# ---- block 1 ----
### Placed standard cells, block 1

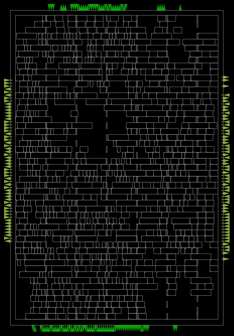
### The metal 3 layer, block 1

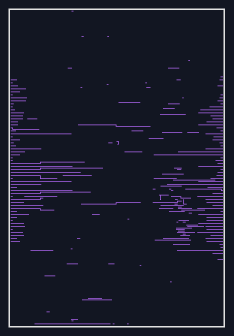
**src/rtl/load_store_unit.sv**
```systemverilog
// Load/store unit: one data-memory bus transaction per load/store, with
// byte/half/word lanes, sign/zero extension, misalignment and timeout traps.
module load_store_unit #(
    parameter int TIMEOUT_CYCLES = 16
) (
    input  logic        clk_i,
    input  logic        rst_i,
    input  logic        req_valid_i,
    input  logic        we_i,
    input  logic [2:0]  funct3_i,
    input  logic [31:0] addr_i,
    input  logic [31:0] wdata_i,
    output logic        stall_o,
    output logic [31:0] rdata_o,
    output logic        rdata_valid_o,
    output logic        misalign_o,
    output logic        bus_err_o,
    output logic        mem_req_o,
    output logic        mem_we_o,
    output logic [31:0] mem_addr_o,
    output logic [3:0]  mem_be_o,
    output logic [31:0] mem_wdata_o,
    input  logic        mem_ack_i,
    input  logic [31:0] mem_rdata_i
);
    localparam int CW = (TIMEOUT_CYCLES > 2) ? $clog2(TIMEOUT_CYCLES) : 1;

    typedef enum logic [1:0] {IDLE, REQ, DONE, ERR} state_t;

    typedef struct packed {
        logic        we;
        logic [2:0]  funct3;
        logic [1:0]  lane;
        logic [31:0] addr;
        logic [31:0] wdata;
        logic [3:0]  be;
    } lsu_req_t;

    state_t   state, state_nxt;
    lsu_req_t req_q, req_new;
    logic [CW-1:0] cnt;
    logic [31:0]   rdata_q;
    logic          mem_req_q;
    logic          err_mis_q;
    logic          illegal, misalign, bad, timeout;

    // Alignment / encoding checks on the incoming instruction
    always_comb begin
        illegal  = (funct3_i == 3'b011) || (funct3_i[2:1] == 2'b11) || (funct3_i[2] && we_i);
        misalign = ((funct3_i[1:0] == 2'b01) && addr_i[0]) ||
                   ((funct3_i == 3'b010) && (addr_i[1:0] != 2'b00));
        bad      = illegal || misalign;
        timeout  = (cnt == CW'(TIMEOUT_CYCLES - 1));
    end

    // Build the bus-side request: aligned address, byte enables, replicated store data
    always_comb begin
        req_new        = '0;
        req_new.we     = we_i;
        req_new.funct3 = funct3_i;
        req_new.lane   = addr_i[1:0];
        req_new.addr   = {addr_i[31:2], 2'b00};
        case (funct3_i[1:0])
            2'b00: begin
                req_new.be    = 4'b0001 << addr_i[1:0];
                req_new.wdata = {4{wdata_i[7:0]}};
            end
            2'b01: begin
                req_new.be    = 4'b0011 << {addr_i[1], 1'b0};
                req_new.wdata = {2{wdata_i[15:0]}};
            end
            default: begin
                req_new.be    = 4'b1111;
                req_new.wdata = wdata_i;
            end
        endcase
    end

    // Pick the addressed lane out of the read word and extend it
    function automatic logic [31:0] load_ext(input logic [31:0] w, input logic [2:0] f3,
                                             input logic [1:0] lane);
        logic [7:0]  b;
        logic [15:0] h;
        b = 8'(w >> {lane, 3'b000});
        h = lane[1] ? w[31:16] : w[15:0];
        case (f3)
            3'b000:  return {{24{b[7]}}, b};
            3'b100:  return {24'b0, b};
            3'b001:  return {{16{h[15]}}, h};
            3'b101:  return {16'b0, h};
            default: return w;
        endcase
    endfunction

    // Next-state logic
    always_comb begin
        state_nxt = state;
        case (state)
            IDLE: if (req_valid_i) state_nxt = bad ? ERR : REQ;
            REQ: begin
                if (mem_ack_i)    state_nxt = DONE;
                else if (timeout) state_nxt = ERR;
            end
            DONE:    state_nxt = IDLE;
            ERR:     state_nxt = IDLE;
            default: state_nxt = IDLE;
        endcase
    end

    // State register and registered bus request
    always_ff @(posedge clk_i or posedge rst_i) begin
        if (rst_i) begin
            state     <= IDLE;
            mem_req_q <= 1'b0;
        end else begin
            state     <= state_nxt;
            mem_req_q <= (state_nxt == REQ);
        end
    end

    // Request latch, timeout counter, load result and error kind
    always_ff @(posedge clk_i or posedge rst_i) begin
        if (rst_i) begin
            req_q     <= '0;
            cnt       <= '0;
            rdata_q   <= '0;
            err_mis_q <= 1'b0;
        end else begin
            case (state)
                IDLE: if (req_valid_i) begin
                    req_q     <= req_new;
                    cnt       <= '0;
                    err_mis_q <= bad;
                    if (bad) rdata_q <= '0;
                end
                REQ: begin
                    cnt <= cnt + CW'(1);
                    if (mem_ack_i) begin
                        if (!req_q.we) rdata_q <= load_ext(mem_rdata_i, req_q.funct3, req_q.lane);
                    end else if (timeout) begin
                        rdata_q   <= '0;
                        err_mis_q <= 1'b0;
                    end
                end
                default: ;
            endcase
        end
    end

    // Core- and bus-facing outputs; bus fields are only driven while requesting
    always_comb begin
        case (state)
            IDLE:    stall_o = req_valid_i && !rst_i;
            REQ:     stall_o = !rst_i;
            default: stall_o = 1'b0;
        endcase
        rdata_o       = rdata_q;
        rdata_valid_o = (state == DONE) && !req_q.we;
        misalign_o    = (state == ERR) && err_mis_q;
        bus_err_o     = (state == ERR) && !err_mis_q;
        mem_req_o     = mem_req_q;
        mem_we_o      = mem_req_q && req_q.we;
        mem_addr_o    = mem_req_q ? req_q.addr  : 32'h0;
        mem_be_o      = mem_req_q ? req_q.be    : 4'h0;
        mem_wdata_o   = mem_req_q ? req_q.wdata : 32'h0;
    end
endmodule
```
**config.mk**
```make
export PLATFORM = sky130hd
export DESIGN_NAME = load_store_unit
export DESIGN_NICKNAME = d
export VERILOG_FILES = /design/src/rtl/load_store_unit.sv
export SDC_FILE = /design/constraint.sdc
export NUM_CORES = 1
export LEC_CHECK = 0
export ABC_CLOCK_PERIOD_IN_PS = 5200
export CAP_MARGIN = 40
export CORE_ASPECT_RATIO = 1.5
export CORE_MARGIN = 2
export CORE_UTILIZATION = 46
export CTS_CLUSTER_DIAMETER = 60
export DETAILED_ROUTE_END_ITERATION = 12
export PLACE_DENSITY = 0.81
export SYNTH_ARGS = -nofsm -noshare
export SYNTH_HDL_FRONTEND = slang
export SYNTH_SLANG_ARGS = --single-unit
```
**constraint.sdc**
```tcl
create_clock -name clk_i -period 5.2 [get_ports clk_i]
set_clock_uncertainty 0.15 [all_clocks]
set_input_delay 1.3 -clock clk_i [delete_from_list [all_inputs] [get_ports clk_i]]
set_output_delay 1.3 -clock clk_i [all_outputs]
set_load 0.01 [all_outputs]
```
==> metrics.cfg <==
[route]
drc=0
dr.first_iter.drc_count=315
post_drt_via_cell_ratio=5.46
wl_per_cell_um=17.7

[timing]
hold_viol=0
relSlewSlack=0.405
finalSetupViolCount=0

[outcome]
run_status=complete, no violations

[logic_synthesis]
yosysWarnings=0

[worst_setup_path]
endpoint_kind=output port
path_common_cell=clkdlybuf4s50_1
cp_data_required_time_ns=3.75
worstRegToRegCells=5

[global_route]
grt_usage=0.248
busiest_layer=met2

[placed_design]
post-place-ws_ns=1.15

[floorplanning]
core-area_um2=12800

Notes on 'Placed standard cells' of block 1 above:
Final Non-Filler Cells: 965
FFs & Latches: 112
tap cells: 159
final core utilization: 0.660

Notes on 'The metal 3 layer' of block 1 above:
share of all routed wire	8.0%
nets with wire on the layer	158
wire length on this layer	1370 µm
grt met3 use: 0.0608
detailed-route wire length: 17100 µm
Vias: 5270

==> cells in the mapped netlist, drive strengths merged, types with 2 or more instances <==
library cell	instances
nand2	155
dfrtp	112
and2	68
o21ai	36
clkbuf	33
mux2i	33
mux2	28
o2bb2ai	23
nor2	17
buf	14
a21oi	13
inv	11
nor2b	9
a221oi	8
a22o	8
mux4	6
nand2b	6
nor3	6
a2111oi	5
o22ai	5
a31oi	2
and3	2
nand3	2
nor3b	2
o221ai	2
==> per-layer routing <==
layer,vias up,routed length [µm],share of wire
met1,2496,6390,0.37
met2,253,8550,0.50
met5,-,0,0
met4,0,780,0.046
met3,47,1370,0.080
li1,2474,-,-
==> cell type report <==
| cell class | instances | area (µm²) |
|---|---|---|
| fill | 984 | 4360 |
| multi-input combinational | 451 | 2940 |
| sequential | 112 | 2800 |
| timing repair buffer | 216 | 2150 |
| clock buffer | 12 | 256 |
| tap | 159 | 199 |
| clock inverter | 4 | 76.3 |
| inverter | 11 | 43.8 |
==> state kept, by name, summed over array words and instances, names as in the netlist <==
name,flops
mem_req_o,1
state,2
cnt,4
err_mis_q,1
req_q,72
rdata_o,32
==> report_power, final <==
group / internal [µW] / switching, µW
sequential: 1250 / 329
clock: 450 / 311
combinational: 983 / 868

# ---- block 2 ----
### The metal 3 layer, block 2

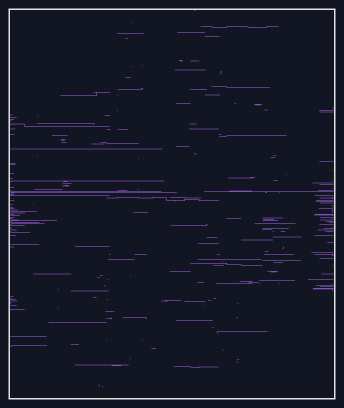
### Register map, names as in the netlist, block 2

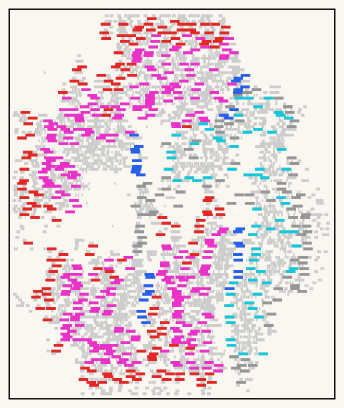
### Placed standard cells, block 2

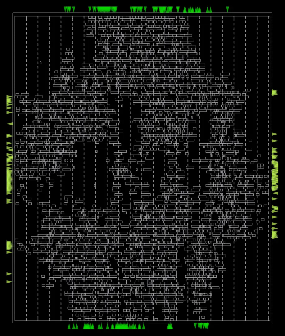
<file path="src/rtl/dsm_iq_correlator_pkg.sv">
// Shared types and constants for the delta-sigma I/Q correlator and the SPI
// register block that feeds it weight vectors.
package dsm_iq_correlator_pkg;

    localparam int W_W   = 5;
    localparam int TAPS  = 8;
    localparam int DOT_W = 9;

    // Base byte addresses of the four weight banks in the SPI register map
    localparam logic [7:0] ADDR_W_COS_1 = 8'h10;
    localparam logic [7:0] ADDR_W_SIN_1 = 8'h18;
    localparam logic [7:0] ADDR_W_COS_2 = 8'h20;
    localparam logic [7:0] ADDR_W_SIN_2 = 8'h28;

    typedef logic signed [W_W-1:0]   lane_t;
    typedef lane_t [TAPS-1:0]        weight_vec_t;
    typedef logic signed [DOT_W-1:0] dot_t;

    // A set history bit adds the weight, a clear bit subtracts it. The weight
    // is widened first so that negating -16 yields +16 instead of wrapping.
    function automatic dot_t tap_term(input logic h, input lane_t w);
        dot_t ext;
        ext = dot_t'(w);
        return h ? ext : -ext;
    endfunction

endpackage

</file>
<file path="src/rtl/dsm_iq_correlator_dot8.sv">
// Eight-tap signed dot product of one weight vector against the bitstream
// history: per-tap terms registered first, then the adder tree result.
module dsm_iq_correlator_dot8
    import dsm_iq_correlator_pkg::*;
(
    input  logic            clk,
    input  logic            reset,
    input  logic [TAPS-1:0] hist_i,
    input  weight_vec_t     w_i,
    output dot_t            dot_o
);

    dot_t term_p1_q [TAPS];
    dot_t dot_p2_d;
    dot_t dot_p2_q;

    // E1: one signed term per tap
    always_ff @(posedge clk or posedge reset) begin
        if (reset) begin
            for (int k = 0; k < TAPS; k++) term_p1_q[k] <= '0;
        end else begin
            for (int k = 0; k < TAPS; k++) term_p1_q[k] <= tap_term(hist_i[k], w_i[k]);
        end
    end

    // Adder tree over the registered terms; 9 bits cover -128..+128
    always_comb begin
        dot_p2_d = '0;
        for (int k = 0; k < TAPS; k++) dot_p2_d = dot_p2_d + term_p1_q[k];
    end

    // E2: registered dot product
    always_ff @(posedge clk or posedge reset) begin
        if (reset) dot_p2_q <= '0;
        else       dot_p2_q <= dot_p2_d;
    end

    assign dot_o = dot_p2_q;

endmodule

</file>
<file path="src/rtl/dsm_iq_correlator.sv">
// Correlates the 1-bit delta-sigma stream against four 8-tap weight sets and
// integrates each dot product over WIN_LEN accepted samples, reporting two
// saturated I/Q pairs with a one-cycle valid pulse per window.
module dsm_iq_correlator
    import dsm_iq_correlator_pkg::*;
#(
    parameter int WIN_LEN = 64,
    parameter int ACC_W   = 16
) (
    input  logic                    clk,
    input  logic                    reset,
    input  logic                    en,
    input  logic                    bit_in,
    input  logic [7:0][4:0]         w_cos_1,
    input  logic [7:0][4:0]         w_sin_1,
    input  logic [7:0][4:0]         w_cos_2,
    input  logic [7:0][4:0]         w_sin_2,
    output logic signed [ACC_W-1:0] i1,
    output logic signed [ACC_W-1:0] q1,
    output logic signed [ACC_W-1:0] i2,
    output logic signed [ACC_W-1:0] q2,
    output logic                    out_valid,
    output logic                    overflow
);

    localparam int CNT_W = (WIN_LEN > 1) ? $clog2(WIN_LEN) : 1;
    localparam int SUM_W = ACC_W + 2;
    localparam logic [CNT_W-1:0]        CNT_LAST = CNT_W'(WIN_LEN - 1);
    localparam logic signed [SUM_W-1:0] SAT_HI   = SUM_W'((64'sd1 <<< (ACC_W - 1)) - 64'sd1);
    localparam logic signed [SUM_W-1:0] SAT_LO   = -SAT_HI - SUM_W'(1);

    logic [TAPS-1:0]         hist_q;
    logic [CNT_W-1:0]        win_cnt_q;
    weight_vec_t             w_in [4];
    weight_vec_t             shadow_q [4];
    logic                    vld_p0_q, last_p0_q;
    logic                    vld_p1_q, last_p1_q;
    logic                    vld_p2_q, last_p2_q;
    dot_t                    dot_p2 [4];
    logic signed [ACC_W-1:0] acc_q [4];
    logic signed [ACC_W-1:0] acc_d [4];
    logic signed [SUM_W-1:0] sum_d [4];
    logic signed [ACC_W-1:0] res_q [4];
    logic                    new_sat_d;
    logic                    sticky_q;
    logic                    out_valid_q;
    logic                    overflow_q;
    logic                    is_first;
    logic                    is_last;

    function automatic logic signed [ACC_W-1:0] sat_val(input logic signed [SUM_W-1:0] s);
        if (s > SAT_HI)      return SAT_HI[ACC_W-1:0];
        else if (s < SAT_LO) return SAT_LO[ACC_W-1:0];
        else                 return s[ACC_W-1:0];
    endfunction

    function automatic logic sat_hit(input logic signed [SUM_W-1:0] s);
        return (s > SAT_HI) || (s < SAT_LO);
    endfunction

    assign is_first = (win_cnt_q == '0);
    assign is_last  = (win_cnt_q == CNT_LAST);

    // Gather the four live weight buses in channel order cos1, sin1, cos2, sin2
    always_comb begin
        w_in[0] = w_cos_1;
        w_in[1] = w_sin_1;
        w_in[2] = w_cos_2;
        w_in[3] = w_sin_2;
    end

    // E0: sample accept; history shift, window count and weight capture on the first sample
    always_ff @(posedge clk or posedge reset) begin
        if (reset) begin
            hist_q    <= '0;
            win_cnt_q <= '0;
            vld_p0_q  <= 1'b0;
            last_p0_q <= 1'b0;
            for (int c = 0; c < 4; c++) shadow_q[c] <= '0;
        end else begin
            vld_p0_q  <= en;
            last_p0_q <= en & is_last;
            if (en) begin
                hist_q    <= {hist_q[TAPS-2:0], bit_in};
                win_cnt_q <= is_last ? '0 : win_cnt_q + 1'b1;
                if (is_first) begin
                    for (int c = 0; c < 4; c++) shadow_q[c] <= w_in[c];
                end
            end
        end
    end

    for (genvar c = 0; c < 4; c++) begin : g_dot
        dsm_iq_correlator_dot8 u_dot (
            .clk   (clk),
            .reset (reset),
            .hist_i(hist_q),
            .w_i   (shadow_q[c]),
            .dot_o (dot_p2[c])
        );
    end

    // E1/E2: valid and last tags travel alongside the dot-product pipeline
    always_ff @(posedge clk or posedge reset) begin
        if (reset) begin
            vld_p1_q  <= 1'b0;
            last_p1_q <= 1'b0;
            vld_p2_q  <= 1'b0;
            last_p2_q <= 1'b0;
        end else begin
            vld_p1_q  <= vld_p0_q;
            last_p1_q <= last_p0_q;
            vld_p2_q  <= vld_p1_q;
            last_p2_q <= last_p1_q;
        end
    end

    // Saturating next accumulator value per channel and any-channel clamp flag
    always_comb begin
        new_sat_d = 1'b0;
        for (int c = 0; c < 4; c++) begin
            sum_d[c] = SUM_W'(acc_q[c]) + SUM_W'(dot_p2[c]);
            acc_d[c] = sat_val(sum_d[c]);
            if (sat_hit(sum_d[c])) new_sat_d = 1'b1;
        end
    end

    // E3: accumulate; on the last sample publish results and start a fresh window
    always_ff @(posedge clk or posedge reset) begin
        if (reset) begin
            sticky_q    <= 1'b0;
            out_valid_q <= 1'b0;
            overflow_q  <= 1'b0;
            for (int c = 0; c < 4; c++) begin
                acc_q[c] <= '0;
                res_q[c] <= '0;
            end
        end else begin
            out_valid_q <= 1'b0;
            if (vld_p2_q) begin
                if (last_p2_q) begin
                    out_valid_q <= 1'b1;
                    overflow_q  <= sticky_q | new_sat_d;
                    sticky_q    <= 1'b0;
                    for (int c = 0; c < 4; c++) begin
                        res_q[c] <= acc_d[c];
                        acc_q[c] <= '0;
                    end
                end else begin
                    sticky_q <= sticky_q | new_sat_d;
                    for (int c = 0; c < 4; c++) acc_q[c] <= acc_d[c];
                end
            end
        end
    end

    assign i1        = res_q[0];
    assign q1        = res_q[1];
    assign i2        = res_q[2];
    assign q2        = res_q[3];
    assign out_valid = out_valid_q;
    assign overflow  = overflow_q;

endmodule

</file>
<file path="config.mk">
export PLATFORM = sky130hd
export DESIGN_NAME = dsm_iq_correlator
export DESIGN_NICKNAME = d
export VERILOG_FILES = /design/src/rtl/dsm_iq_correlator_pkg.sv /design/src/rtl/dsm_iq_correlator_dot8.sv /design/src/rtl/dsm_iq_correlator.sv
export SDC_FILE = /design/constraint.sdc
export NUM_CORES = 1
export LEC_CHECK = 0
export CORE_ASPECT_RATIO = 1.2
export CORE_MARGIN = 2
export CORE_UTILIZATION = 30
export DETAILED_ROUTE_END_ITERATION = 8
export GPL_TIMING_DRIVEN = 0
export SYNTH_ARGS = -nofsm -noshare
export SYNTH_HDL_FRONTEND = slang
export SYNTH_HIERARCHICAL = 1
export SYNTH_SLANG_ARGS = --single-unit
export TNS_END_PERCENT = 30
</file>
<file path="constraint.sdc">
create_clock -name clk -period 27.5 [get_ports clk]
set_clock_uncertainty 0.1 [all_clocks]
set_input_delay 2.75 -clock clk [delete_from_list [all_inputs] [get_ports clk]]
set_output_delay 2.75 -clock clk [all_outputs]
set_load 0.05 [all_outputs]
</file>
==> metrics.cfg <==
[outcome]
run_status=complete, no violations

[job]
cap_violations=0

[timing]
grt_setup_unrepaired=false
max_slew.worst_pin.slew_ns=1.31
min_period_ns=5.49
timing.fmax_ghz=0.182
finalCritPeriodShare=0.200
relSlewSlack=0.124

[cts]
cts_tree=yes
cts_root_buffer=clkbuf_16
clk_path_buf_depth=3
worst_setup_hold_path_clk_slew_ns=0.06

[worst_setup_path]
cp_data_required_time_ns=27.91
reg2reg_to=g_dot[1].u_dot/dot_o[8]
critPathMaxFanout=10
cpMaxStageDelayCell=clkbuf_1
crit_arrival_ns=5.90
crit_type=input port to flip-flop
path_common_cell=clkbuf_1
start_kind=input port

[floorplanning]
pin_count=230
dieWidth_um=310
core.rowCount=134
die_h_um=371
core-area_um2=111000

[logic_synthesis]
synth.distinct_cells=73
synth_top_area_share=0.471
synthSimpleGateAreaFrac=0.0654
adder_share=0.176
synthCells=3024
common_cells=dfrtp_1 (635), inv_1 (556), o21ai_0 (242), mux2_2 (202), fa_1 (184)
ff_type=dfrtp_1
yosys-stat-area_um2=33700
synth_top_cell_by_count=dfrtp_1
synth_area_um2=33700
synth-edff-count=0
synth-async-reset-ratio=1.00

[global_route]
grt_max_degree=119

[route]
wl_met2_um=41900
first_pass_iters=5
wl_met3_um=3870
dr.first_iter.drc_count=920
wl_met1_um=35700
post_drt_via_cell_ratio=4.44
wl_per_cell_um=17.1
drc=0

[placed_design]
place.gp.congestion=0.836
post-place-ws_ns=21.21
io_buffers=229

[layout]
top_regs=g_dot.u_dot/term_p1_q: 288 flops, shadow_q: 160 flops, acc_q: 64 flops
nNetsFinal=3848
area_growth_pct=20.4

[min_path]
min_path_type=flip-flop to flip-flop

## Picture notes: 'The metal 3 layer' of block 2
longest straight run	158 µm
main direction	horizontal
grt met3 use: 0.0274
detailed-route wire length: 83600 µm
Vias: 21700

## Picture notes: 'Register map, names as in the netlist' of block 2
colour	signal	placed flops
magenta	`g_dot.u_dot/term_p1_q`	288
red	`shadow_q`	160
cyan	`acc_q`	64
blue	`g_dot.u_dot/dot_o`	36

## Picture notes: 'Placed standard cells' of block 2
tap cells: 1496
FFs & Latches: 635

[metrics by stage]
step                std cells  instance area, µm²  hold slack (ns)   util
floorplan                3024               33700            0.231      -
global placement         4749               37900            0.235  0.340
detailed placement       4755               38100            0.236  0.342
CTS                      4890               40600            0.249  0.365
global route             4890               40600            0.258  0.365
finish                   4891               40600            0.248  0.365
[per-layer routing]
| metal | up-vias | track usage |
|---|---|---|
| met1 | 10900 | 0.184 |
| met4 | 4 | 0.0480 |
| li1 | 10400 | - |
| met5 | - | 0 |
| met3 | 95 | 0.0274 |
| met2 | 337 | 0.260 |
[cell type report]
| class | count | area (µm²) | share of cell area |
|---|---|---|---|
| Clock inverter | 38 | 502 | 0.0123 |
| Timing Repair Buffer | 235 | 2460 | 0.0605 |
| Antenna cell | 1 | 2.50 | 0.0000616 |
| Sequential cell | 635 | 15900 | 0.391 |
| Clock buffer | 97 | 2050 | 0.0504 |
| Buffer | 69 | 279 | 0.00687 |
| Tap cell | 1496 | 1870 | 0.0461 |
| Inverter | 556 | 2100 | 0.0518 |
| Multi-Input combinational cell | 1764 | 15500 | 0.381 |

# ---- block 3 ----
**src/rtl/reservation_station_nw_pkg.sv**
```systemverilog
// rtl/reservation_station_nw_pkg.sv - shared types for the ALU reservation station
package reservation_station_nw_pkg;

    localparam int XLEN        = 32;
    localparam int ROB_TAG_LEN = 6;

    typedef enum logic [3:0] {
        ALU_ADD  = 4'd0,
        ALU_SUB  = 4'd1,
        ALU_AND  = 4'd2,
        ALU_OR   = 4'd3,
        ALU_XOR  = 4'd4,
        ALU_SLL  = 4'd5,
        ALU_SRL  = 4'd6,
        ALU_SRA  = 4'd7,
        ALU_SLT  = 4'd8,
        ALU_SLTU = 4'd9
    } ALU_FUNC;

    // Depth-independent part of an entry; the station appends its own age field.
    typedef struct packed {
        logic                   valid;
        ALU_FUNC                func;
        logic [ROB_TAG_LEN-1:0] t1;
        logic [ROB_TAG_LEN-1:0] t2;
        logic [ROB_TAG_LEN-1:0] dst;
        logic                   rdy1;
        logic                   rdy2;
        logic [XLEN-1:0]        v1;
        logic [XLEN-1:0]        v2;
    } RS_ENTRY_NW;

endpackage

```
**src/rtl/reservation_station_nw_if.sv**
```systemverilog
// rtl/reservation_station_nw_if.sv - dispatch, CDB, issue and status bundle of the station
interface reservation_station_nw_if #(
    parameter int NUM_CDB = 2,
    parameter int AGE_W   = 3
) ();
    import reservation_station_nw_pkg::*;

    logic                                    in_valid;
    logic                                    in_ready;
    ALU_FUNC                                 in_func;
    logic [ROB_TAG_LEN-1:0]                  in_t1;
    logic [ROB_TAG_LEN-1:0]                  in_t2;
    logic [ROB_TAG_LEN-1:0]                  in_dst;
    logic                                    in_rdy1;
    logic                                    in_rdy2;
    logic [XLEN-1:0]                         in_v1;
    logic [XLEN-1:0]                         in_v2;

    logic [NUM_CDB-1:0]                      cdb_valid;
    logic [NUM_CDB-1:0][ROB_TAG_LEN-1:0]     cdb_tag;
    logic [NUM_CDB-1:0][XLEN-1:0]            cdb_value;

    logic                                    out_valid;
    logic                                    out_ready;
    ALU_FUNC                                 out_func;
    logic [XLEN-1:0]                         out_v1;
    logic [XLEN-1:0]                         out_v2;
    logic [ROB_TAG_LEN-1:0]                  out_dst;

    logic [AGE_W:0]                          count;
    logic                                    full;
    logic                                    empty;

    modport master (
        output in_valid, in_func, in_t1, in_t2, in_dst, in_rdy1, in_rdy2, in_v1, in_v2,
        output cdb_valid, cdb_tag, cdb_value, out_ready,
        input  in_ready, out_valid, out_func, out_v1, out_v2, out_dst, count, full, empty
    );

    modport slave (
        input  in_valid, in_func, in_t1, in_t2, in_dst, in_rdy1, in_rdy2, in_v1, in_v2,
        input  cdb_valid, cdb_tag, cdb_value, out_ready,
        output in_ready, out_valid, out_func, out_v1, out_v2, out_dst, count, full, empty
    );

endinterface

```
**src/rtl/reservation_station_nw_rs_age_select.sv**
```systemverilog
// rtl/reservation_station_nw_rs_age_select.sv - combinational oldest-ready entry finder
module rs_age_select #(
    parameter int NUM_ENTRIES = 8,
    parameter int AGE_W       = 3
) (
    input  logic [NUM_ENTRIES-1:0]            ready,
    input  logic [NUM_ENTRIES-1:0][AGE_W-1:0] age,
    output logic [AGE_W-1:0]                  sel,
    output logic                              found
);

    logic [AGE_W-1:0] best_age;

    // Valid ages are unique, so strict less-than never needs a tie-break.
    always_comb begin
        sel      = '0;
        found    = 1'b0;
        best_age = '0;
        for (int i = 0; i < NUM_ENTRIES; i++) begin
            if (ready[i] && (!found || (age[i] < best_age))) begin
                sel      = AGE_W'(i);
                found    = 1'b1;
                best_age = age[i];
            end
        end
    end

endmodule

```
**src/rtl/reservation_station_nw.sv**
```systemverilog
// rtl/reservation_station_nw.sv - age-ordered ALU reservation station; RS_BYPASS_EN enables same-cycle CDB issue
module reservation_station_nw
    import reservation_station_nw_pkg::*;
#(
    parameter int NUM_ENTRIES = 8,
    parameter int NUM_CDB     = 2,
    parameter int AGE_W       = $clog2(NUM_ENTRIES)
) (
    input  logic                     clk,
    input  logic                     reset,
    input  logic                     flush,
    reservation_station_nw_if.slave  bus
);

    typedef struct packed {
        RS_ENTRY_NW       body;
        logic [AGE_W-1:0] age;
    } rs_slot_t;

    rs_slot_t                            slot_q [NUM_ENTRIES];
    logic [AGE_W:0]                      count_q;
    logic                                out_valid_q;
    ALU_FUNC                             out_func_q;
    logic [XLEN-1:0]                     out_v1_q;
    logic [XLEN-1:0]                     out_v2_q;
    logic [ROB_TAG_LEN-1:0]              out_dst_q;

    logic [NUM_ENTRIES-1:0]              wake1;
    logic [NUM_ENTRIES-1:0]              wake2;
    logic [NUM_ENTRIES-1:0][XLEN-1:0]    wval1;
    logic [NUM_ENTRIES-1:0][XLEN-1:0]    wval2;
    logic [NUM_ENTRIES-1:0]              ready_vec;
    logic [NUM_ENTRIES-1:0][AGE_W-1:0]   age_vec;

    logic [AGE_W-1:0]                    sel_idx;
    logic                                sel_found;
    logic                                issue;
    logic [XLEN-1:0]                     iss_v1;
    logic [XLEN-1:0]                     iss_v2;

    logic                                full_w;
    logic                                load;
    logic [AGE_W-1:0]                    free_idx;
    RS_ENTRY_NW                          ld_entry;
    logic                                ld_hit1;
    logic                                ld_hit2;
    logic [XLEN-1:0]                     ld_val1;
    logic [XLEN-1:0]                     ld_val2;

    // Lowest-index matching port wins: scan downwards so the last write is port 0.
    function automatic logic [XLEN:0] cdb_lookup(
        input logic [ROB_TAG_LEN-1:0]              tag,
        input logic [NUM_CDB-1:0]                  cv,
        input logic [NUM_CDB-1:0][ROB_TAG_LEN-1:0] ct,
        input logic [NUM_CDB-1:0][XLEN-1:0]        cval
    );
        logic [XLEN:0] res;
        res = '0;
        for (int p = NUM_CDB - 1; p >= 0; p--) begin
            if (cv[p] && (ct[p] == tag)) res = {1'b1, cval[p]};
        end
        return res;
    endfunction

    always_comb begin
        wake1     = '0;
        wake2     = '0;
        wval1     = '0;
        wval2     = '0;
        ready_vec = '0;
        age_vec   = '0;
        for (int e = 0; e < NUM_ENTRIES; e++) begin
            {wake1[e], wval1[e]} = cdb_lookup(slot_q[e].body.t1, bus.cdb_valid, bus.cdb_tag, bus.cdb_value);
            {wake2[e], wval2[e]} = cdb_lookup(slot_q[e].body.t2, bus.cdb_valid, bus.cdb_tag, bus.cdb_value);
            age_vec[e] = slot_q[e].age;
`ifdef RS_BYPASS_EN
            ready_vec[e] = slot_q[e].body.valid
                         && (slot_q[e].body.rdy1 || wake1[e])
                         && (slot_q[e].body.rdy2 || wake2[e]);
`else
            ready_vec[e] = slot_q[e].body.valid && slot_q[e].body.rdy1 && slot_q[e].body.rdy2;
`endif
        end
    end

    rs_age_select #(
        .NUM_ENTRIES (NUM_ENTRIES),
        .AGE_W       (AGE_W)
    ) u_age_select (
        .ready (ready_vec),
        .age   (age_vec),
        .sel   (sel_idx),
        .found (sel_found)
    );

    assign issue  = sel_found && (!out_valid_q || bus.out_ready);
    assign iss_v1 = slot_q[sel_idx].body.rdy1 ? slot_q[sel_idx].body.v1 : wval1[sel_idx];
    assign iss_v2 = slot_q[sel_idx].body.rdy2 ? slot_q[sel_idx].body.v2 : wval2[sel_idx];

    assign full_w = (count_q == (AGE_W+1)'(NUM_ENTRIES));
    assign load   = bus.in_valid && !full_w;

    always_comb begin
        free_idx = '0;
        for (int e = NUM_ENTRIES - 1; e >= 0; e--) begin
            if (!slot_q[e].body.valid) free_idx = AGE_W'(e);
        end
    end

    // Operands not yet ready may still be captured from the CDB on the load edge.
    always_comb begin
        {ld_hit1, ld_val1} = cdb_lookup(bus.in_t1, bus.cdb_valid, bus.cdb_tag, bus.cdb_value);
        {ld_hit2, ld_val2} = cdb_lookup(bus.in_t2, bus.cdb_valid, bus.cdb_tag, bus.cdb_value);
        ld_entry       = '0;
        ld_entry.valid = 1'b1;
        ld_entry.func  = bus.in_func;
        ld_entry.t1    = bus.in_t1;
        ld_entry.t2    = bus.in_t2;
        ld_entry.dst   = bus.in_dst;
        ld_entry.rdy1  = bus.in_rdy1 || ld_hit1;
        ld_entry.rdy2  = bus.in_rdy2 || ld_hit2;
        ld_entry.v1    = bus.in_rdy1 ? bus.in_v1 : ld_val1;
        ld_entry.v2    = bus.in_rdy2 ? bus.in_v2 : ld_val2;
    end

    always_ff @(posedge clk or negedge reset) begin
        if (!reset) begin
            for (int e = 0; e < NUM_ENTRIES; e++) slot_q[e] <= '0;
            count_q     <= '0;
            out_valid_q <= 1'b0;
            out_func_q  <= ALU_ADD;
            out_v1_q    <= '0;
            out_v2_q    <= '0;
            out_dst_q   <= '0;
        end else if (flush) begin
            for (int e = 0; e < NUM_ENTRIES; e++) slot_q[e].body.valid <= 1'b0;
            count_q     <= '0;
            out_valid_q <= 1'b0;
        end else begin
            for (int e = 0; e < NUM_ENTRIES; e++) begin
                if (slot_q[e].body.valid) begin
                    if (!slot_q[e].body.rdy1 && wake1[e]) begin
                        slot_q[e].body.rdy1 <= 1'b1;
                        slot_q[e].body.v1   <= wval1[e];
                    end
                    if (!slot_q[e].body.rdy2 && wake2[e]) begin
                        slot_q[e].body.rdy2 <= 1'b1;
                        slot_q[e].body.v2   <= wval2[e];
                    end
                    if (issue && (slot_q[e].age > slot_q[sel_idx].age))
                        slot_q[e].age <= slot_q[e].age - 1'b1;
                end
            end
            if (issue) slot_q[sel_idx].body.valid <= 1'b0;
            if (load) begin
                slot_q[free_idx].body <= ld_entry;
                slot_q[free_idx].age  <= AGE_W'(count_q - (AGE_W+1)'(issue));
            end
            count_q <= count_q + (AGE_W+1)'(load) - (AGE_W+1)'(issue);

            if (issue) begin
                out_valid_q <= 1'b1;
                out_func_q  <= slot_q[sel_idx].body.func;
                out_v1_q    <= iss_v1;
                out_v2_q    <= iss_v2;
                out_dst_q   <= slot_q[sel_idx].body.dst;
            end else if (bus.out_ready) begin
                out_valid_q <= 1'b0;
            end
        end
    end

    assign bus.in_ready  = !full_w;
    assign bus.out_valid = out_valid_q;
    assign bus.out_func  = out_func_q;
    assign bus.out_v1    = out_v1_q;
    assign bus.out_v2    = out_v2_q;
    assign bus.out_dst   = out_dst_q;
    assign bus.count     = count_q;
    assign bus.full      = full_w;
    assign bus.empty     = (count_q == '0);

endmodule
```
**src/flat_wrapper.sv**
```systemverilog
// flat-port wrapper written by rule: the top's interface ports become plain ports
module reservation_station_nw_flat import reservation_station_nw_pkg::*;
#(
    parameter int NUM_ENTRIES = 8,
    parameter int NUM_CDB     = 2,
    parameter int AGE_W       = $clog2(NUM_ENTRIES)
)
  (clk, reset, flush, bus_in_valid, bus_in_func, bus_in_t1, bus_in_t2, bus_in_dst, bus_in_rdy1, bus_in_rdy2, bus_in_v1, bus_in_v2, bus_cdb_valid, bus_cdb_tag, bus_cdb_value, bus_out_ready, bus_in_ready, bus_out_valid, bus_out_func, bus_out_v1, bus_out_v2, bus_out_dst, bus_count, bus_full, bus_empty);
  reservation_station_nw_if #(.NUM_CDB(NUM_CDB), .AGE_W(AGE_W)) bus_i ();
  input  logic clk;
  input  logic reset;
  input  logic flush;
  input wire logic [$bits(bus_i.in_valid)-1:0] bus_in_valid;
  input wire logic [$bits(bus_i.in_func)-1:0] bus_in_func;
  input wire logic [$bits(bus_i.in_t1)-1:0] bus_in_t1;
  input wire logic [$bits(bus_i.in_t2)-1:0] bus_in_t2;
  input wire logic [$bits(bus_i.in_dst)-1:0] bus_in_dst;
  input wire logic [$bits(bus_i.in_rdy1)-1:0] bus_in_rdy1;
  input wire logic [$bits(bus_i.in_rdy2)-1:0] bus_in_rdy2;
  input wire logic [$bits(bus_i.in_v1)-1:0] bus_in_v1;
  input wire logic [$bits(bus_i.in_v2)-1:0] bus_in_v2;
  input wire logic [$bits(bus_i.cdb_valid)-1:0] bus_cdb_valid;
  input wire logic [$bits(bus_i.cdb_tag)-1:0] bus_cdb_tag;
  input wire logic [$bits(bus_i.cdb_value)-1:0] bus_cdb_value;
  input wire logic [$bits(bus_i.out_ready)-1:0] bus_out_ready;
  output wire logic [$bits(bus_i.in_ready)-1:0] bus_in_ready;
  output wire logic [$bits(bus_i.out_valid)-1:0] bus_out_valid;
  output wire logic [$bits(bus_i.out_func)-1:0] bus_out_func;
  output wire logic [$bits(bus_i.out_v1)-1:0] bus_out_v1;
  output wire logic [$bits(bus_i.out_v2)-1:0] bus_out_v2;
  output wire logic [$bits(bus_i.out_dst)-1:0] bus_out_dst;
  output wire logic [$bits(bus_i.count)-1:0] bus_count;
  output wire logic [$bits(bus_i.full)-1:0] bus_full;
  output wire logic [$bits(bus_i.empty)-1:0] bus_empty;
  assign bus_i.in_valid = bus_in_valid;
  assign bus_i.in_func = bus_in_func;
  assign bus_i.in_t1 = bus_in_t1;
  assign bus_i.in_t2 = bus_in_t2;
  assign bus_i.in_dst = bus_in_dst;
  assign bus_i.in_rdy1 = bus_in_rdy1;
  assign bus_i.in_rdy2 = bus_in_rdy2;
  assign bus_i.in_v1 = bus_in_v1;
  assign bus_i.in_v2 = bus_in_v2;
  assign bus_i.cdb_valid = bus_cdb_valid;
  assign bus_i.cdb_tag = bus_cdb_tag;
  assign bus_i.cdb_value = bus_cdb_value;
  assign bus_i.out_ready = bus_out_ready;
  assign bus_in_ready = bus_i.in_ready;
  assign bus_out_valid = bus_i.out_valid;
  assign bus_out_func = bus_i.out_func;
  assign bus_out_v1 = bus_i.out_v1;
  assign bus_out_v2 = bus_i.out_v2;
  assign bus_out_dst = bus_i.out_dst;
  assign bus_count = bus_i.count;
  assign bus_full = bus_i.full;
  assign bus_empty = bus_i.empty;
  reservation_station_nw #(.NUM_ENTRIES(NUM_ENTRIES), .NUM_CDB(NUM_CDB), .AGE_W(AGE_W)) u_core (.clk(clk), .reset(reset), .flush(flush), .bus(bus_i));
endmodule
```
**config.mk**
```make
export PLATFORM = sky130hd
export DESIGN_NAME = reservation_station_nw_flat
export DESIGN_NICKNAME = d
export VERILOG_FILES = /design/src/rtl/reservation_station_nw_pkg.sv /design/src/rtl/reservation_station_nw_if.sv /design/src/rtl/reservation_station_nw_rs_age_select.sv /design/src/rtl/reservation_station_nw.sv /design/src/flat_wrapper.sv
export SDC_FILE = /design/constraint.sdc
export NUM_CORES = 2
export LEC_CHECK = 0
export CAP_MARGIN = 30
export CELL_PAD_IN_SITES_DETAIL_PLACEMENT = 1
export CELL_PAD_IN_SITES_GLOBAL_PLACEMENT = 1
export CORE_MARGIN = 5
export CORE_UTILIZATION = 30
export CTS_BUF_LIST = sky130_fd_sc_hd__clkbuf_16
export CTS_CLUSTER_DIAMETER = 100
export DETAILED_ROUTE_END_ITERATION = 6
export GPL_ROUTABILITY_DRIVEN = 0
export PLACE_DENSITY = 0.52
export SYNTH_ARGS = -nofsm -noshare
export SYNTH_HDL_FRONTEND = slang
export SYNTH_SLANG_ARGS = --single-unit
```
**constraint.sdc**
```tcl
create_clock -name clk -period 15.65 [get_ports clk]
set_input_delay 3.13 -clock clk [delete_from_list [all_inputs] [get_ports clk]]
set_output_delay 3.13 -clock clk [all_outputs]
set_load 0.02 [all_outputs]
```
### The metal 3 layer, block 3

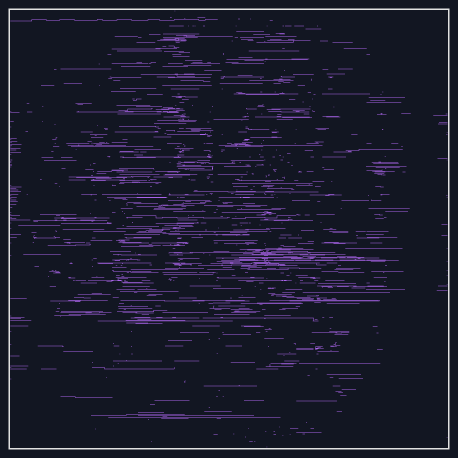
wire length on this layer	16400 µm
nets with wire on the layer	463
main direction	horizontal
share of all routed wire	6.3%
longest straight run	163 µm

### Port wiring, block 3

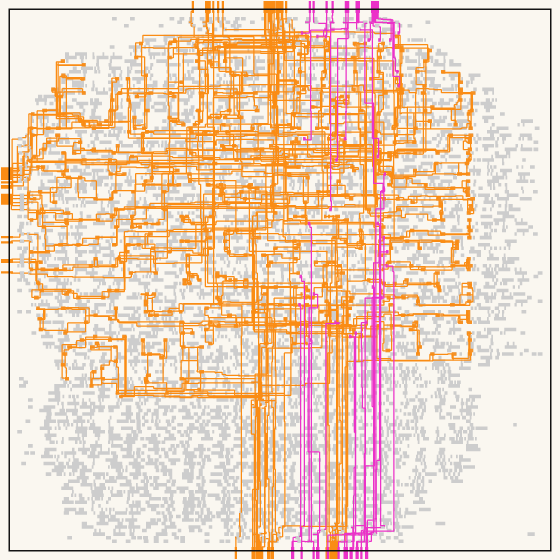
colour	port	bits	direction	edge	end cells	buffers	wire
magenta	`bus_in_v1`	32	input	17 bottom, 15 top	32	32	5010 µm
orange	`bus_cdb_value`	64	input	22 top, 21 bottom, 21 left	593	124	33.1 mm

==> metrics.cfg <==
[outcome]
run_status=complete, no violations

[cts]
cts_resized=0
cts_setup_buffers=0
cts_root_buffer=clkbuf_16

[worst_setup_path]
path_common_cell=ha_1
crit_start=u_core.slot_q[735]
endpoint_kind=flip-flop
reg2reg_to=u_core.age_vec[23]

[route]
drc=0
wl_met1_um=108000
wl_per_cell_um=34.9
dr.first_iter.drc_count=4257

[pwr]
pg_seq_uw=2830
peakVddDrop_v=0.0000826
p_leak_uw=0.0237
p_int_uw=4660

[logic_synthesis]
synth-edff-count=0
avgSynthCellArea_um2=9.30
synth_top_cell_by_count=dfrtp_1
synthAoiAreaFrac=0.296
synth.distinct_cells=78
synthSimpleGateAreaFrac=0.0946
synthesis.nets=5539
mux_share=0.0929
ys.flops=815
yosys.area.top_type=dfrtp_1

[global_route]
grt_pass1_wl_um=376000
use_met1=0.373
busiest_layer=met2
gr-usage-met3=0.0455

[placed_design]
dp_cells=7315

[layout]
largest_class=multi-input combinational cells
clk_share=0.0550
clock_buffers=104
nNetsFinal=5452
combAreaFraction=0.466
buf_share=0.0759
n_antenna_cell=10
instances_no_fill=7511
lay_top_cells=dfrtp_1 (815), a21oi_1 (690), o22a_1 (513)

[timing]
finalCritPeriodShare=0.936
clock_skew_ns=0.0494
finalMaxSlewViolations=0

[floorplanning]
fp_util=0.301
die-area_um2=173000
core-area_um2=164000
taps=2189

through the flow:
| stage | total power (µW) | area [µm²] |
|---|---|---|
| after floorplan | 3980 | 49500 |
| after global routing | 7600 | 57800 |
| after CTS | 7310 | 57700 |
| after global placement | 4880 | 54300 |
| after detailed placement | 4940 | 54600 |
| final | 7270 | 57800 |
cell families (layout without fill, tap and decap cells):
kind of cell / Yosys count / after routing
AOI/OAI and AO/OA: 2077 / 2077
xor gates and xnor gates: 219 / 219
adders and majority gates: 47 / 47
buffers and inverters: 703 / 694
DFF: 815 / 815
muxes: 437 / 437
other: 0 / 10
and+or+nand+nor: 1023 / 1023
critical path, delay by kind of cell, from the launching register on:
kind | cells | cell delay, ns
buffers and inverters | 4 | 0.75
muxes | 1 | 0.27
and+or+nand+nor | 17 | 3.66
adders and majority gates | 8 | 2.30
DFF | 1 | 0.59
AOI/OAI and AO/OA | 31 | 6.95
registers in the layout, indices dropped and copies added, names as in the netlist:
signal and cells:
u_core.age_vec 24, u_core.bus.out_v1 32, u_core.bus.out_func 4, u_core.bus.out_valid 1, u_core.bus.out_v2 32, u_core.bus.out_dst 6, u_core.slot_q 712, u_core.bus.count 4

# ---- block 4 ----
### Register map, names as in the netlist, block 4

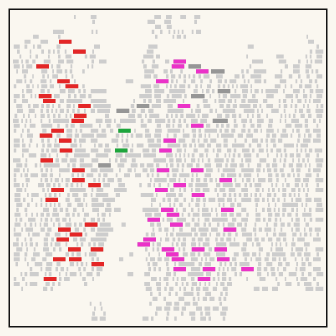
### Placed standard cells, block 4

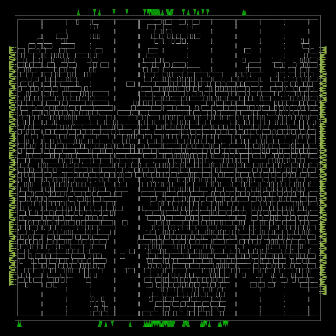
`src/rtl/mem_arbiter_pkg.sv`:
```
// Shared encodings for the memory access sequencer: access sizes, FSM states
// and grant identifiers, plus the request legality check.
package mem_arbiter_pkg;

    localparam int unsigned DEF_WIDTH      = 32;
    localparam int unsigned DEF_ADDR_WIDTH = 32;

    localparam logic [1:0] SIZE_B = 2'b00;
    localparam logic [1:0] SIZE_H = 2'b01;
    localparam logic [1:0] SIZE_W = 2'b10;

    localparam logic [1:0] S_IDLE  = 2'd0;
    localparam logic [1:0] S_IRESP = 2'd1;
    localparam logic [1:0] S_DRESP = 2'd2;
    localparam logic [1:0] S_RMW   = 2'd3;

    localparam logic GRANT_FETCH = 1'b0;
    localparam logic GRANT_DATA  = 1'b1;

    // Size/offset combinations the memory port cannot serve in one word.
    function automatic logic is_misaligned(input logic [1:0] size, input logic [1:0] offset);
        return (size == 2'b11) ||
               (size == SIZE_H && offset[0]) ||
               (size == SIZE_W && offset != 2'b00);
    endfunction

endpackage

```
`src/rtl/mem_lane.sv`:
```
// Byte/halfword lane logic: extracts and extends load data, and merges store
// data into a read word for read-modify-write. Purely combinational.
module mem_lane
    import mem_arbiter_pkg::*;
#(
    parameter int unsigned WIDTH = DEF_WIDTH
) (
    input  logic [WIDTH-1:0] rdata,
    input  logic [WIDTH-1:0] wdata,
    input  logic [1:0]       size,
    input  logic [1:0]       offset,
    input  logic             is_unsigned,
    output logic [WIDTH-1:0] load_data,
    output logic [WIDTH-1:0] merged
);

    localparam int unsigned SW = $clog2(WIDTH);

    logic [SW-1:0]    shamt;
    logic [WIDTH-1:0] lane;
    logic [WIDTH-1:0] mask;

    // Lane select, extension and merge mask, little-endian byte order.
    always_comb begin
        shamt     = '0;
        mask      = '1;
        load_data = rdata;
        if (size == SIZE_B) begin
            shamt = SW'({offset, 3'b000});
        end else if (size == SIZE_H) begin
            shamt = SW'({offset[1], 4'b0000});
        end
        lane = rdata >> shamt;
        unique case (size)
            SIZE_B: begin
                load_data = {{(WIDTH-8){lane[7] & ~is_unsigned}}, lane[7:0]};
                mask      = WIDTH'(8'hFF) << shamt;
            end
            SIZE_H: begin
                load_data = {{(WIDTH-16){lane[15] & ~is_unsigned}}, lane[15:0]};
                mask      = WIDTH'(16'hFFFF) << shamt;
            end
            default: begin
                load_data = rdata;
                mask      = '1;
            end
        endcase
        merged = (rdata & ~mask) | ((wdata << shamt) & mask);
    end

endmodule

```
`src/rtl/mem_arbiter.sv`:
```
// Single-port memory sequencer: round-robin arbitration between fetch and
// load/store, one word request per cycle, sub-word stores via read-modify-write.
module mem_arbiter
    import mem_arbiter_pkg::*;
#(
    parameter int unsigned WIDTH      = DEF_WIDTH,
    parameter int unsigned ADDR_WIDTH = DEF_ADDR_WIDTH,
    parameter int unsigned DEV_BASE   = 8192
) (
    input  logic                  clk,
    input  logic                  rst,
    input  logic                  ireq_valid_i,
    output logic                  ireq_ready_o,
    input  logic [ADDR_WIDTH-1:0] ireq_addr_i,
    output logic                  iresp_valid_o,
    output logic [WIDTH-1:0]      iresp_data_o,
    input  logic                  dreq_valid_i,
    output logic                  dreq_ready_o,
    input  logic                  dreq_we_i,
    input  logic [1:0]            dreq_size_i,
    input  logic                  dreq_unsigned_i,
    input  logic [ADDR_WIDTH-1:0] dreq_addr_i,
    input  logic [WIDTH-1:0]      dreq_wdata_i,
    output logic                  dresp_valid_o,
    output logic [WIDTH-1:0]      dresp_rdata_o,
    output logic                  dresp_err_o,
    output logic                  memread_o,
    output logic                  memwrite_o,
    output logic [ADDR_WIDTH-1:0] memaddr_o,
    output logic [WIDTH-1:0]      memwdata_o,
    input  logic [WIDTH-1:0]      memrdata_i
);

    logic [1:0]            state_q, state_d;
    logic                  last_grant_q;
    logic [1:0]            size_q;
    logic [1:0]            off_q;
    logic                  uns_q;
    logic                  is_load_q;
    logic                  err_q;
    logic [ADDR_WIDTH-1:0] addr_q;
    logic [WIDTH-1:0]      wdata_q;

    logic                  can_accept;
    logic                  fetch_win;
    logic                  data_win;
    logic                  d_err;
    logic [ADDR_WIDTH-1:0] i_word_addr;
    logic [ADDR_WIDTH-1:0] d_word_addr;
    logic [WIDTH-1:0]      load_data;
    logic [WIDTH-1:0]      merged;
    logic                  unused_fetch_offset;

    // Fetches are always word-aligned by the core; low bits are ignored.
    assign unused_fetch_offset = ^ireq_addr_i[1:0];

    assign i_word_addr = {ireq_addr_i[ADDR_WIDTH-1:2], 2'b00};
    assign d_word_addr = {dreq_addr_i[ADDR_WIDTH-1:2], 2'b00};

    // Arbitration: a lone requester wins; on a tie the port not granted last wins.
    always_comb begin
        can_accept = !rst && (state_q != S_RMW);
        fetch_win  = can_accept && ireq_valid_i &&
                     (!dreq_valid_i || last_grant_q == GRANT_DATA);
        data_win   = can_accept && dreq_valid_i && !fetch_win;
        d_err      = is_misaligned(dreq_size_i, dreq_addr_i[1:0]) ||
                     (dreq_we_i && dreq_size_i != SIZE_W &&
                      dreq_addr_i >= ADDR_WIDTH'(DEV_BASE));
    end

    // Lane logic always works on captured request attributes and the read word.
    mem_lane #(
        .WIDTH (WIDTH)
    ) u_lane (
        .rdata       (memrdata_i),
        .wdata       (wdata_q),
        .size        (size_q),
        .offset      (off_q),
        .is_unsigned (uns_q),
        .load_data   (load_data),
        .merged      (merged)
    );

    // Next state, responses and memory strobes; everything is forced low during rst.
    always_comb begin
        state_d       = state_q;
        ireq_ready_o  = 1'b0;
        dreq_ready_o  = 1'b0;
        iresp_valid_o = 1'b0;
        iresp_data_o  = '0;
        dresp_valid_o = 1'b0;
        dresp_rdata_o = '0;
        dresp_err_o   = 1'b0;
        memread_o     = 1'b0;
        memwrite_o    = 1'b0;
        memaddr_o     = '0;
        memwdata_o    = '0;
        if (!rst) begin
            unique case (state_q)
                S_IRESP: begin
                    iresp_valid_o = 1'b1;
                    iresp_data_o  = memrdata_i;
                    state_d       = S_IDLE;
                end
                S_DRESP: begin
                    dresp_valid_o = 1'b1;
                    dresp_err_o   = err_q;
                    dresp_rdata_o = (is_load_q && !err_q) ? load_data : '0;
                    state_d       = S_IDLE;
                end
                S_RMW: begin
                    memwrite_o = 1'b1;
                    memaddr_o  = addr_q;
                    memwdata_o = merged;
                    state_d    = S_DRESP;
                end
                default: state_d = S_IDLE;
            endcase

            // A new accept overrides the return to idle (RMW never accepts).
            if (fetch_win) begin
                ireq_ready_o = 1'b1;
                memread_o    = 1'b1;
                memaddr_o    = i_word_addr;
                state_d      = S_IRESP;
            end else if (data_win) begin
                dreq_ready_o = 1'b1;
                state_d      = S_DRESP;
                if (!d_err) begin
                    memaddr_o = d_word_addr;
                    if (!dreq_we_i) begin
                        memread_o = 1'b1;
                    end else if (dreq_size_i == SIZE_W) begin
                        memwrite_o = 1'b1;
                        memwdata_o = dreq_wdata_i;
                    end else begin
                        memread_o = 1'b1;
                        state_d   = S_RMW;
                    end
                end
            end
        end
    end

    // State, grant history and capture of the accepted data request.
    always_ff @(posedge clk) begin
        if (rst) begin
            state_q      <= S_IDLE;
            last_grant_q <= GRANT_DATA;
            size_q       <= SIZE_B;
            off_q        <= 2'b00;
            uns_q        <= 1'b0;
            is_load_q    <= 1'b0;
            err_q        <= 1'b0;
            addr_q       <= '0;
            wdata_q      <= '0;
        end else begin
            state_q <= state_d;
            if (fetch_win) begin
                last_grant_q <= GRANT_FETCH;
            end else if (data_win) begin
                last_grant_q <= GRANT_DATA;
                size_q       <= dreq_size_i;
                off_q        <= dreq_addr_i[1:0];
                uns_q        <= dreq_unsigned_i;
                is_load_q    <= !dreq_we_i;
                err_q        <= d_err;
                addr_q       <= d_word_addr;
                wdata_q      <= dreq_wdata_i;
            end
        end
    end

endmodule

```
`config.mk`:
```
export PLATFORM = sky130hd
export DESIGN_NAME = mem_arbiter
export DESIGN_NICKNAME = d
export VERILOG_FILES = /design/src/rtl/mem_arbiter_pkg.sv /design/src/rtl/mem_lane.sv /design/src/rtl/mem_arbiter.sv
export SDC_FILE = /design/constraint.sdc
export NUM_CORES = 1
export LEC_CHECK = 0
export ABC_AREA = 1
export CELL_PAD_IN_SITES_DETAIL_PLACEMENT = 1
export CELL_PAD_IN_SITES_GLOBAL_PLACEMENT = 2
export CORE_UTILIZATION = 20
export DETAILED_ROUTE_END_ITERATION = 12
export GPL_ROUTABILITY_DRIVEN = 0
export MAX_ROUTING_LAYER = met4
export PLACE_DENSITY = 0.92
export SKIP_CTS_REPAIR_TIMING = 1
export SLEW_MARGIN = 20
export SYNTH_ARGS = -nofsm -noshare
export SYNTH_HDL_FRONTEND = slang
export SYNTH_SLANG_ARGS = --single-unit
```
`constraint.sdc`:
```
create_clock -name clk -period 2.7 [get_ports clk]
set_clock_uncertainty 0.2 [all_clocks]
set_input_delay 0.675 -clock clk [delete_from_list [all_inputs] [get_ports clk]]
set_output_delay 0.675 -clock clk [all_outputs]
set_load 0.005 [all_outputs]
```
==> metrics.cfg <==
[worst_setup_path]
crit_buf_inv=6
r2r-start=state_q[1]
reg2reg_to=addr_q[17]
path_common_cell=buf_6
crit_arrival_ns=2.18
worstRegToRegCells=9
cp_data_required_time_ns=1.82
critPathCapture=memaddr_o[24]
r2r_slack_ns=0.28
cpMaxStageDelayCell=dlymetal6s2s_1
cp.depth=14
path_cells=dlymetal6s2s_1 -> nor2_1 -> nand2_1 -> nor2_2 -> nand3_2 -> nand2_4 -> buf_6 -> buf_6 -> buf_6 -> buf_6 -> nand3_1 -> nand3_1 -> nand2_1 -> buf_2
critPathMaxFanout=7

[layout]
largest_reg_flops=32
lay_top_count=nand2_1
drive_above_1_share=0.451
top_regs=wdata_q: 32 flops, addr_q: 30 flops

[logic_synthesis]
ys_sh_xor=0
ys.flops=72
synth-async-reset-ratio=0
synth_top_area_share=0.244
synthAoiAreaFrac=0.242
synth-edff-count=0
mux_share=0
ff_type=dfxtp_1
ys_top_logic_family=simple AND/OR/NAND/NOR gates
yosys-stat-area_um2=5910
synthSimpleGateAreaFrac=0.364
synth_seq_share=0.244

[pwr]
p_total_uw=4240

[min_path]
min_path_type=flip-flop to flip-flop

[timing]
finalSetupViolCount=95
min_period_ns=3.05
finalMaxSlewViolations=0
max_slew.worst_pin.slew_ns=0.655
hold_ws_ns=0.284
relSlewSlack=0.563
hold_viol=0
timing.fmax_ghz=0.327
fin_ws_ns=-0.354

[route]
post_drt_via_cell_ratio=4.87
dr.first_iter.drc_count=536
ant_nets=0

[cts]
cts_tree=yes
cts_buffers=9
cts_root_buffer=clkbuf_16
clock_latency_ns=0.34
worst_setup_hold_path_clk_slew_ns=0.06
h-tree-depth=3
clk_path_buf_depth=2

[global_route]
grt_overflow=0
antenna_found_initial=6
grt_usage=0.212

[job]
tool_warnings=29
cap_violations=0

[outcome]
run_status=complete, but fails checks
violations=setup timing

[floorplanning]
die-area_um2=30200
fp_util=0.205

[placed_design]
dpl-instance-area_um2=10300

## Picture notes: 'Register map, names as in the netlist' of block 4
colour	signal	placed flops
red	`addr_q`	30
magenta	`wdata_q`	32
green	`state_q`	2
not coloured	8
final core utilization: 0.446
Seq area share: 0.112
Sequential Area: 1450 µm²
P_seq: 1190 µW

## Picture notes: 'Placed standard cells' of block 4
Final Non-Filler Cells: 1950
core area: 28900 µm²
# fillers: 3567
FP Rows: 62
FFs & Latches: 72

[cell type report]
class                      count  area [µm²]  share of cell area
sequential                    72        1450               0.112
clock inverter                 7        55.1             0.00427
antenna                        6        15.0             0.00117
timing repair buffer         545        5160               0.401
tap                          384         480              0.0373
inverter                     128         541              0.0420
multi-input combinational    799        4950               0.384
clock buffer                   9         225              0.0175
[power by group]
| group | switching, µW | internal (µW) |
|---|---|---|
| Sequential | 55.6 | 1140 |
| Combinational | 970 | 898 |
| Clock | 546 | 630 |
| Total | 1570 | 2670 |
[worst min-delay path, cell delays in order (launching register included)]
cell and delay [ns]:
dfxtp_1 0.31, inv_1 0.07, a21oi_1 0.06
[synth_stat cells, types with 5 or more instances]
cell / instances
inv_1: 120
nand3_1: 100
clkbuf_1: 29
o22ai_1: 6
dfxtp_1: 72
buf_2: 31
a21oi_1: 122
o21ai_1: 8
inv_2: 6
nand2_1: 317
a31oi_1: 7
o21ai_0: 122
buf_4: 5
nor2_1: 87
buf_6: 8
o211ai_1: 7
[layer usage]
metal	track usage	wire [µm]
met1	0.247	15600
met2	0.365	20100
met3	0.0441	2240
met4	0.0618	1270
met5	-	0

# ---- block 5 ----
==> config.mk <==
export PLATFORM = sky130hd
export DESIGN_NAME = uart_tx_arbiter
export DESIGN_NICKNAME = d
export VERILOG_FILES = /design/src/rtl/uart_tx_arbiter_pkg.sv /design/src/rtl/uart_tx_arbiter_rr_pick.sv /design/src/rtl/uart_tx_arbiter.sv
export SDC_FILE = /design/constraint.sdc
export NUM_CORES = 1
export LEC_CHECK = 0
export ABC_AREA = 1
export CAP_MARGIN = 20
export CORE_MARGIN = 5
export CORE_UTILIZATION = 30
export CTS_CLUSTER_DIAMETER = 60
export CTS_CLUSTER_SIZE = 30
export DETAILED_ROUTE_END_ITERATION = 10
export PLACE_DENSITY = 0.68
export SYNTH_ARGS = -nofsm -noshare
export SYNTH_HDL_FRONTEND = slang
export SYNTH_HIERARCHICAL = 1
export SYNTH_SLANG_ARGS = --single-unit
==> constraint.sdc <==
create_clock -name clk -period 1.9 [get_ports clk]
set_clock_uncertainty 0.05 [all_clocks]
set_input_delay 0.285 -clock clk [delete_from_list [all_inputs] [get_ports clk]]
set_output_delay 0.285 -clock clk [all_outputs]
set_load 0.005 [all_outputs]
==> src/rtl/uart_tx_arbiter_pkg.sv <==
// Shared definitions for the uart_tx arbiter: state encoding and default sizing.
package uart_tx_arbiter_pkg;

  localparam int UART_ARB_STATES_NUM     = 5;
  localparam int UART_ARB_NUM_REQ        = 4;
  localparam int UART_ARB_DATA_BITS      = 8;
  localparam int UART_ARB_TIMEOUT_CYCLES = 1024;

  typedef enum logic [2:0] {
    ARB_IDLE      = 3'd0,
    ARB_LOAD      = 3'd1,
    ARB_START     = 3'd2,
    ARB_WAIT_BUSY = 3'd3,
    ARB_WAIT_DONE = 3'd4
  } arb_state_e;

endpackage

==> src/rtl/uart_tx_arbiter_rr_pick.sv <==
// rr_pick: combinational round-robin picker; first asserted req at or after ptr,
// wrapping through the lower indices. Reusable by any arbiter.
module rr_pick #(
  parameter int NUM_REQ = 4
) (
  input  logic [NUM_REQ-1:0]         req,
  input  logic [$clog2(NUM_REQ)-1:0] ptr,
  output logic [NUM_REQ-1:0]         pick,
  output logic [$clog2(NUM_REQ)-1:0] pick_idx
);

  localparam int IDX_W = $clog2(NUM_REQ);

  logic [IDX_W:0]   sum;
  logic [IDX_W-1:0] idx;
  logic             found;

  always_comb begin
    pick     = '0;
    pick_idx = '0;
    found    = 1'b0;
    sum      = '0;
    idx      = '0;
    for (int k = 0; k < NUM_REQ; k++) begin
      sum = {1'b0, ptr} + (IDX_W+1)'(k);
      if (sum >= (IDX_W+1)'(NUM_REQ)) sum = sum - (IDX_W+1)'(NUM_REQ);
      idx = sum[IDX_W-1:0];
      if (!found && req[idx]) begin
        found     = 1'b1;
        pick[idx] = 1'b1;
        pick_idx  = idx;
      end
    end
  end

endmodule

==> src/rtl/uart_tx_arbiter.sv <==
// Packet-granular round-robin arbiter in front of uart_tx.
// Optional LOAD stall timeout: define UART_TX_ARBITER_TIMEOUT_EN.
//
// state     | meaning
// IDLE      | no owner; pick next requester round-robin
// LOAD      | owner granted; wait for its next byte
// START     | raise tx_write
// WAIT_BUSY | hold tx_write until uart_tx reports busy
// WAIT_DONE | wait for the byte to finish; release on last
module uart_tx_arbiter
  import uart_tx_arbiter_pkg::*;
#(
  parameter int NUM_REQ        = UART_ARB_NUM_REQ,
  parameter int DATA_BITS      = UART_ARB_DATA_BITS,
  parameter int TIMEOUT_CYCLES = UART_ARB_TIMEOUT_CYCLES
) (
  input  logic                         clk,
  input  logic                         reset,
  input  logic [NUM_REQ-1:0]           req_valid,
  input  logic [NUM_REQ*DATA_BITS-1:0] req_byte,
  input  logic [NUM_REQ-1:0]           req_last,
  output logic [NUM_REQ-1:0]           req_ready,
  output logic [NUM_REQ-1:0]           grant,
  output logic                         tx_write,
  output logic [DATA_BITS-1:0]         tx_byte,
  input  logic                         tx_busy,
  output logic                         arb_busy,
  output logic                         timeout_err
);

  localparam int IDX_W = $clog2(NUM_REQ);

  arb_state_e          state, state_nxt;
  logic [NUM_REQ-1:0]  grant_nxt;
  logic [IDX_W-1:0]    gidx, gidx_nxt;
  logic [IDX_W-1:0]    ptr, ptr_nxt, ptr_after_g;
  logic                tx_write_nxt;
  logic [DATA_BITS-1:0] tx_byte_nxt;
  logic                last_q, last_q_nxt;
  logic                timeout_err_nxt;
  logic [NUM_REQ-1:0]  pick;
  logic [IDX_W-1:0]    pick_idx;
  logic                accept;
  logic                to_hit;

  rr_pick #(.NUM_REQ(NUM_REQ)) u_rr_pick (
    .req      (req_valid),
    .ptr      (ptr),
    .pick     (pick),
    .pick_idx (pick_idx)
  );

  assign accept      = (state == ARB_LOAD) && req_valid[gidx];
  assign req_ready   = (state == ARB_LOAD) ? (grant & req_valid) : '0;
  assign arb_busy    = (state != ARB_IDLE);
  assign ptr_after_g = (gidx == IDX_W'(NUM_REQ-1)) ? '0 : gidx + 1'b1;

`ifdef UART_TX_ARBITER_TIMEOUT_EN
  localparam int TO_W = $clog2(TIMEOUT_CYCLES);
  logic [TO_W-1:0] to_cnt;

  // Counts LOAD cycles without an accept; restarts on every LOAD entry.
  always_ff @(posedge clk or negedge reset) begin
    if (!reset) begin
      to_cnt <= '0;
    end else if (state_nxt == ARB_LOAD && state != ARB_LOAD) begin
      to_cnt <= '0;
    end else if (state == ARB_LOAD && !accept) begin
      to_cnt <= to_cnt + 1'b1;
    end
  end

  assign to_hit = (state == ARB_LOAD) && !accept && (to_cnt == TO_W'(TIMEOUT_CYCLES-1));
`else
  assign to_hit = 1'b0;
`endif

  always_ff @(posedge clk or negedge reset) begin
    if (!reset) begin
      state       <= ARB_IDLE;
      grant       <= '0;
      gidx        <= '0;
      ptr         <= '0;
      tx_write    <= 1'b0;
      tx_byte     <= '0;
      last_q      <= 1'b0;
      timeout_err <= 1'b0;
    end else begin
      state       <= state_nxt;
      grant       <= grant_nxt;
      gidx        <= gidx_nxt;
      ptr         <= ptr_nxt;
      tx_write    <= tx_write_nxt;
      tx_byte     <= tx_byte_nxt;
      last_q      <= last_q_nxt;
      timeout_err <= timeout_err_nxt;
    end
  end

  always_comb begin
    state_nxt       = state;
    grant_nxt       = grant;
    gidx_nxt        = gidx;
    ptr_nxt         = ptr;
    tx_write_nxt    = tx_write;
    tx_byte_nxt     = tx_byte;
    last_q_nxt      = last_q;
    timeout_err_nxt = 1'b0;
    case (state)
      ARB_IDLE: begin
        if (|req_valid) begin
          grant_nxt = pick;
          gidx_nxt  = pick_idx;
          state_nxt = ARB_LOAD;
        end
      end
      ARB_LOAD: begin
        // An accept on the terminal timeout cycle takes priority.
        if (accept) begin
          tx_byte_nxt = req_byte[int'(gidx)*DATA_BITS +: DATA_BITS];
          last_q_nxt  = req_last[gidx];
          state_nxt   = ARB_START;
        end else if (to_hit) begin
          timeout_err_nxt = 1'b1;
          grant_nxt       = '0;
          ptr_nxt         = ptr_after_g;
          state_nxt       = ARB_IDLE;
        end
      end
      ARB_START: begin
        tx_write_nxt = 1'b1;
        state_nxt    = ARB_WAIT_BUSY;
      end
      ARB_WAIT_BUSY: begin
        if (tx_busy) begin
          tx_write_nxt = 1'b0;
          state_nxt    = ARB_WAIT_DONE;
        end
      end
      ARB_WAIT_DONE: begin
        if (!tx_busy) begin
          if (last_q) begin
            grant_nxt = '0;
            ptr_nxt   = ptr_after_g;
            state_nxt = ARB_IDLE;
          end else begin
            state_nxt = ARB_LOAD;
          end
        end
      end
      default: begin
        grant_nxt    = '0;
        tx_write_nxt = 1'b0;
        state_nxt    = ARB_IDLE;
      end
    endcase
  end

endmodule
### Routed metal per tile, block 5

The die is cut into 17 by 17 equal tiles; black is low, pale yellow is high, scaled to the fullest tile. Values are wire area over tile area, all layers added.
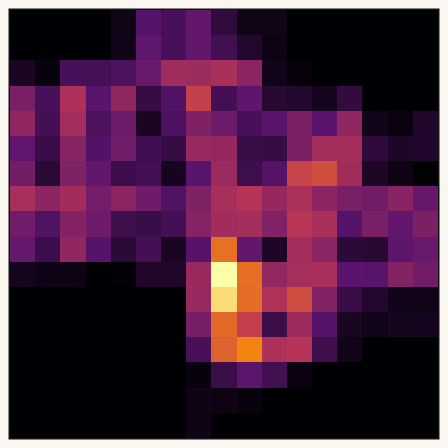
nearly empty tiles	34%
fullest tile	0.59
densest ninth of the die	centre
mean over tiles	0.11

==> metrics.cfg <==
[logic_synthesis]
yosysCellCount=262
avgSynthCellArea_um2=6.85
mux_share=0
yosys.area.top_type=dfrtp_1

[route]
via_count=1958
wl_met1_um=2070
top_layer_used=met4
wl_met3_um=449

[cts]
cts_buffers=3
ctsHoldBuffers=0
worst_setup_hold_path_clk_slew_ns=0.08
clock_latency_ns=0.26

[global_route]
grt_pass1_wl_um=7880
met2_usage=0.214
antenna_found_initial=0

[pwr]
p_leak_uw=0.00130
switching_power_uw=1800

[floorplanning]
dieWidth_um=87.4
die_h_um=87.4
fp_util=0.305

[timing]
fin_ws_ns=0.136
finalCritPeriodShare=0.929

[worst_setup_path]
cpMaxStageDelayCell=dfrtp_1

[layout]
nNonClkBuffers=78
nNetsFinal=387
clock_buffers=4
top_regs=tx_byte: 8 flops, grant: 4 flops, state: 3 flops
regMostFlops=tx_byte

[outcome]
run_status=complete, no violations

[placed_design]
post-place-ws_ns=-0.0534

### Placed standard cells, block 5

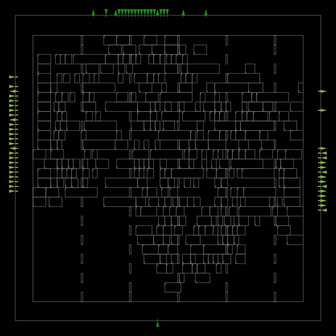
Seq area share: 0.200
Final Non-Filler Cells: 412
core area: 5890 µm²

metrics by stage:
step	hold WS, ns	cell area [µm²]	total power [µW]	TNS, ns	std cells
6_report	0.319	2640	3720	0	412
5_1_grt	0.361	2640	4140	0	412
4_1_cts	0.330	2580	3630	0	407
3_5_place_dp	0.421	2520	3290	-0.146	402
3_3_place_gp	0.416	2520	3240	-0.0544	402
2_1_floorplan	-0.0606	1800	2570	0	262
power by group through the flow:
| stage | Sequential (µW) | Combinational (µW) | Clock, µW |
|---|---|---|---|
| final | 831 | 2590 | 299 |
| after global placement | 839 | 2400 | 0 |
| after floorplan | 858 | 1710 | 0 |
| after global routing | 866 | 2940 | 330 |
| after CTS | 837 | 2480 | 311 |
| after detailed placement | 843 | 2450 | 0 |
path summary, 6_finish.rpt:
path	cells past startpoint	slack [ns]	start	end
max	3	0.14	state[0]	arb_busy
min	2	0.32	reset	tx_write
max reg2reg	10	0.15	ptr[0]	grant[3]
min reg2reg	2	0.43	tx_byte[7]	tx_byte[7]
max in group asynchronous	2	1.24	reset	state[2]
min in group clk	2	0.43	tx_byte[7]	tx_byte[7]

# ---- block 6 ----
## config.mk

```make
export PLATFORM = sky130hd
export DESIGN_NAME = generic_fir
export DESIGN_NICKNAME = d
export VERILOG_FILES = /design/src/rtl/generic_fir.sv
export SDC_FILE = /design/constraint.sdc
export NUM_CORES = 1
export LEC_CHECK = 0
export CORE_UTILIZATION = 56
export CTS_BUF_LIST = sky130_fd_sc_hd__clkbuf_4 sky130_fd_sc_hd__clkbuf_8 sky130_fd_sc_hd__clkbuf_16
export DETAILED_ROUTE_END_ITERATION = 8
export HOLD_SLACK_MARGIN = 0.05
export MAX_ROUTING_LAYER = met4
export PLACE_DENSITY = 0.82
export REMOVE_ABC_BUFFERS = 1
export SLEW_MARGIN = 40
export SYNTH_ARGS = -nofsm -noshare
export SYNTH_HDL_FRONTEND = slang
export SYNTH_SLANG_ARGS = --single-unit
```

## constraint.sdc

```tcl
create_clock -name i_clk -period 4.4 [get_ports i_clk]
set_input_delay 0.88 -clock i_clk [delete_from_list [all_inputs] [get_ports i_clk]]
set_output_delay 0.88 -clock i_clk [all_outputs]
set_load 0.02 [all_outputs]
```

## src/rtl/generic_fir.sv

```systemverilog
// Fixed-coefficient direct-form FIR: delay line, registered products, registered sum.
// Status flags travel in a two-stage pipeline alongside the data so they align with o_result.
module generic_fir #(
   parameter int NTAPS = 8,
   parameter int IW    = 12,
   parameter int CW    = 16,
   parameter int OW    = IW + CW + $clog2(NTAPS),
   parameter logic [NTAPS*CW-1:0] COEFFS = {16'sd1, 16'sd2, 16'sd3, 16'sd4,
                                             16'sd4, 16'sd3, 16'sd2, 16'sd1}
) (
   input  logic                 i_clk,
   input  logic                 i_rst_n,
   input  logic                 i_ce,
   input  logic signed [IW-1:0] i_sample,
   output logic signed [OW-1:0] o_result,
   output logic                 o_valid_first,
   output logic                 o_valid_result
);

   localparam int PW   = IW + CW;
   localparam int CNTW = $clog2(NTAPS + 1);
   localparam logic [CNTW-1:0] FULL = CNTW'(NTAPS);

   logic signed [IW-1:0] x         [NTAPS];
   logic signed [PW-1:0] prod      [NTAPS];
   logic signed [PW-1:0] prod_next [NTAPS];
   logic signed [OW-1:0] sum_next;
   logic [CNTW-1:0]      cnt;
   logic                 x_first, x_full;
   logic                 p_first, p_full;

   always_comb begin
      for (int unsigned k = 0; k < NTAPS; k++) begin
         prod_next[k] = PW'(x[k]) * PW'($signed(COEFFS[k*CW +: CW]));
      end
   end

   always_comb begin
      sum_next = '0;
      for (int unsigned k = 0; k < NTAPS; k++) begin
         sum_next = sum_next + OW'(prod[k]);
      end
   end

   always_ff @(posedge i_clk or negedge i_rst_n) begin
      if (!i_rst_n) begin
         for (int unsigned k = 0; k < NTAPS; k++) begin
            x[k]    <= '0;
            prod[k] <= '0;
         end
         o_result <= '0;
      end else if (i_ce) begin
         x[0] <= i_sample;
         for (int unsigned k = 1; k < NTAPS; k++) begin
            x[k] <= x[k-1];
         end
         for (int unsigned k = 0; k < NTAPS; k++) begin
            prod[k] <= prod_next[k];
         end
         o_result <= sum_next;
      end
   end

   // Flags are tagged at capture time (stage 0) and then follow the products and sum.
   always_ff @(posedge i_clk or negedge i_rst_n) begin
      if (!i_rst_n) begin
         cnt            <= '0;
         x_first        <= 1'b0;
         x_full         <= 1'b0;
         p_first        <= 1'b0;
         p_full         <= 1'b0;
         o_valid_first  <= 1'b0;
         o_valid_result <= 1'b0;
      end else if (i_ce) begin
         if (cnt != FULL) begin
            cnt <= cnt + CNTW'(1);
         end
         x_first        <= (cnt == '0);
         x_full         <= (cnt >= FULL - CNTW'(1));
         p_first        <= x_first;
         p_full         <= x_full;
         o_valid_first  <= p_first;
         o_valid_result <= p_full;
      end
   end

endmodule

```

### Register map, names as in the netlist, block 6

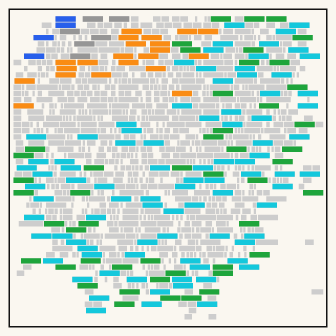
colour	signal	placed flops
blue	`cnt`	4
orange	`o_result`	21
green	`x`	48
cyan	`prod`	88
not coloured	6

### Port wiring, block 6

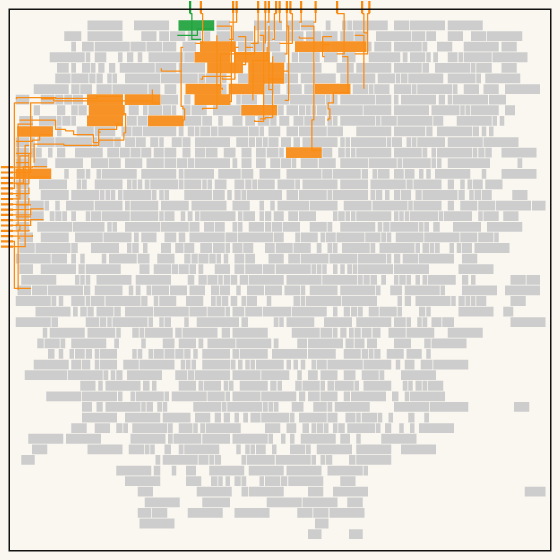
colour	port	bits	direction	edge	end cells	buffers	wire
green	`o_valid_result`	1	output	top	1	1	21.0 µm
orange	`o_result`	31	output	16 left, 15 top	21	31	867 µm

### The metal 3 layer, block 6

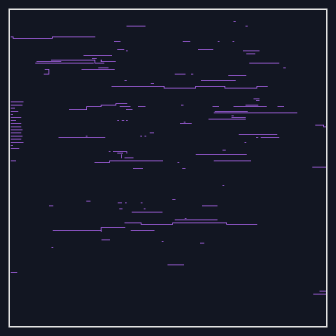
main direction	horizontal
longest straight run	36.3 µm
nets with wire on the layer	79
share of all routed wire	3.7%

## Yosys cell counts, types with 7 or more instances
cell type	number	area [µm²]
clkbuf_1	25	93.8
a21oi_1	24	120
dfrtp_1	167	4180
ha_1	62	776
fa_1	86	1720
nand2_1	83	312
mux2_2	70	788
o21a_1	12	90.1
inv_1	201	754
a21o_1	14	105
nor2_1	36	135
nor3_1	8	40.0
xnor2_1	15	131
xor2_1	7	61.3
a211oi_1	12	90.1
o21ai_0	86	430
nand3_1	7	35.0
buf_4	10	75.1
## path summary, 6_finish.rpt
path | start | to | cells after the start
hold / removal | i_rst_n | prod[65] | 1
hold reg to reg | x[50] | prod[116] | 2
min in group i_clk | x[50] | prod[116] | 2
setup / recovery | prod[2] | o_result[13] | 17
max in group asynchronous | i_rst_n | p_full | 2
setup reg to reg | prod[2] | o_result[13] | 17
## layout by cell type (no fill, tap or decap), types with 22 or more instances in the layout
cell               n
mux2_2            67
o21ai_0           82
nand2_1           83
buf_4             45
nor2_1            34
ha_1              55
a21oi_1           22
dfrtp_1          167
inv_1            191
clkdlybuf4s50_1   45
fa_1              82
==> metrics.cfg <==
[outcome]
run_status=complete, but fails checks
violations=DRC, setup timing

[layout]
area_growth_pct=17.8
fill_cells=1282
clock_buffers=18
mi_logic_area_um2=5570
nNonClkBuffers=98
nNetsFinal=1235
regMostFlops=prod
clk_share=0.0495

[route]
drc=2
wl_um=22300
wl_met2_um=11400
top_layer_used=met4

[logic_synthesis]
synth_seq_share=0.400
ys_top_logic_family=adder cells
ys.flops=167
synthAoiAreaFrac=0.103
ff_type=dfrtp_1
mux_share=0.0812
yosysCellCount=996

[timing]
timing.fmax_ghz=0.221
clock_skew_ns=0.0113
hold_ws_ns=0.298
finalSetupViolCount=10
fin_ws_ns=-0.133
grt_setup_unrepaired=true
hold_viol=0

[floorplanning]
dieWidth_um=139

[worst_setup_path]
crit_buf_inv=5
path_cells=inv_1 -> fa_1 -> inv_1 -> fa_1 -> inv_1 -> fa_2 -> fa_1 -> inv_1 -> ha_2 -> inv_2 -> fa_2 -> nor2b_2 -> o31a_1 -> o31ai_4 -> o21ai_2 -> xnor2_1 -> mux2_4

[global_route]
first_global_vias=7673
grt_overflow=0
antenna_found_initial=0

[cts]
cts_sinks=167
worst_setup_hold_path_clk_slew_ns=0.07
cts_root_buffer=clkbuf_16
ctsHoldBuffers=0


# ---- block 7 ----
## src/rtl/cpu_prog_ctrl.sv

```systemverilog
// cpu_prog_ctrl: host-command driven program loader and execution sequencer.
// Host bytes select between loading instruction words into instruction memory
// (little-endian byte assembly) and running the core, either until halt or
// for a single step. Loading and execution never overlap.
module cpu_prog_ctrl #(
    parameter int NB_INSTRUCTION  = 32,
    parameter int IMEM_ADDR_WIDTH = 5,
    parameter int NB_BYTE         = 8
) (
    input  logic                       clk,
    input  logic                       i_rst,
    input  logic [NB_BYTE-1:0]         i_rx_data,
    input  logic                       i_rx_valid,
    input  logic                       i_halt,
    output logic [NB_INSTRUCTION-1:0]  o_imem_data,
    output logic [IMEM_ADDR_WIDTH-1:0] o_imem_waddr,
    output logic                       o_imem_wen,
    output logic [1:0]                 o_mem_wsize,
    output logic                       o_cpu_en,
    output logic                       o_ack,
    output logic [2:0]                 o_state
);

    localparam int NBYTES = NB_INSTRUCTION / NB_BYTE;
    localparam int IDX_W  = (NBYTES > 1) ? $clog2(NBYTES) : 1;
    localparam logic [IDX_W-1:0]   LAST_IDX  = IDX_W'(NBYTES - 1);
    localparam logic [NB_BYTE-1:0] CMD_LOAD  = NB_BYTE'(8'h4C);
    localparam logic [NB_BYTE-1:0] CMD_RUN   = NB_BYTE'(8'h52);
    localparam logic [NB_BYTE-1:0] CMD_STEP  = NB_BYTE'(8'h53);
    localparam logic [NB_BYTE-1:0] CMD_HALT  = NB_BYTE'(8'h48);
    localparam logic [NB_BYTE-1:0] ONE_WORD  = NB_BYTE'(1);

    typedef enum logic [2:0] {
        IDLE    = 3'd0,
        LD_CNT  = 3'd1,
        LD_BYTE = 3'd2,
        RUN     = 3'd3,
        STEP    = 3'd4
    } state_t;

    state_t                       state;
    logic [NB_INSTRUCTION-1:0]    word;
    logic [IMEM_ADDR_WIDTH-1:0]   addr;
    logic [IMEM_ADDR_WIDTH-1:0]   waddr;
    logic [IDX_W-1:0]             byte_idx;
    logic [NB_BYTE-1:0]           count;
    logic                         wen;
    logic [1:0]                   wsize;
    logic                         cpu_en;
    logic                         ack;

    // Command decode, word assembly and run sequencing; all outputs registered.
    always_ff @(posedge clk) begin
        if (i_rst) begin
            state    <= IDLE;
            word     <= '0;
            addr     <= '0;
            waddr    <= '0;
            byte_idx <= '0;
            count    <= '0;
            wen      <= 1'b0;
            wsize    <= 2'b00;
            cpu_en   <= 1'b0;
            ack      <= 1'b0;
        end else begin
            wen    <= 1'b0;
            wsize  <= 2'b00;
            cpu_en <= 1'b0;
            ack    <= 1'b0;
            case (state)
                IDLE: begin
                    if (i_rx_valid) begin
                        if (i_rx_data == CMD_LOAD) begin
                            state <= LD_CNT;
                        end else if (i_rx_data == CMD_RUN) begin
                            state  <= RUN;
                            cpu_en <= 1'b1;
                        end else if (i_rx_data == CMD_STEP) begin
                            state  <= STEP;
                            cpu_en <= 1'b1;
                        end
                    end
                end
                LD_CNT: begin
                    if (i_rx_valid) begin
                        if (i_rx_data == '0) begin
                            state <= IDLE;
                            ack   <= 1'b1;
                        end else begin
                            count    <= i_rx_data;
                            addr     <= '0;
                            byte_idx <= '0;
                            state    <= LD_BYTE;
                        end
                    end
                end
                LD_BYTE: begin
                    if (i_rx_valid) begin
                        // Shift in from the top so the first byte ends in the low lane.
                        word <= {i_rx_data, word[NB_INSTRUCTION-1:NB_BYTE]};
                        if (byte_idx == LAST_IDX) begin
                            byte_idx <= '0;
                            wen      <= 1'b1;
                            wsize    <= 2'b10;
                            waddr    <= addr;
                            addr     <= addr + 1'b1;
                            count    <= count - 1'b1;
                            if (count == ONE_WORD) begin
                                state <= IDLE;
                                ack   <= 1'b1;
                            end
                        end else begin
                            byte_idx <= byte_idx + 1'b1;
                        end
                    end
                end
                RUN: begin
                    if (i_halt || (i_rx_valid && (i_rx_data == CMD_HALT))) begin
                        state <= IDLE;
                        ack   <= 1'b1;
                    end else begin
                        cpu_en <= 1'b1;
                    end
                end
                STEP: begin
                    state <= IDLE;
                    ack   <= 1'b1;
                end
                default: begin
                    state <= IDLE;
                end
            endcase
        end
    end

    assign o_imem_data  = word;
    assign o_imem_waddr = waddr;
    assign o_imem_wen   = wen;
    assign o_mem_wsize  = wsize;
    assign o_cpu_en     = cpu_en;
    assign o_ack        = ack;
    assign o_state      = state;

endmodule

```

## config.mk

```make
export PLATFORM = sky130hd
export DESIGN_NAME = cpu_prog_ctrl
export DESIGN_NICKNAME = d
export VERILOG_FILES = /design/src/rtl/cpu_prog_ctrl.sv
export SDC_FILE = /design/constraint.sdc
export NUM_CORES = 1
export LEC_CHECK = 0
export CAP_MARGIN = 10
export CORE_MARGIN = 5
export CORE_UTILIZATION = 45
export CTS_CLUSTER_DIAMETER = 30
export DETAILED_ROUTE_END_ITERATION = 16
export MAX_ROUTING_LAYER = met4
export PLACE_DENSITY = 0.76
export SLEW_MARGIN = 20
export SYNTH_ARGS = -nofsm -noshare
export SYNTH_HDL_FRONTEND = slang
export SYNTH_SLANG_ARGS = --single-unit
export TNS_END_PERCENT = 100
```

## constraint.sdc

```tcl
create_clock -name clk -period 2.1 [get_ports clk]
set_input_delay 0.21 -clock clk [delete_from_list [all_inputs] [get_ports clk]]
set_output_delay 0.21 -clock clk [all_outputs]
set_load 0.01 [all_outputs]
```

### Routed metal per tile, block 7

The die is cut into 17 by 17 equal tiles; black is low, pale yellow is high, scaled to the fullest tile. Values are wire area over tile area, all layers added.
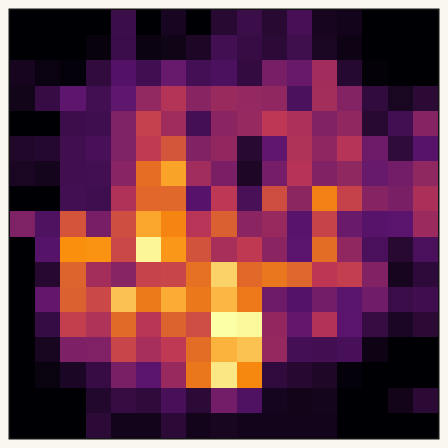
mean over tiles	0.14
nearly empty tiles	16%
emptiest ninth of the die	lower right
densest ninth of the die	centre
All-Layer GR Usage: 0.181
Vias: 2458

### The metal 3 layer, block 7

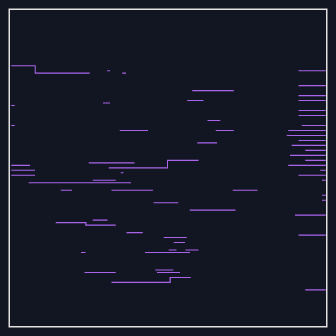
longest straight run	27.6 µm
wire length on this layer	430 µm
main direction	horizontal
share of all routed wire	6.8%
nets with wire on the layer	51
grt met3 use: 0.0466
detailed-route wire length: 6310 µm

==> metrics.cfg <==
[layout]
lay_top_count=nand2_1
largest_reg_flops=32
area_growth_pct=30.6
mi_logic_area_um2=1320
lay_top_cells=nand2_1 (91), dfxtp_1 (58), clkdlybuf4s50_1 (54)

[cts]
cts_tree=yes
cts_resized=0
cts_root_buffer=clkbuf_8
ctsHoldBuffers=0
h-tree-depth=3
clk_path_buf_depth=2
cts_sinks=58

[logic_synthesis]
synth.distinct_cells=47
synth_seq_share=0.444
synthesis.nets=338
yosys-stat-area_um2=2620
synthTopCellsByArea=dfxtp_1 (44%), nand2_1 (13%), a21oi_1 (9.4%), nor2_1 (2.9%), o21ai_0 (2.5%)
synth-async-reset-ratio=0
yosysCellCount=322

[route]
wl_met3_um=429
wl_per_cell_um=13.9
dr.first_iter.drc_count=210
wl_met2_um=3010
top_layer_used=met4

[pwr]
p_sw_frac=0.235
top_power_group=sequential cells
p_total_uw=2070
p_leak_uw=0.00116
p_comb_uw=98.6
p_seq_frac=0.532
clkPwrFrac=0.421
peakVddDrop_v=0.000350
switching_power_uw=488
clk-power_uw=871

[placed_design]
dpl-instance-area_um2=3260
place.gp.congestion=0.948
dp_hpwl_um=4500
io_buffers=55

[global_route]
first_global_vias=2292
grt_pass1_wl_um=10700
grt_overflow=0
busiest_layer=met2
met2_usage=0.279
antenna_found_initial=0

[outcome]
run_status=complete, no violations

[floorplanning]
die-area_um2=7440

[worst_setup_path]
crit_buf_inv=0
cp.depth=6
endpoint_kind=flip-flop
r2r-start=byte_idx[0]

[timing]
tns_ns=0
relSlewSlack=0.647
min_period_ns=1.76
timing.fmax_ghz=0.569
grt_setup_unrepaired=false
hold_viol=0

[job]
cap_violations=0

### Register map, names as in the netlist, block 7

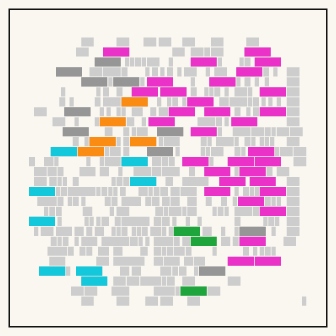
colour	signal	placed flops
magenta	`o_imem_data`	32
cyan	`count`	8
orange	`addr`	5
green	`o_state`	3
Seq area share: 0.340
final core utilization: 0.613
Sequential Area: 1160 µm²
P_seq: 1100 µW

-- logic make-up (layout without fill, tap and decap cells) --
kind of cell,Yosys count,in the layout,synth area share
flip-flops,58,58,0.444
buffers and inverters,28,89,0.0511
adder cells (fa/ha/maj),4,4,0.0191
other,1,1,0.00143
AND/OR/NAND/NOR,144,144,0.265
XOR/XNOR,2,2,0.00669
multiplexers,2,2,0.00765
AND-OR/OR-AND,83,83,0.206
-- synthesized netlist by cell type, types with 2 or more instances --
cell      instances
nand2_1          91
dfxtp_1          58
a21oi_1          49
nor2_1           20
o21ai_0          13
clkbuf_1         12
inv_1             6
buf_2             5
buf_4             4
ha_1              4
nand4_1           4
nor3_1            4
nand3_1           3
nor2b_1           3
nor3b_1           3
a211oi_1          2
a211oi_2          2
a221oi_2          2
a22oi_1           2
a41oi_2           2
and2_1            2
mux2i_1           2
nand2b_1          2
nor4_4            2
o22ai_1           2
xor2_1            2
-- final cells by class --
cell class,count,area share
Multi-Input combinational cell,236,0.387
Clock buffer,11,0.0414
Inverter,6,0.00659
Clock inverter,3,0.00512
Tap cell,72,0.0264
Timing Repair Buffer,69,0.194
Sequential cell,58,0.340

# ---- block 8 ----
<file path="src/rtl/tx_sched.sv">
// tx_sched: round-robin scheduler feeding one multi-frame UART transmitter.
// Ports: clk_in, rst_n_in (async low); req_valid_in/req_data_in/req_ready_out
//   per requester; grant_out; tx_new_data_out/tx_data_out/tx_busy_in to the
//   transmitter; done_out/done_id_out completion pulse and requester index.
module tx_sched #(
  parameter int NUM_REQ   = 4,
  parameter int DATA_SIZE = 16
) (
  input  logic                         clk_in,
  input  logic                         rst_n_in,
  input  logic [NUM_REQ-1:0]           req_valid_in,
  input  logic [NUM_REQ*DATA_SIZE-1:0] req_data_in,
  output logic [NUM_REQ-1:0]           req_ready_out,
  output logic [NUM_REQ-1:0]           grant_out,
  output logic                         tx_new_data_out,
  output logic [DATA_SIZE-1:0]         tx_data_out,
  input  logic                         tx_busy_in,
  output logic                         done_out,
  output logic [$clog2(NUM_REQ)-1:0]   done_id_out
);

  localparam int IW = $clog2(NUM_REQ);

  typedef enum logic [1:0] {
    IDLE,
    ISSUE,
    WAIT_START,
    WAIT_DONE
  } state_t;

  state_t state, state_nxt;

  logic [IW-1:0]      last_grant;
  logic [IW-1:0]      gnt_idx;
  logic [IW-1:0]      win_idx;
  logic [NUM_REQ-1:0] win_oh;
  logic               win_found;
  logic [1:0]         retry_cnt;
  logic [1:0]         tmo_cnt;
  logic               accept;
  logic               tmo_hit;
  logic               give_up;
  logic               retry_go;

  // Round-robin search starting just after the last winner.
  always_comb begin
    int j;
    logic [IW-1:0] idx;
    j         = 0;
    idx       = '0;
    win_found = 1'b0;
    win_idx   = '0;
    for (int i = 0; i < NUM_REQ; i++) begin
      j = int'(last_grant) + 1 + i;
      if (j >= NUM_REQ) j = j - NUM_REQ;
      idx = IW'(j);
      if (!win_found && req_valid_in[idx]) begin
        win_found = 1'b1;
        win_idx   = idx;
      end
    end
  end

  always_comb begin
    win_oh          = '0;
    win_oh[win_idx] = 1'b1;
  end

  assign accept   = (state == IDLE) && !tx_busy_in
                    && win_found;
  // Fourth consecutive idle cycle after a start pulse.
  assign tmo_hit  = (state == WAIT_START) && !tx_busy_in
                    && (tmo_cnt == 2'd3);
  assign give_up  = tmo_hit && (retry_cnt == 2'd3);
  assign retry_go = tmo_hit && !give_up;

  always_ff @(posedge clk_in or negedge rst_n_in) begin
    if (!rst_n_in) state <= IDLE;
    else           state <= state_nxt;
  end

  always_comb begin
    state_nxt       = state;
    req_ready_out   = '0;
    tx_new_data_out = 1'b0;
    done_out        = 1'b0;
    unique case (state)
      IDLE: begin
        // Ready is combinational, so mask it while reset is held.
        if (accept && rst_n_in) begin
          req_ready_out = win_oh;
          state_nxt     = ISSUE;
        end
      end
      ISSUE: begin
        tx_new_data_out = 1'b1;
        state_nxt       = WAIT_START;
      end
      WAIT_START: begin
        if (tx_busy_in) begin
          state_nxt = WAIT_DONE;
        end else if (give_up) begin
          done_out  = 1'b1;
          state_nxt = IDLE;
        end else if (retry_go) begin
          state_nxt = ISSUE;
        end
      end
      WAIT_DONE: begin
        if (!tx_busy_in) begin
          done_out  = 1'b1;
          state_nxt = IDLE;
        end
      end
      default: state_nxt = IDLE;
    endcase
  end

  assign done_id_out = gnt_idx;

  always_ff @(posedge clk_in or negedge rst_n_in) begin
    if (!rst_n_in) begin
      last_grant  <= IW'(NUM_REQ - 1);
      gnt_idx     <= '0;
      grant_out   <= '0;
      tx_data_out <= '0;
      retry_cnt   <= '0;
      tmo_cnt     <= '0;
    end else begin
      if (accept) begin
        last_grant  <= win_idx;
        gnt_idx     <= win_idx;
        grant_out   <= win_oh;
        tx_data_out <=
          req_data_in[win_idx*DATA_SIZE +: DATA_SIZE];
        retry_cnt   <= '0;
      end else if (done_out) begin
        grant_out <= '0;
      end
      if (state == ISSUE) begin
        tmo_cnt <= '0;
      end else if (state == WAIT_START && !tx_busy_in) begin
        tmo_cnt <= tmo_cnt + 2'd1;
      end
      if (retry_go) retry_cnt <= retry_cnt + 2'd1;
    end
  end

endmodule

</file>
<file path="config.mk">
export PLATFORM = sky130hd
export DESIGN_NAME = tx_sched
export DESIGN_NICKNAME = d
export VERILOG_FILES = /design/src/rtl/tx_sched.sv
export SDC_FILE = /design/constraint.sdc
export NUM_CORES = 1
export LEC_CHECK = 0
export CORE_MARGIN = 2
export CORE_UTILIZATION = 30
export CTS_BUF_LIST = sky130_fd_sc_hd__clkbuf_4 sky130_fd_sc_hd__clkbuf_8
export CTS_CLUSTER_DIAMETER = 120
export DETAILED_ROUTE_END_ITERATION = 8
export HOLD_SLACK_MARGIN = 0.02
export SETUP_SLACK_MARGIN = 0.1
export SYNTH_ARGS = -nofsm -noshare
export SYNTH_HDL_FRONTEND = slang
export SYNTH_SLANG_ARGS = --single-unit
</file>
<file path="constraint.sdc">
create_clock -name clk_in -period 2.1 [get_ports clk_in]
set_input_delay 0.42 -clock clk_in [delete_from_list [all_inputs] [get_ports clk_in]]
set_output_delay 0.42 -clock clk_in [all_outputs]
set_load 0.02 [all_outputs]
</file>
==> metrics.cfg <==
[logic_synthesis]
synthAoiAreaFrac=0.373
synth-edff-count=0
synthSimpleGateAreaFrac=0.128
synthesis.nets=278
adder_share=0.0125
synth_top_area_share=0.351
yosysCellCount=205

[timing]
fin_ws_ns=-0.0483
finalSetupViolCount=2

[layout]
mi_logic_area_um2=1110
final_core_util=0.522
regMostFlops=tx_data_out
instances_no_fill=404
top_regs=tx_data_out: 16 flops, grant_out: 4 flops

[pwr]
p_leak_uw=0.00138
peakVddDrop_v=0.000600
p_comb_uw=2410

[route]
drc=0

[floorplanning]
fp_util=0.312

[outcome]
run_status=complete, but fails checks
violations=setup timing

[worst_setup_path]
path_cells=nand2b_4 -> a21oi_2 -> a221o_1 -> nor4_4 -> buf_4

[placed_design]
dp_cells=393

[global_route]
grt_max_degree=32

[cts]
cts_buffers=5

## critical path: cells and delay by family (launching register included)
| kind | cells | cell delay, ns |
|---|---|---|
| flops | 1 | 0.58 |
| compound gates | 2 | 0.37 |
| buf+inv | 1 | 0.19 |
| simple gates | 2 | 0.31 |
## layout by cell type (no fill, tap or decap), types with 3 or more instances in the layout
cell type        netlist  final
clkbuf_8               3      6
o22a_1                16     16
buf_12                 0      3
buf_4                  3     33
clkdlybuf4s50_1        0     86
nand3_1               17     17
a22o_1                 5      5
inv_1                  3      3
a221o_2                8      8
nand2_1                8      7
dfrtp_1               28     28
a221o_1                9      9
nor4_4                 1      3
o21ai_0               23     23
buf_2                  4      4
buf_6                  7      4
a21o_1                 3      3
a21oi_1               22     21
nor2_1                12     12
## through the flow
step	hold WS, ns	total power [µW]
global placement	0.487	3400
floorplan	0.124	2440
detailed placement	0.481	3420
global route	0.339	4230
finish	0.319	3950
CTS	0.315	3970
## routing by layer
layer | vias up | GRT usage
met5 | - | 0
met2 | 64 | 0.335
met4 | 0 | 0.0433
li1 | 1031 | -
met3 | 6 | 0.0462
met1 | 1032 | 0.243
### The metal 3 layer, block 8

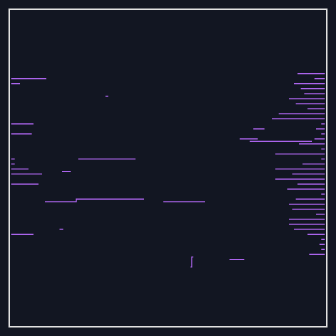
wire length on this layer	364 µm
longest straight run	18.2 µm
nets with wire on the layer	54
share of all routed wire	5.4%

### Register map, names as in the netlist, block 8

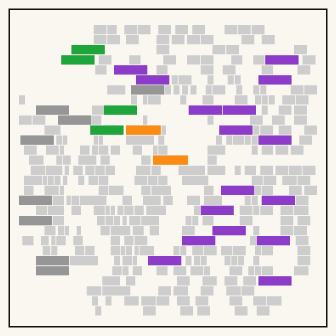
colour	signal	placed flops
purple	`tx_data_out`	16
green	`grant_out`	4
orange	`last_grant`	2
not coloured	8
P_seq: 1040 µW
Sequential Area: 753 µm²


# ---- block 9 ----
<file path="config.mk">
export PLATFORM = sky130hd
export DESIGN_NAME = move_request_gen
export DESIGN_NICKNAME = d
export VERILOG_FILES = /design/src/rtl/move_request_gen.sv
export SDC_FILE = /design/constraint.sdc
export NUM_CORES = 1
export LEC_CHECK = 0
export CORE_UTILIZATION = 45
export CTS_BUF_LIST = sky130_fd_sc_hd__clkbuf_4
export CTS_CLUSTER_SIZE = 16
export DETAILED_ROUTE_END_ITERATION = 8
export PLACE_DENSITY = 0.67
export SLEW_MARGIN = 20
export SYNTH_ARGS = -nofsm -noshare
export SYNTH_HDL_FRONTEND = slang
export SYNTH_SLANG_ARGS = --single-unit
</file>
<file path="constraint.sdc">
create_clock -name clock -period 2.5 [get_ports clock]
set_clock_uncertainty 0.1 [all_clocks]
set_input_delay 0.5 -clock clock [delete_from_list [all_inputs] [get_ports clock]]
set_output_delay 0.5 -clock clock [all_outputs]
set_load 0.01 [all_outputs]
</file>
<file path="src/rtl/move_request_gen.sv">
// Turns four raw active-low push-buttons into masked one-cycle move strobes for movement_control.
// Define AUTO_REPEAT_EN for press-and-hold auto-repeat; otherwise one strobe per press or chord change.
module move_request_gen #(
    parameter int unsigned DEBOUNCE_CYCLES = 500000,
    parameter int unsigned REPEAT_DELAY    = 25000000,
    parameter int unsigned REPEAT_PERIOD   = 5000000,
    parameter int unsigned X_MAX           = 159,
    parameter int unsigned Y_MAX           = 119,
    parameter int unsigned CNT_W           = 25
) (
    input  logic       clock,
    input  logic       resetn,
    input  logic [3:0] key_n,
    input  logic [7:0] cur_x,
    input  logic [7:0] cur_y,
    output logic [3:0] directions,
    output logic       enMove,
    output logic       held
);
    localparam int unsigned DbW = (DEBOUNCE_CYCLES > 1) ? $clog2(DEBOUNCE_CYCLES) : 1;

    if (CNT_W < 1 || CNT_W > 32 || REPEAT_DELAY < 2 || REPEAT_PERIOD < 2 ||
        longint'(REPEAT_DELAY) > (longint'(1) << CNT_W)) begin : g_param_check
        $error("move_request_gen: repeat counter cannot hold REPEAT_DELAY");
    end

    logic [3:0]     sync1_q, sync2_q, deb_q, d_q, d_last_q, mask;
    logic [DbW-1:0] db_cnt_q [4];
    logic           fire, fire_q, en_q, held_q, chord;
    logic [3:0]     dir_q;

    always_ff @(posedge clock) begin
        if (!resetn) begin
            sync1_q <= '0;
            sync2_q <= '0;
        end else begin
            sync1_q <= ~key_n;
            sync2_q <= sync1_q;
        end
    end

    // Each key flips only after DEBOUNCE_CYCLES consecutive disagreeing samples.
    always_ff @(posedge clock) begin
        if (!resetn) begin
            deb_q <= '0;
            for (int i = 0; i < 4; i++) db_cnt_q[i] <= '0;
        end else begin
            for (int i = 0; i < 4; i++) begin
                if (sync2_q[i] == deb_q[i]) begin
                    db_cnt_q[i] <= '0;
                end else if (db_cnt_q[i] == DbW'(DEBOUNCE_CYCLES - 1)) begin
                    deb_q[i]    <= sync2_q[i];
                    db_cnt_q[i] <= '0;
                end else begin
                    db_cnt_q[i] <= db_cnt_q[i] + 1'b1;
                end
            end
        end
    end

    always_ff @(posedge clock) begin
        if (!resetn) begin
            d_q      <= '0;
            d_last_q <= '0;
            held_q   <= 1'b0;
        end else begin
            d_q      <= deb_q;
            d_last_q <= d_q;
            held_q   <= |d_q;
        end
    end

    assign chord = (d_q != 4'b0000) && (d_q != d_last_q);

    // Opposing keys cancel; edges of the canvas block outward moves.
    always_comb begin
        mask = d_q;
        if (d_q[3] && d_q[1]) begin
            mask[3] = 1'b0;
            mask[1] = 1'b0;
        end
        if (d_q[2] && d_q[0]) begin
            mask[2] = 1'b0;
            mask[0] = 1'b0;
        end
        if (cur_x == 8'd0)         mask[3] = 1'b0;
        if (cur_x >= 8'(X_MAX))    mask[1] = 1'b0;
        if (cur_y == 8'd0)         mask[2] = 1'b0;
        if (cur_y >= 8'(Y_MAX))    mask[0] = 1'b0;
    end

`ifdef AUTO_REPEAT_EN
    typedef enum logic [1:0] {StIdle, StDelay, StRepeat} state_e;
    state_e           state_q, state_d;
    logic [CNT_W-1:0] cnt_q, cnt_d;

    always_ff @(posedge clock) begin
        if (!resetn) begin
            state_q <= StIdle;
            cnt_q   <= '0;
        end else begin
            state_q <= state_d;
            cnt_q   <= cnt_d;
        end
    end

    always_comb begin
        state_d = state_q;
        cnt_d   = '0;
        case (state_q)
            StIdle: if (d_q != 4'b0000) state_d = StDelay;
            StDelay: begin
                if (d_q == 4'b0000)                              state_d = StIdle;
                else if (chord)                                  cnt_d = '0;
                else if (cnt_q == CNT_W'(REPEAT_DELAY - 1))      state_d = StRepeat;
                else                                             cnt_d = cnt_q + 1'b1;
            end
            StRepeat: begin
                if (d_q == 4'b0000)                              state_d = StIdle;
                else if (chord)                                  state_d = StDelay;
                else if (cnt_q == CNT_W'(REPEAT_PERIOD - 1))     cnt_d = '0;
                else                                             cnt_d = cnt_q + 1'b1;
            end
            default: state_d = StIdle;
        endcase
    end

    always_comb begin
        fire = 1'b0;
        case (state_q)
            StIdle:   fire = (d_q != 4'b0000);
            StDelay:  fire = (d_q != 4'b0000) && (chord || cnt_q == CNT_W'(REPEAT_DELAY - 1));
            StRepeat: fire = (d_q != 4'b0000) && (chord || cnt_q == CNT_W'(REPEAT_PERIOD - 1));
            default:  fire = 1'b0;
        endcase
    end
`else
    typedef enum logic [0:0] {StIdle, StHold} state_e;
    state_e state_q, state_d;

    always_ff @(posedge clock) begin
        if (!resetn) state_q <= StIdle;
        else         state_q <= state_d;
    end

    always_comb begin
        state_d = state_q;
        case (state_q)
            StIdle:  if (d_q != 4'b0000) state_d = StHold;
            StHold:  if (d_q == 4'b0000) state_d = StIdle;
            default: state_d = StIdle;
        endcase
    end

    always_comb begin
        fire = 1'b0;
        case (state_q)
            StIdle:  fire = (d_q != 4'b0000);
            StHold:  fire = chord;
            default: fire = 1'b0;
        endcase
    end
`endif

    // The mask is applied one edge after the fire decision so it sees the latest cursor.
    always_ff @(posedge clock) begin
        if (!resetn) begin
            fire_q <= 1'b0;
            en_q   <= 1'b0;
            dir_q  <= '0;
        end else begin
            fire_q <= fire;
            en_q   <= fire_q && (mask != 4'b0000);
            dir_q  <= fire_q ? mask : 4'b0000;
        end
    end

    assign directions = dir_q;
    assign enMove     = en_q;
    assign held       = held_q;
endmodule

</file>
==> metrics.cfg <==
[placed_design]
dp_hpwl_um=6440
dpl-instance-area_um2=5820
post-place-ws_ns=0.207
dp_cells=716

[logic_synthesis]
yosys-stat-area_um2=5090
ys_top_logic_family=simple AND/OR/NAND/NOR gates
yosys.area.top_type=edfxtp_1
avgSynthCellArea_um2=10.6
ys.flops=104
ff_type=edfxtp_1
synth_area_um2=5090
yosysWarnings=0
synth-edff-count=76
synth_top_area_share=0.448
mux_share=0

[layout]
largest_class=flip-flops and latches
mi_logic_area_um2=2420
instances_no_fill=732
clock_buffers=10
final_core_util=0.546
inv_count=15
lay_top_cells=edfxtp_1 (76), conb_1 (76), nor2_1 (67)
design_area_um2=5980
combAreaFraction=0.405
clk_share=0.0268
buf_share=0.0540

[route]
wl_um=8880
top_layer_used=met4
via_count=3736
wl_met3_um=409
wl_met2_um=4070
drc=0
ant_nets=0

[floorplanning]
fp_util=0.466
die-area_um2=11700
pin_count=28

[job]
cap_violations=0

[timing]
fin_ws_ns=0.284
grt_setup_unrepaired=false
tns_ns=0
relSlewSlack=0.572
timing.fmax_ghz=0.451
hold_viol=0
hold_ws_ns=0.339
finalMaxSlewViolations=0

[global_route]
use_met1=0.202
busiest_layer=met2
grt_usage=0.162
grt_overflow=0

[worst_setup_path]
r2r-start=db_cnt_q[2][5]
crit_family=simple AND/OR/NAND/NOR gates
max_stage_delay_ns=0.63
start_kind=flip-flop
critPathMaxFanout=7
cp_data_required_time_ns=2.73
crit_type=flip-flop to flip-flop
endpoint_kind=flip-flop
crit_start=db_cnt_q[2][5]

[pwr]
combPwrFrac=0.051
clkPwrFrac=0.312
p_leak_uw=0.00210
p_comb_uw=159
p_int_uw=2400
switching_power_uw=693

[cts]
cts_buffers=9
cts_setup_buffers=0
clk_path_buf_depth=2
cts_root_buffer=clkbuf_4

[outcome]
run_status=complete, no violations

-- cells in the mapped netlist (4+ instances only) --
master / n
a21oi_1: 25
and2_1: 12
and3_1: 7
and4_1: 8
clkbuf_1: 14
dfxtp_1: 28
edfxtp_1: 76
ha_1: 4
inv_1: 15
nand2_1: 29
nand3_1: 30
nand4_1: 14
nor2_1: 67
nor3_1: 4
nor4_1: 13
nor4b_1: 8
o21ai_0: 10
o31ai_1: 12
or3_1: 16
or4_1: 14
xnor2_1: 19
xor2_1: 35
-- worst paths after layout --
kind / to / slack (ns) / depth (start not counted)
setup / recovery: db_cnt_q[2][17] / 0.28 / 4
hold / removal: sync2_q[1] / 0.34 / 1
setup reg to reg: db_cnt_q[2][17] / 0.28 / 4
hold reg to reg: sync2_q[1] / 0.34 / 1
-- registers in the layout, indices dropped and copies added, names as in the netlist --
| name | count |
|---|---|
| db_cnt_q | 76 |
| d_last_q | 4 |
| d_q | 4 |
| deb_q | 4 |
| directions | 4 |
| sync1_q | 4 |
| sync2_q | 4 |
| enMove | 1 |
| fire_q | 1 |
| held | 1 |
| state_q | 1 |
### Register map, names as in the netlist, block 9

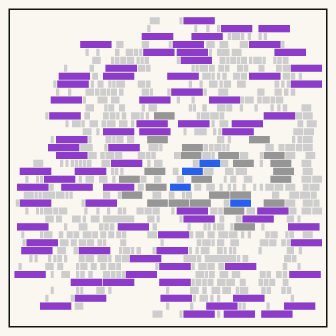
colour	signal	placed flops	where
blue	`d_q`	4	centre
purple	`db_cnt_q`	76	spread over the die

### Placed standard cells, block 9

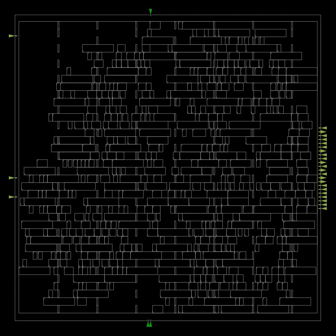
core area: 10900 µm²
# fillers: 996
FFs & Latches: 104
FP Rows: 38


# ---- block 10 ----
## config.mk

```make
export PLATFORM = sky130hd
export DESIGN_NAME = mic1_sequencer
export DESIGN_NICKNAME = d
export VERILOG_FILES = /design/src/rtl/mic1_pkg.sv /design/src/rtl/mic1_next_addr.sv /design/src/rtl/mic1_sequencer.sv
export SDC_FILE = /design/constraint.sdc
export NUM_CORES = 1
export LEC_CHECK = 0
export ABC_AREA = 0
export CAP_MARGIN = 5
export CORE_UTILIZATION = 43
export DETAILED_ROUTE_END_ITERATION = 8
export GPL_TIMING_DRIVEN = 0
export PLACE_DENSITY = 0.8
export SETUP_SLACK_MARGIN = 0.02
export SLEW_MARGIN = 15
export SYNTH_ARGS = -nofsm -noshare
export SYNTH_HDL_FRONTEND = slang
export SYNTH_SLANG_ARGS = --single-unit
```

## constraint.sdc

```tcl
create_clock -name clock -period 1.9 [get_ports clock]
set_input_delay 0.38 -clock clock [delete_from_list [all_inputs] [get_ports clock]]
set_output_delay 0.38 -clock clock [all_outputs]
set_load 0.1 [all_outputs]
```

## src/rtl/mic1_pkg.sv

```systemverilog
// Shared definitions for the MIC-1 microprogram sequencer.
// Holds the MIR field bit positions, the default halt address, the shift_ctrl
// encodings, the sequencer state enum and a reference shifter helper that
// applies a shift_ctrl code to a 32-bit datapath word.
package mic1_pkg;

  // MIR field positions (36-bit microinstruction)
  localparam int unsigned NEXT_HI  = 35;
  localparam int unsigned NEXT_LO  = 27;
  localparam int unsigned JMPC_BIT = 26;
  localparam int unsigned JAMN_BIT = 25;
  localparam int unsigned JAMZ_BIT = 24;
  localparam int unsigned SHIFT_HI = 23;
  localparam int unsigned SHIFT_LO = 22;
  localparam int unsigned ALU_HI   = 21;
  localparam int unsigned ALU_LO   = 16;
  localparam int unsigned CEN_HI   = 15;
  localparam int unsigned CEN_LO   = 7;
  localparam int unsigned MEM_HI   = 6;
  localparam int unsigned MEM_LO   = 4;
  localparam int unsigned BSEL_HI  = 3;
  localparam int unsigned BSEL_LO  = 0;

  localparam logic [8:0] HALT_ADDR = 9'h1FF;

  // shift_ctrl = {SLL8, SRA1}; 2'b11 falls through to bypass
  localparam logic [1:0] SHIFT_NONE = 2'b00;
  localparam logic [1:0] SHIFT_SRA1 = 2'b01;
  localparam logic [1:0] SHIFT_SLL8 = 2'b10;

  typedef enum logic [1:0] {
    StFetch,
    StRun,
    StStall,
    StHalt
  } seq_state_e;

  // Datapath shifter behaviour selected by shift_ctrl.
  function automatic logic [31:0] shift_apply(input logic [1:0]  ctrl,
                                              input logic [31:0] data);
    logic [31:0] res;
    case (ctrl)
      SHIFT_SRA1: res = {data[31], data[31:1]};
      SHIFT_SLL8: res = {data[23:0], 8'h00};
      default:    res = data;
    endcase
    return res;
  endfunction

endpackage

```

## src/rtl/mic1_next_addr.sv

```systemverilog
// Combinational next-microaddress logic for the MIC-1 sequencer.
// Ports:
//   next_address  in  9  NEXT_ADDRESS field of the MIR
//   jmpc, jamn, jamz in 1 jump control bits of the MIR
//   alu_n, alu_z  in  1  ALU flags of the current microinstruction
//   mbr           in  8  MBR contents, ORed into the low byte on JMPC
//   next_mpc      out 9  selected next microaddress
module mic1_next_addr
  import mic1_pkg::*;
(
  input  logic [8:0] next_address,
  input  logic       jmpc,
  input  logic       jamn,
  input  logic       jamz,
  input  logic       alu_n,
  input  logic       alu_z,
  input  logic [7:0] mbr,
  output logic [8:0] next_mpc
);

  logic       hi;
  logic [7:0] lo;

  always_comb begin
    hi       = next_address[8] | (jamz & alu_z) | (jamn & alu_n);
    // The OR stays inside 8 bits, so JMPC never disturbs the high bit.
    lo       = next_address[7:0] | (jmpc ? mbr : 8'h00);
    next_mpc = {hi, lo};
  end

endmodule

```

## src/rtl/mic1_sequencer.sv

```systemverilog
// MIC-1 microprogram sequencer: holds MPC and MIR, addresses the external
// combinational control store and drives the datapath control fields.
// Adds a memory wait handshake (STALL) and a terminal HALT state.
// Ports:
//   clock, reset         rising-edge clock, asynchronous active-high reset
//   rom_addr  out 9      control-store address (next_mpc, combinational)
//   rom_data  in  36     control-store word at rom_addr
//   alu_n, alu_z in 1    ALU flags for the current microinstruction
//   mbr       in  8      MBR contents for JMPC
//   wait_req  in  1      memory not ready; freeze sequencing
//   mpc       out 9      current microinstruction address
//   shift_ctrl/alu_ctrl/c_enable/mem_ctrl/b_sel out  MIR control fields
//   n_flag, z_flag out 1 latched N/Z of the last executed microinstruction
//   halted    out 1      sequencer is in HALT
module mic1_sequencer
  import mic1_pkg::*;
#(
  parameter int unsigned       ADDR_W    = 9,
  parameter int unsigned       WORD_W    = 36,
  parameter logic [ADDR_W-1:0] HALT_ADDR = mic1_pkg::HALT_ADDR
) (
  input  logic              clock,
  input  logic              reset,
  output logic [ADDR_W-1:0] rom_addr,
  input  logic [WORD_W-1:0] rom_data,
  input  logic              alu_n,
  input  logic              alu_z,
  input  logic [7:0]        mbr,
  input  logic              wait_req,
  output logic [ADDR_W-1:0] mpc,
  output logic [1:0]        shift_ctrl,
  output logic [5:0]        alu_ctrl,
  output logic [8:0]        c_enable,
  output logic [2:0]        mem_ctrl,
  output logic [3:0]        b_sel,
  output logic              n_flag,
  output logic              z_flag,
  output logic              halted
);

  seq_state_e        state_q, state_d;
  logic [ADDR_W-1:0] mpc_q, mpc_d;
  logic [WORD_W-1:0] mir_q, mir_d;
  logic              n_q, n_d;
  logic              z_q, z_d;

  logic [ADDR_W-1:0] next_mpc;
  logic              halt_req;

  mic1_next_addr u_next_addr (
    .next_address (mir_q[NEXT_HI:NEXT_LO]),
    .jmpc         (mir_q[JMPC_BIT]),
    .jamn         (mir_q[JAMN_BIT]),
    .jamz         (mir_q[JAMZ_BIT]),
    .alu_n        (alu_n),
    .alu_z        (alu_z),
    .mbr          (mbr),
    .next_mpc     (next_mpc)
  );

  // Halt only on a plain jump to HALT_ADDR; any JAM/JMPC makes 0x1FF a real target.
  assign halt_req = (mir_q[NEXT_HI:NEXT_LO] == HALT_ADDR) & ~mir_q[JMPC_BIT] &
                    ~mir_q[JAMN_BIT] & ~mir_q[JAMZ_BIT];

  always_ff @(posedge clock or posedge reset) begin
    if (reset) begin
      state_q <= StFetch;
      mpc_q   <= '0;
      mir_q   <= '0;
      n_q     <= 1'b0;
      z_q     <= 1'b0;
    end else begin
      state_q <= state_d;
      mpc_q   <= mpc_d;
      mir_q   <= mir_d;
      n_q     <= n_d;
      z_q     <= z_d;
    end
  end

  always_comb begin
    state_d    = state_q;
    mpc_d      = mpc_q;
    mir_d      = mir_q;
    n_d        = n_q;
    z_d        = z_q;
    rom_addr   = next_mpc;
    shift_ctrl = mir_q[SHIFT_HI:SHIFT_LO];
    alu_ctrl   = mir_q[ALU_HI:ALU_LO];
    c_enable   = mir_q[CEN_HI:CEN_LO];
    mem_ctrl   = mir_q[MEM_HI:MEM_LO];
    b_sel      = mir_q[BSEL_HI:BSEL_LO];
    halted     = 1'b0;

    unique case (state_q)
      StFetch: begin
        // MIR is the reset NOP here; wait_req is deliberately ignored.
        rom_addr = '0;
        mpc_d    = '0;
        mir_d    = rom_data;
        state_d  = StRun;
      end
      StRun: begin
        if (wait_req) begin
          state_d = StStall;
        end else begin
          mpc_d = next_mpc;
          mir_d = rom_data;
          n_d   = alu_n;
          z_d   = alu_z;
          // The halting instruction still completes and advances mpc to its target.
          if (halt_req) begin
            state_d = StHalt;
          end
        end
      end
      StStall: begin
        // Writes of the re-presented instruction were already committed.
        c_enable = '0;
        mem_ctrl = '0;
        if (!wait_req) begin
          state_d = StRun;
        end
      end
      StHalt: begin
        rom_addr   = mpc_q;
        shift_ctrl = '0;
        alu_ctrl   = '0;
        c_enable   = '0;
        mem_ctrl   = '0;
        b_sel      = '0;
        halted     = 1'b1;
      end
    endcase
  end

  assign mpc    = mpc_q;
  assign n_flag = n_q;
  assign z_flag = z_q;

endmodule

```

### Register map, names as in the netlist, block 10

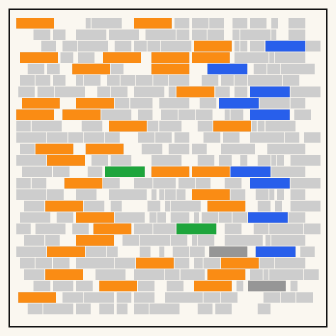
colour	signal	placed flops
blue	`mpc`	9
green	`state_q`	2
orange	`mir_q`	36
final core utilization: 0.822
Seq area share: 0.294
Sequential Area: 1240 µm²

### The metal 3 layer, block 10

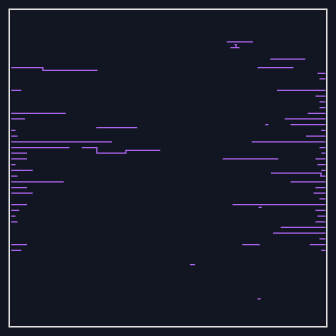
longest straight run	23.7 µm
share of all routed wire	5.7%
grt met3 use: 0.0589
detailed-route wire length: 6170 µm
Vias: 1819

### Port wiring, block 10

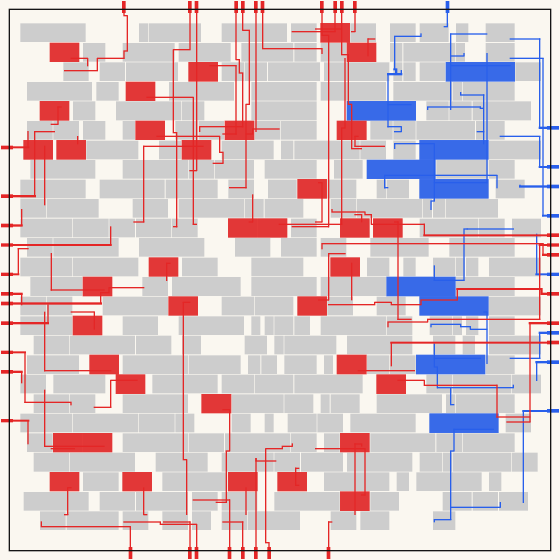
colour	port	bits	direction	edge	end cells	buffers	wire
blue	`mpc`	9	output	8 right, 1 top	9	9	323 µm
red	`rom_data`	36	input	11 left, 11 top, 8 bottom, 6 right	36	36	968 µm

==> metrics.cfg <==
[logic_synthesis]
synthSimpleGateAreaFrac=0.107
yosysWarnings=0
synth-edff-count=0
synthAoiAreaFrac=0.0781
mux_share=0.225
yosys.area.top_type=dfrtp_1
synth_top_cell_by_count=dfrtp_1
synth_top_area_share=0.531

[timing]
finalMaxSlewViolations=0
finalSetupViolCount=33
timing.fmax_ghz=0.471
grt_setup_unrepaired=true
finalCritPeriodShare=1.12
fin_ws_ns=-0.225
tns_ns=-4.35

[worst_setup_path]
critPathCapture=rom_addr[2]
crit_buf_inv=3
cp_data_required_time_ns=1.52
cpMaxStageDelayCell=dfrtp_2
max_stage_delay_ns=0.44
r2r-start=state_q[1]
endpoint_kind=output port
cp.depth=5
reg2reg_to=mir_q[4]
path_cells=inv_2 -> ha_4 -> clkbuf_16 -> mux2i_4 -> buf_12
crit_start=state_q[1]
start_kind=flip-flop
crit_type=flip-flop to output port

[cts]
worst_setup_hold_path_clk_slew_ns=0.09
cts_sinks=49
clock_latency_ns=0.29
cts_tree=yes
ctsHoldBuffers=0
clk_path_buf_depth=2

[layout]
design_area_um2=4220
largest_class=buffers
ff_count=49
mi_logic_area_um2=1280
nNetsFinal=342
n_antenna_cell=0
inv_count=5
area_growth_pct=83.0
logic_gates=118

[job]
tool_warnings=33

[global_route]
grt_overflow=0
busiest_layer=met2
grt_max_degree=30
grt_pass1_wl_um=9500
met2_usage=0.399

[floorplanning]
fp_util=0.449
core.rowCount=26
taps=70
die_h_um=75.3

[placed_design]
io_buffers=93

[route]
dr.first_iter.drc_count=82
drc=0
wl_met3_um=348
wl_met2_um=3370
first_pass_iters=4

[outcome]
run_status=complete, but fails checks
violations=setup timing

## sequential cells by signal, summed over array words and instances, names as in the netlist
| register | flops |
|---|---|
| n_flag | 1 |
| mpc | 9 |
| z_flag | 1 |
| state_q | 2 |
| mir_q | 36 |
## stage by stage
| stage | hold slack [ns] | cells | setup slack [ns] |
|---|---|---|---|
| 2_1_floorplan | 0.449 | 181 | -0.208 |
| 3_3_place_gp | 0.461 | 344 | -1.02 |
| 3_5_place_dp | 0.476 | 345 | -1.03 |
| 4_1_cts | 0.413 | 356 | -0.253 |
| 5_1_grt | 0.469 | 359 | -0.281 |
| 6_report | 0.425 | 359 | -0.225 |
## what timing repair did
action | CTS | global route
buffers inserted | 1 | 3
resized | 345 | 16
setup endpoints to repair | 75 | 63
cloned | 2 | 1
pin swaps | 2 | 1
hold endpoints to repair | 0 | 0


## Gallery

Register map, names as in the netlist.
image #1
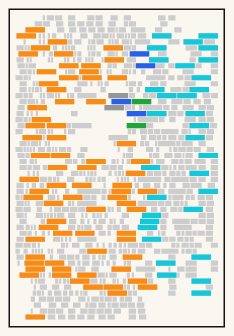
image #2
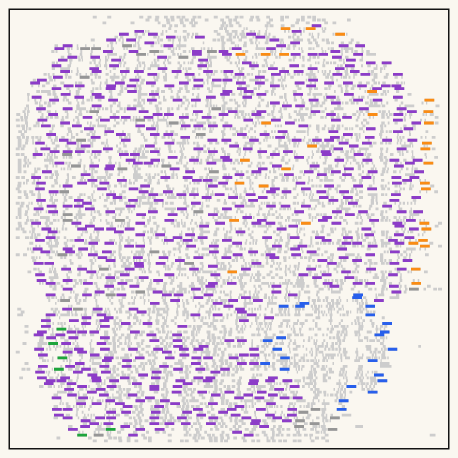
image #3
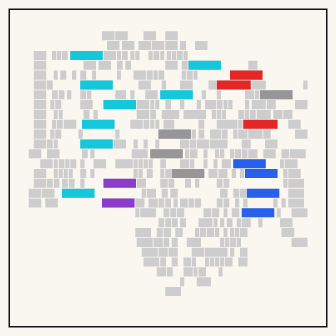
image #2: block 3
image #3: block 5
image #1: block 1

Key to image #1:
colour	signal	placed flops
blue	`cnt`	4
cyan	`rdata_o`	32
orange	`req_q`	72
green	`state`	2
not coloured	2


==> gallery <==
Placed standard cells.
Plate I
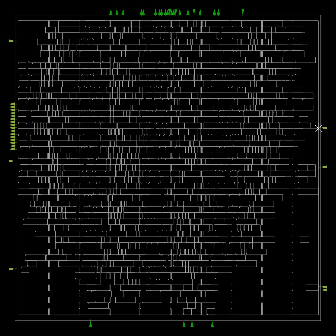
Plate II
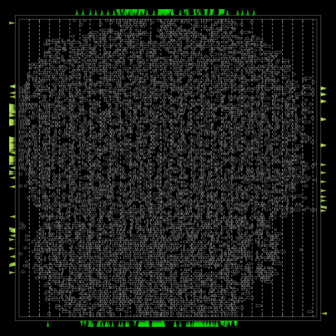
Plate III
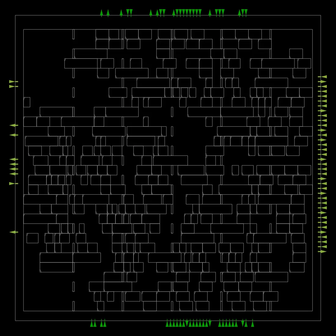
Plate IV
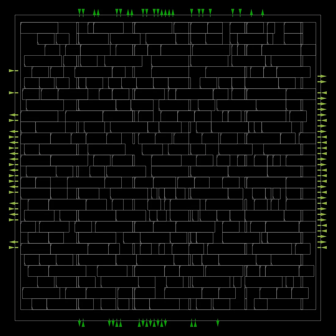
Plate V
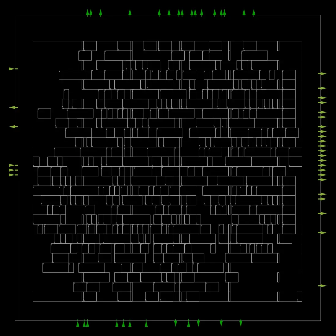
| picture | from |
|---|---|
| Plate II | block 3 |
| Plate IV | block 10 |
| Plate V | block 7 |
| Plate I | block 6 |
| Plate III | block 8 |
Of these, most sequential cells: Plate II

Power is estimated from default activity; no workload was simulated.
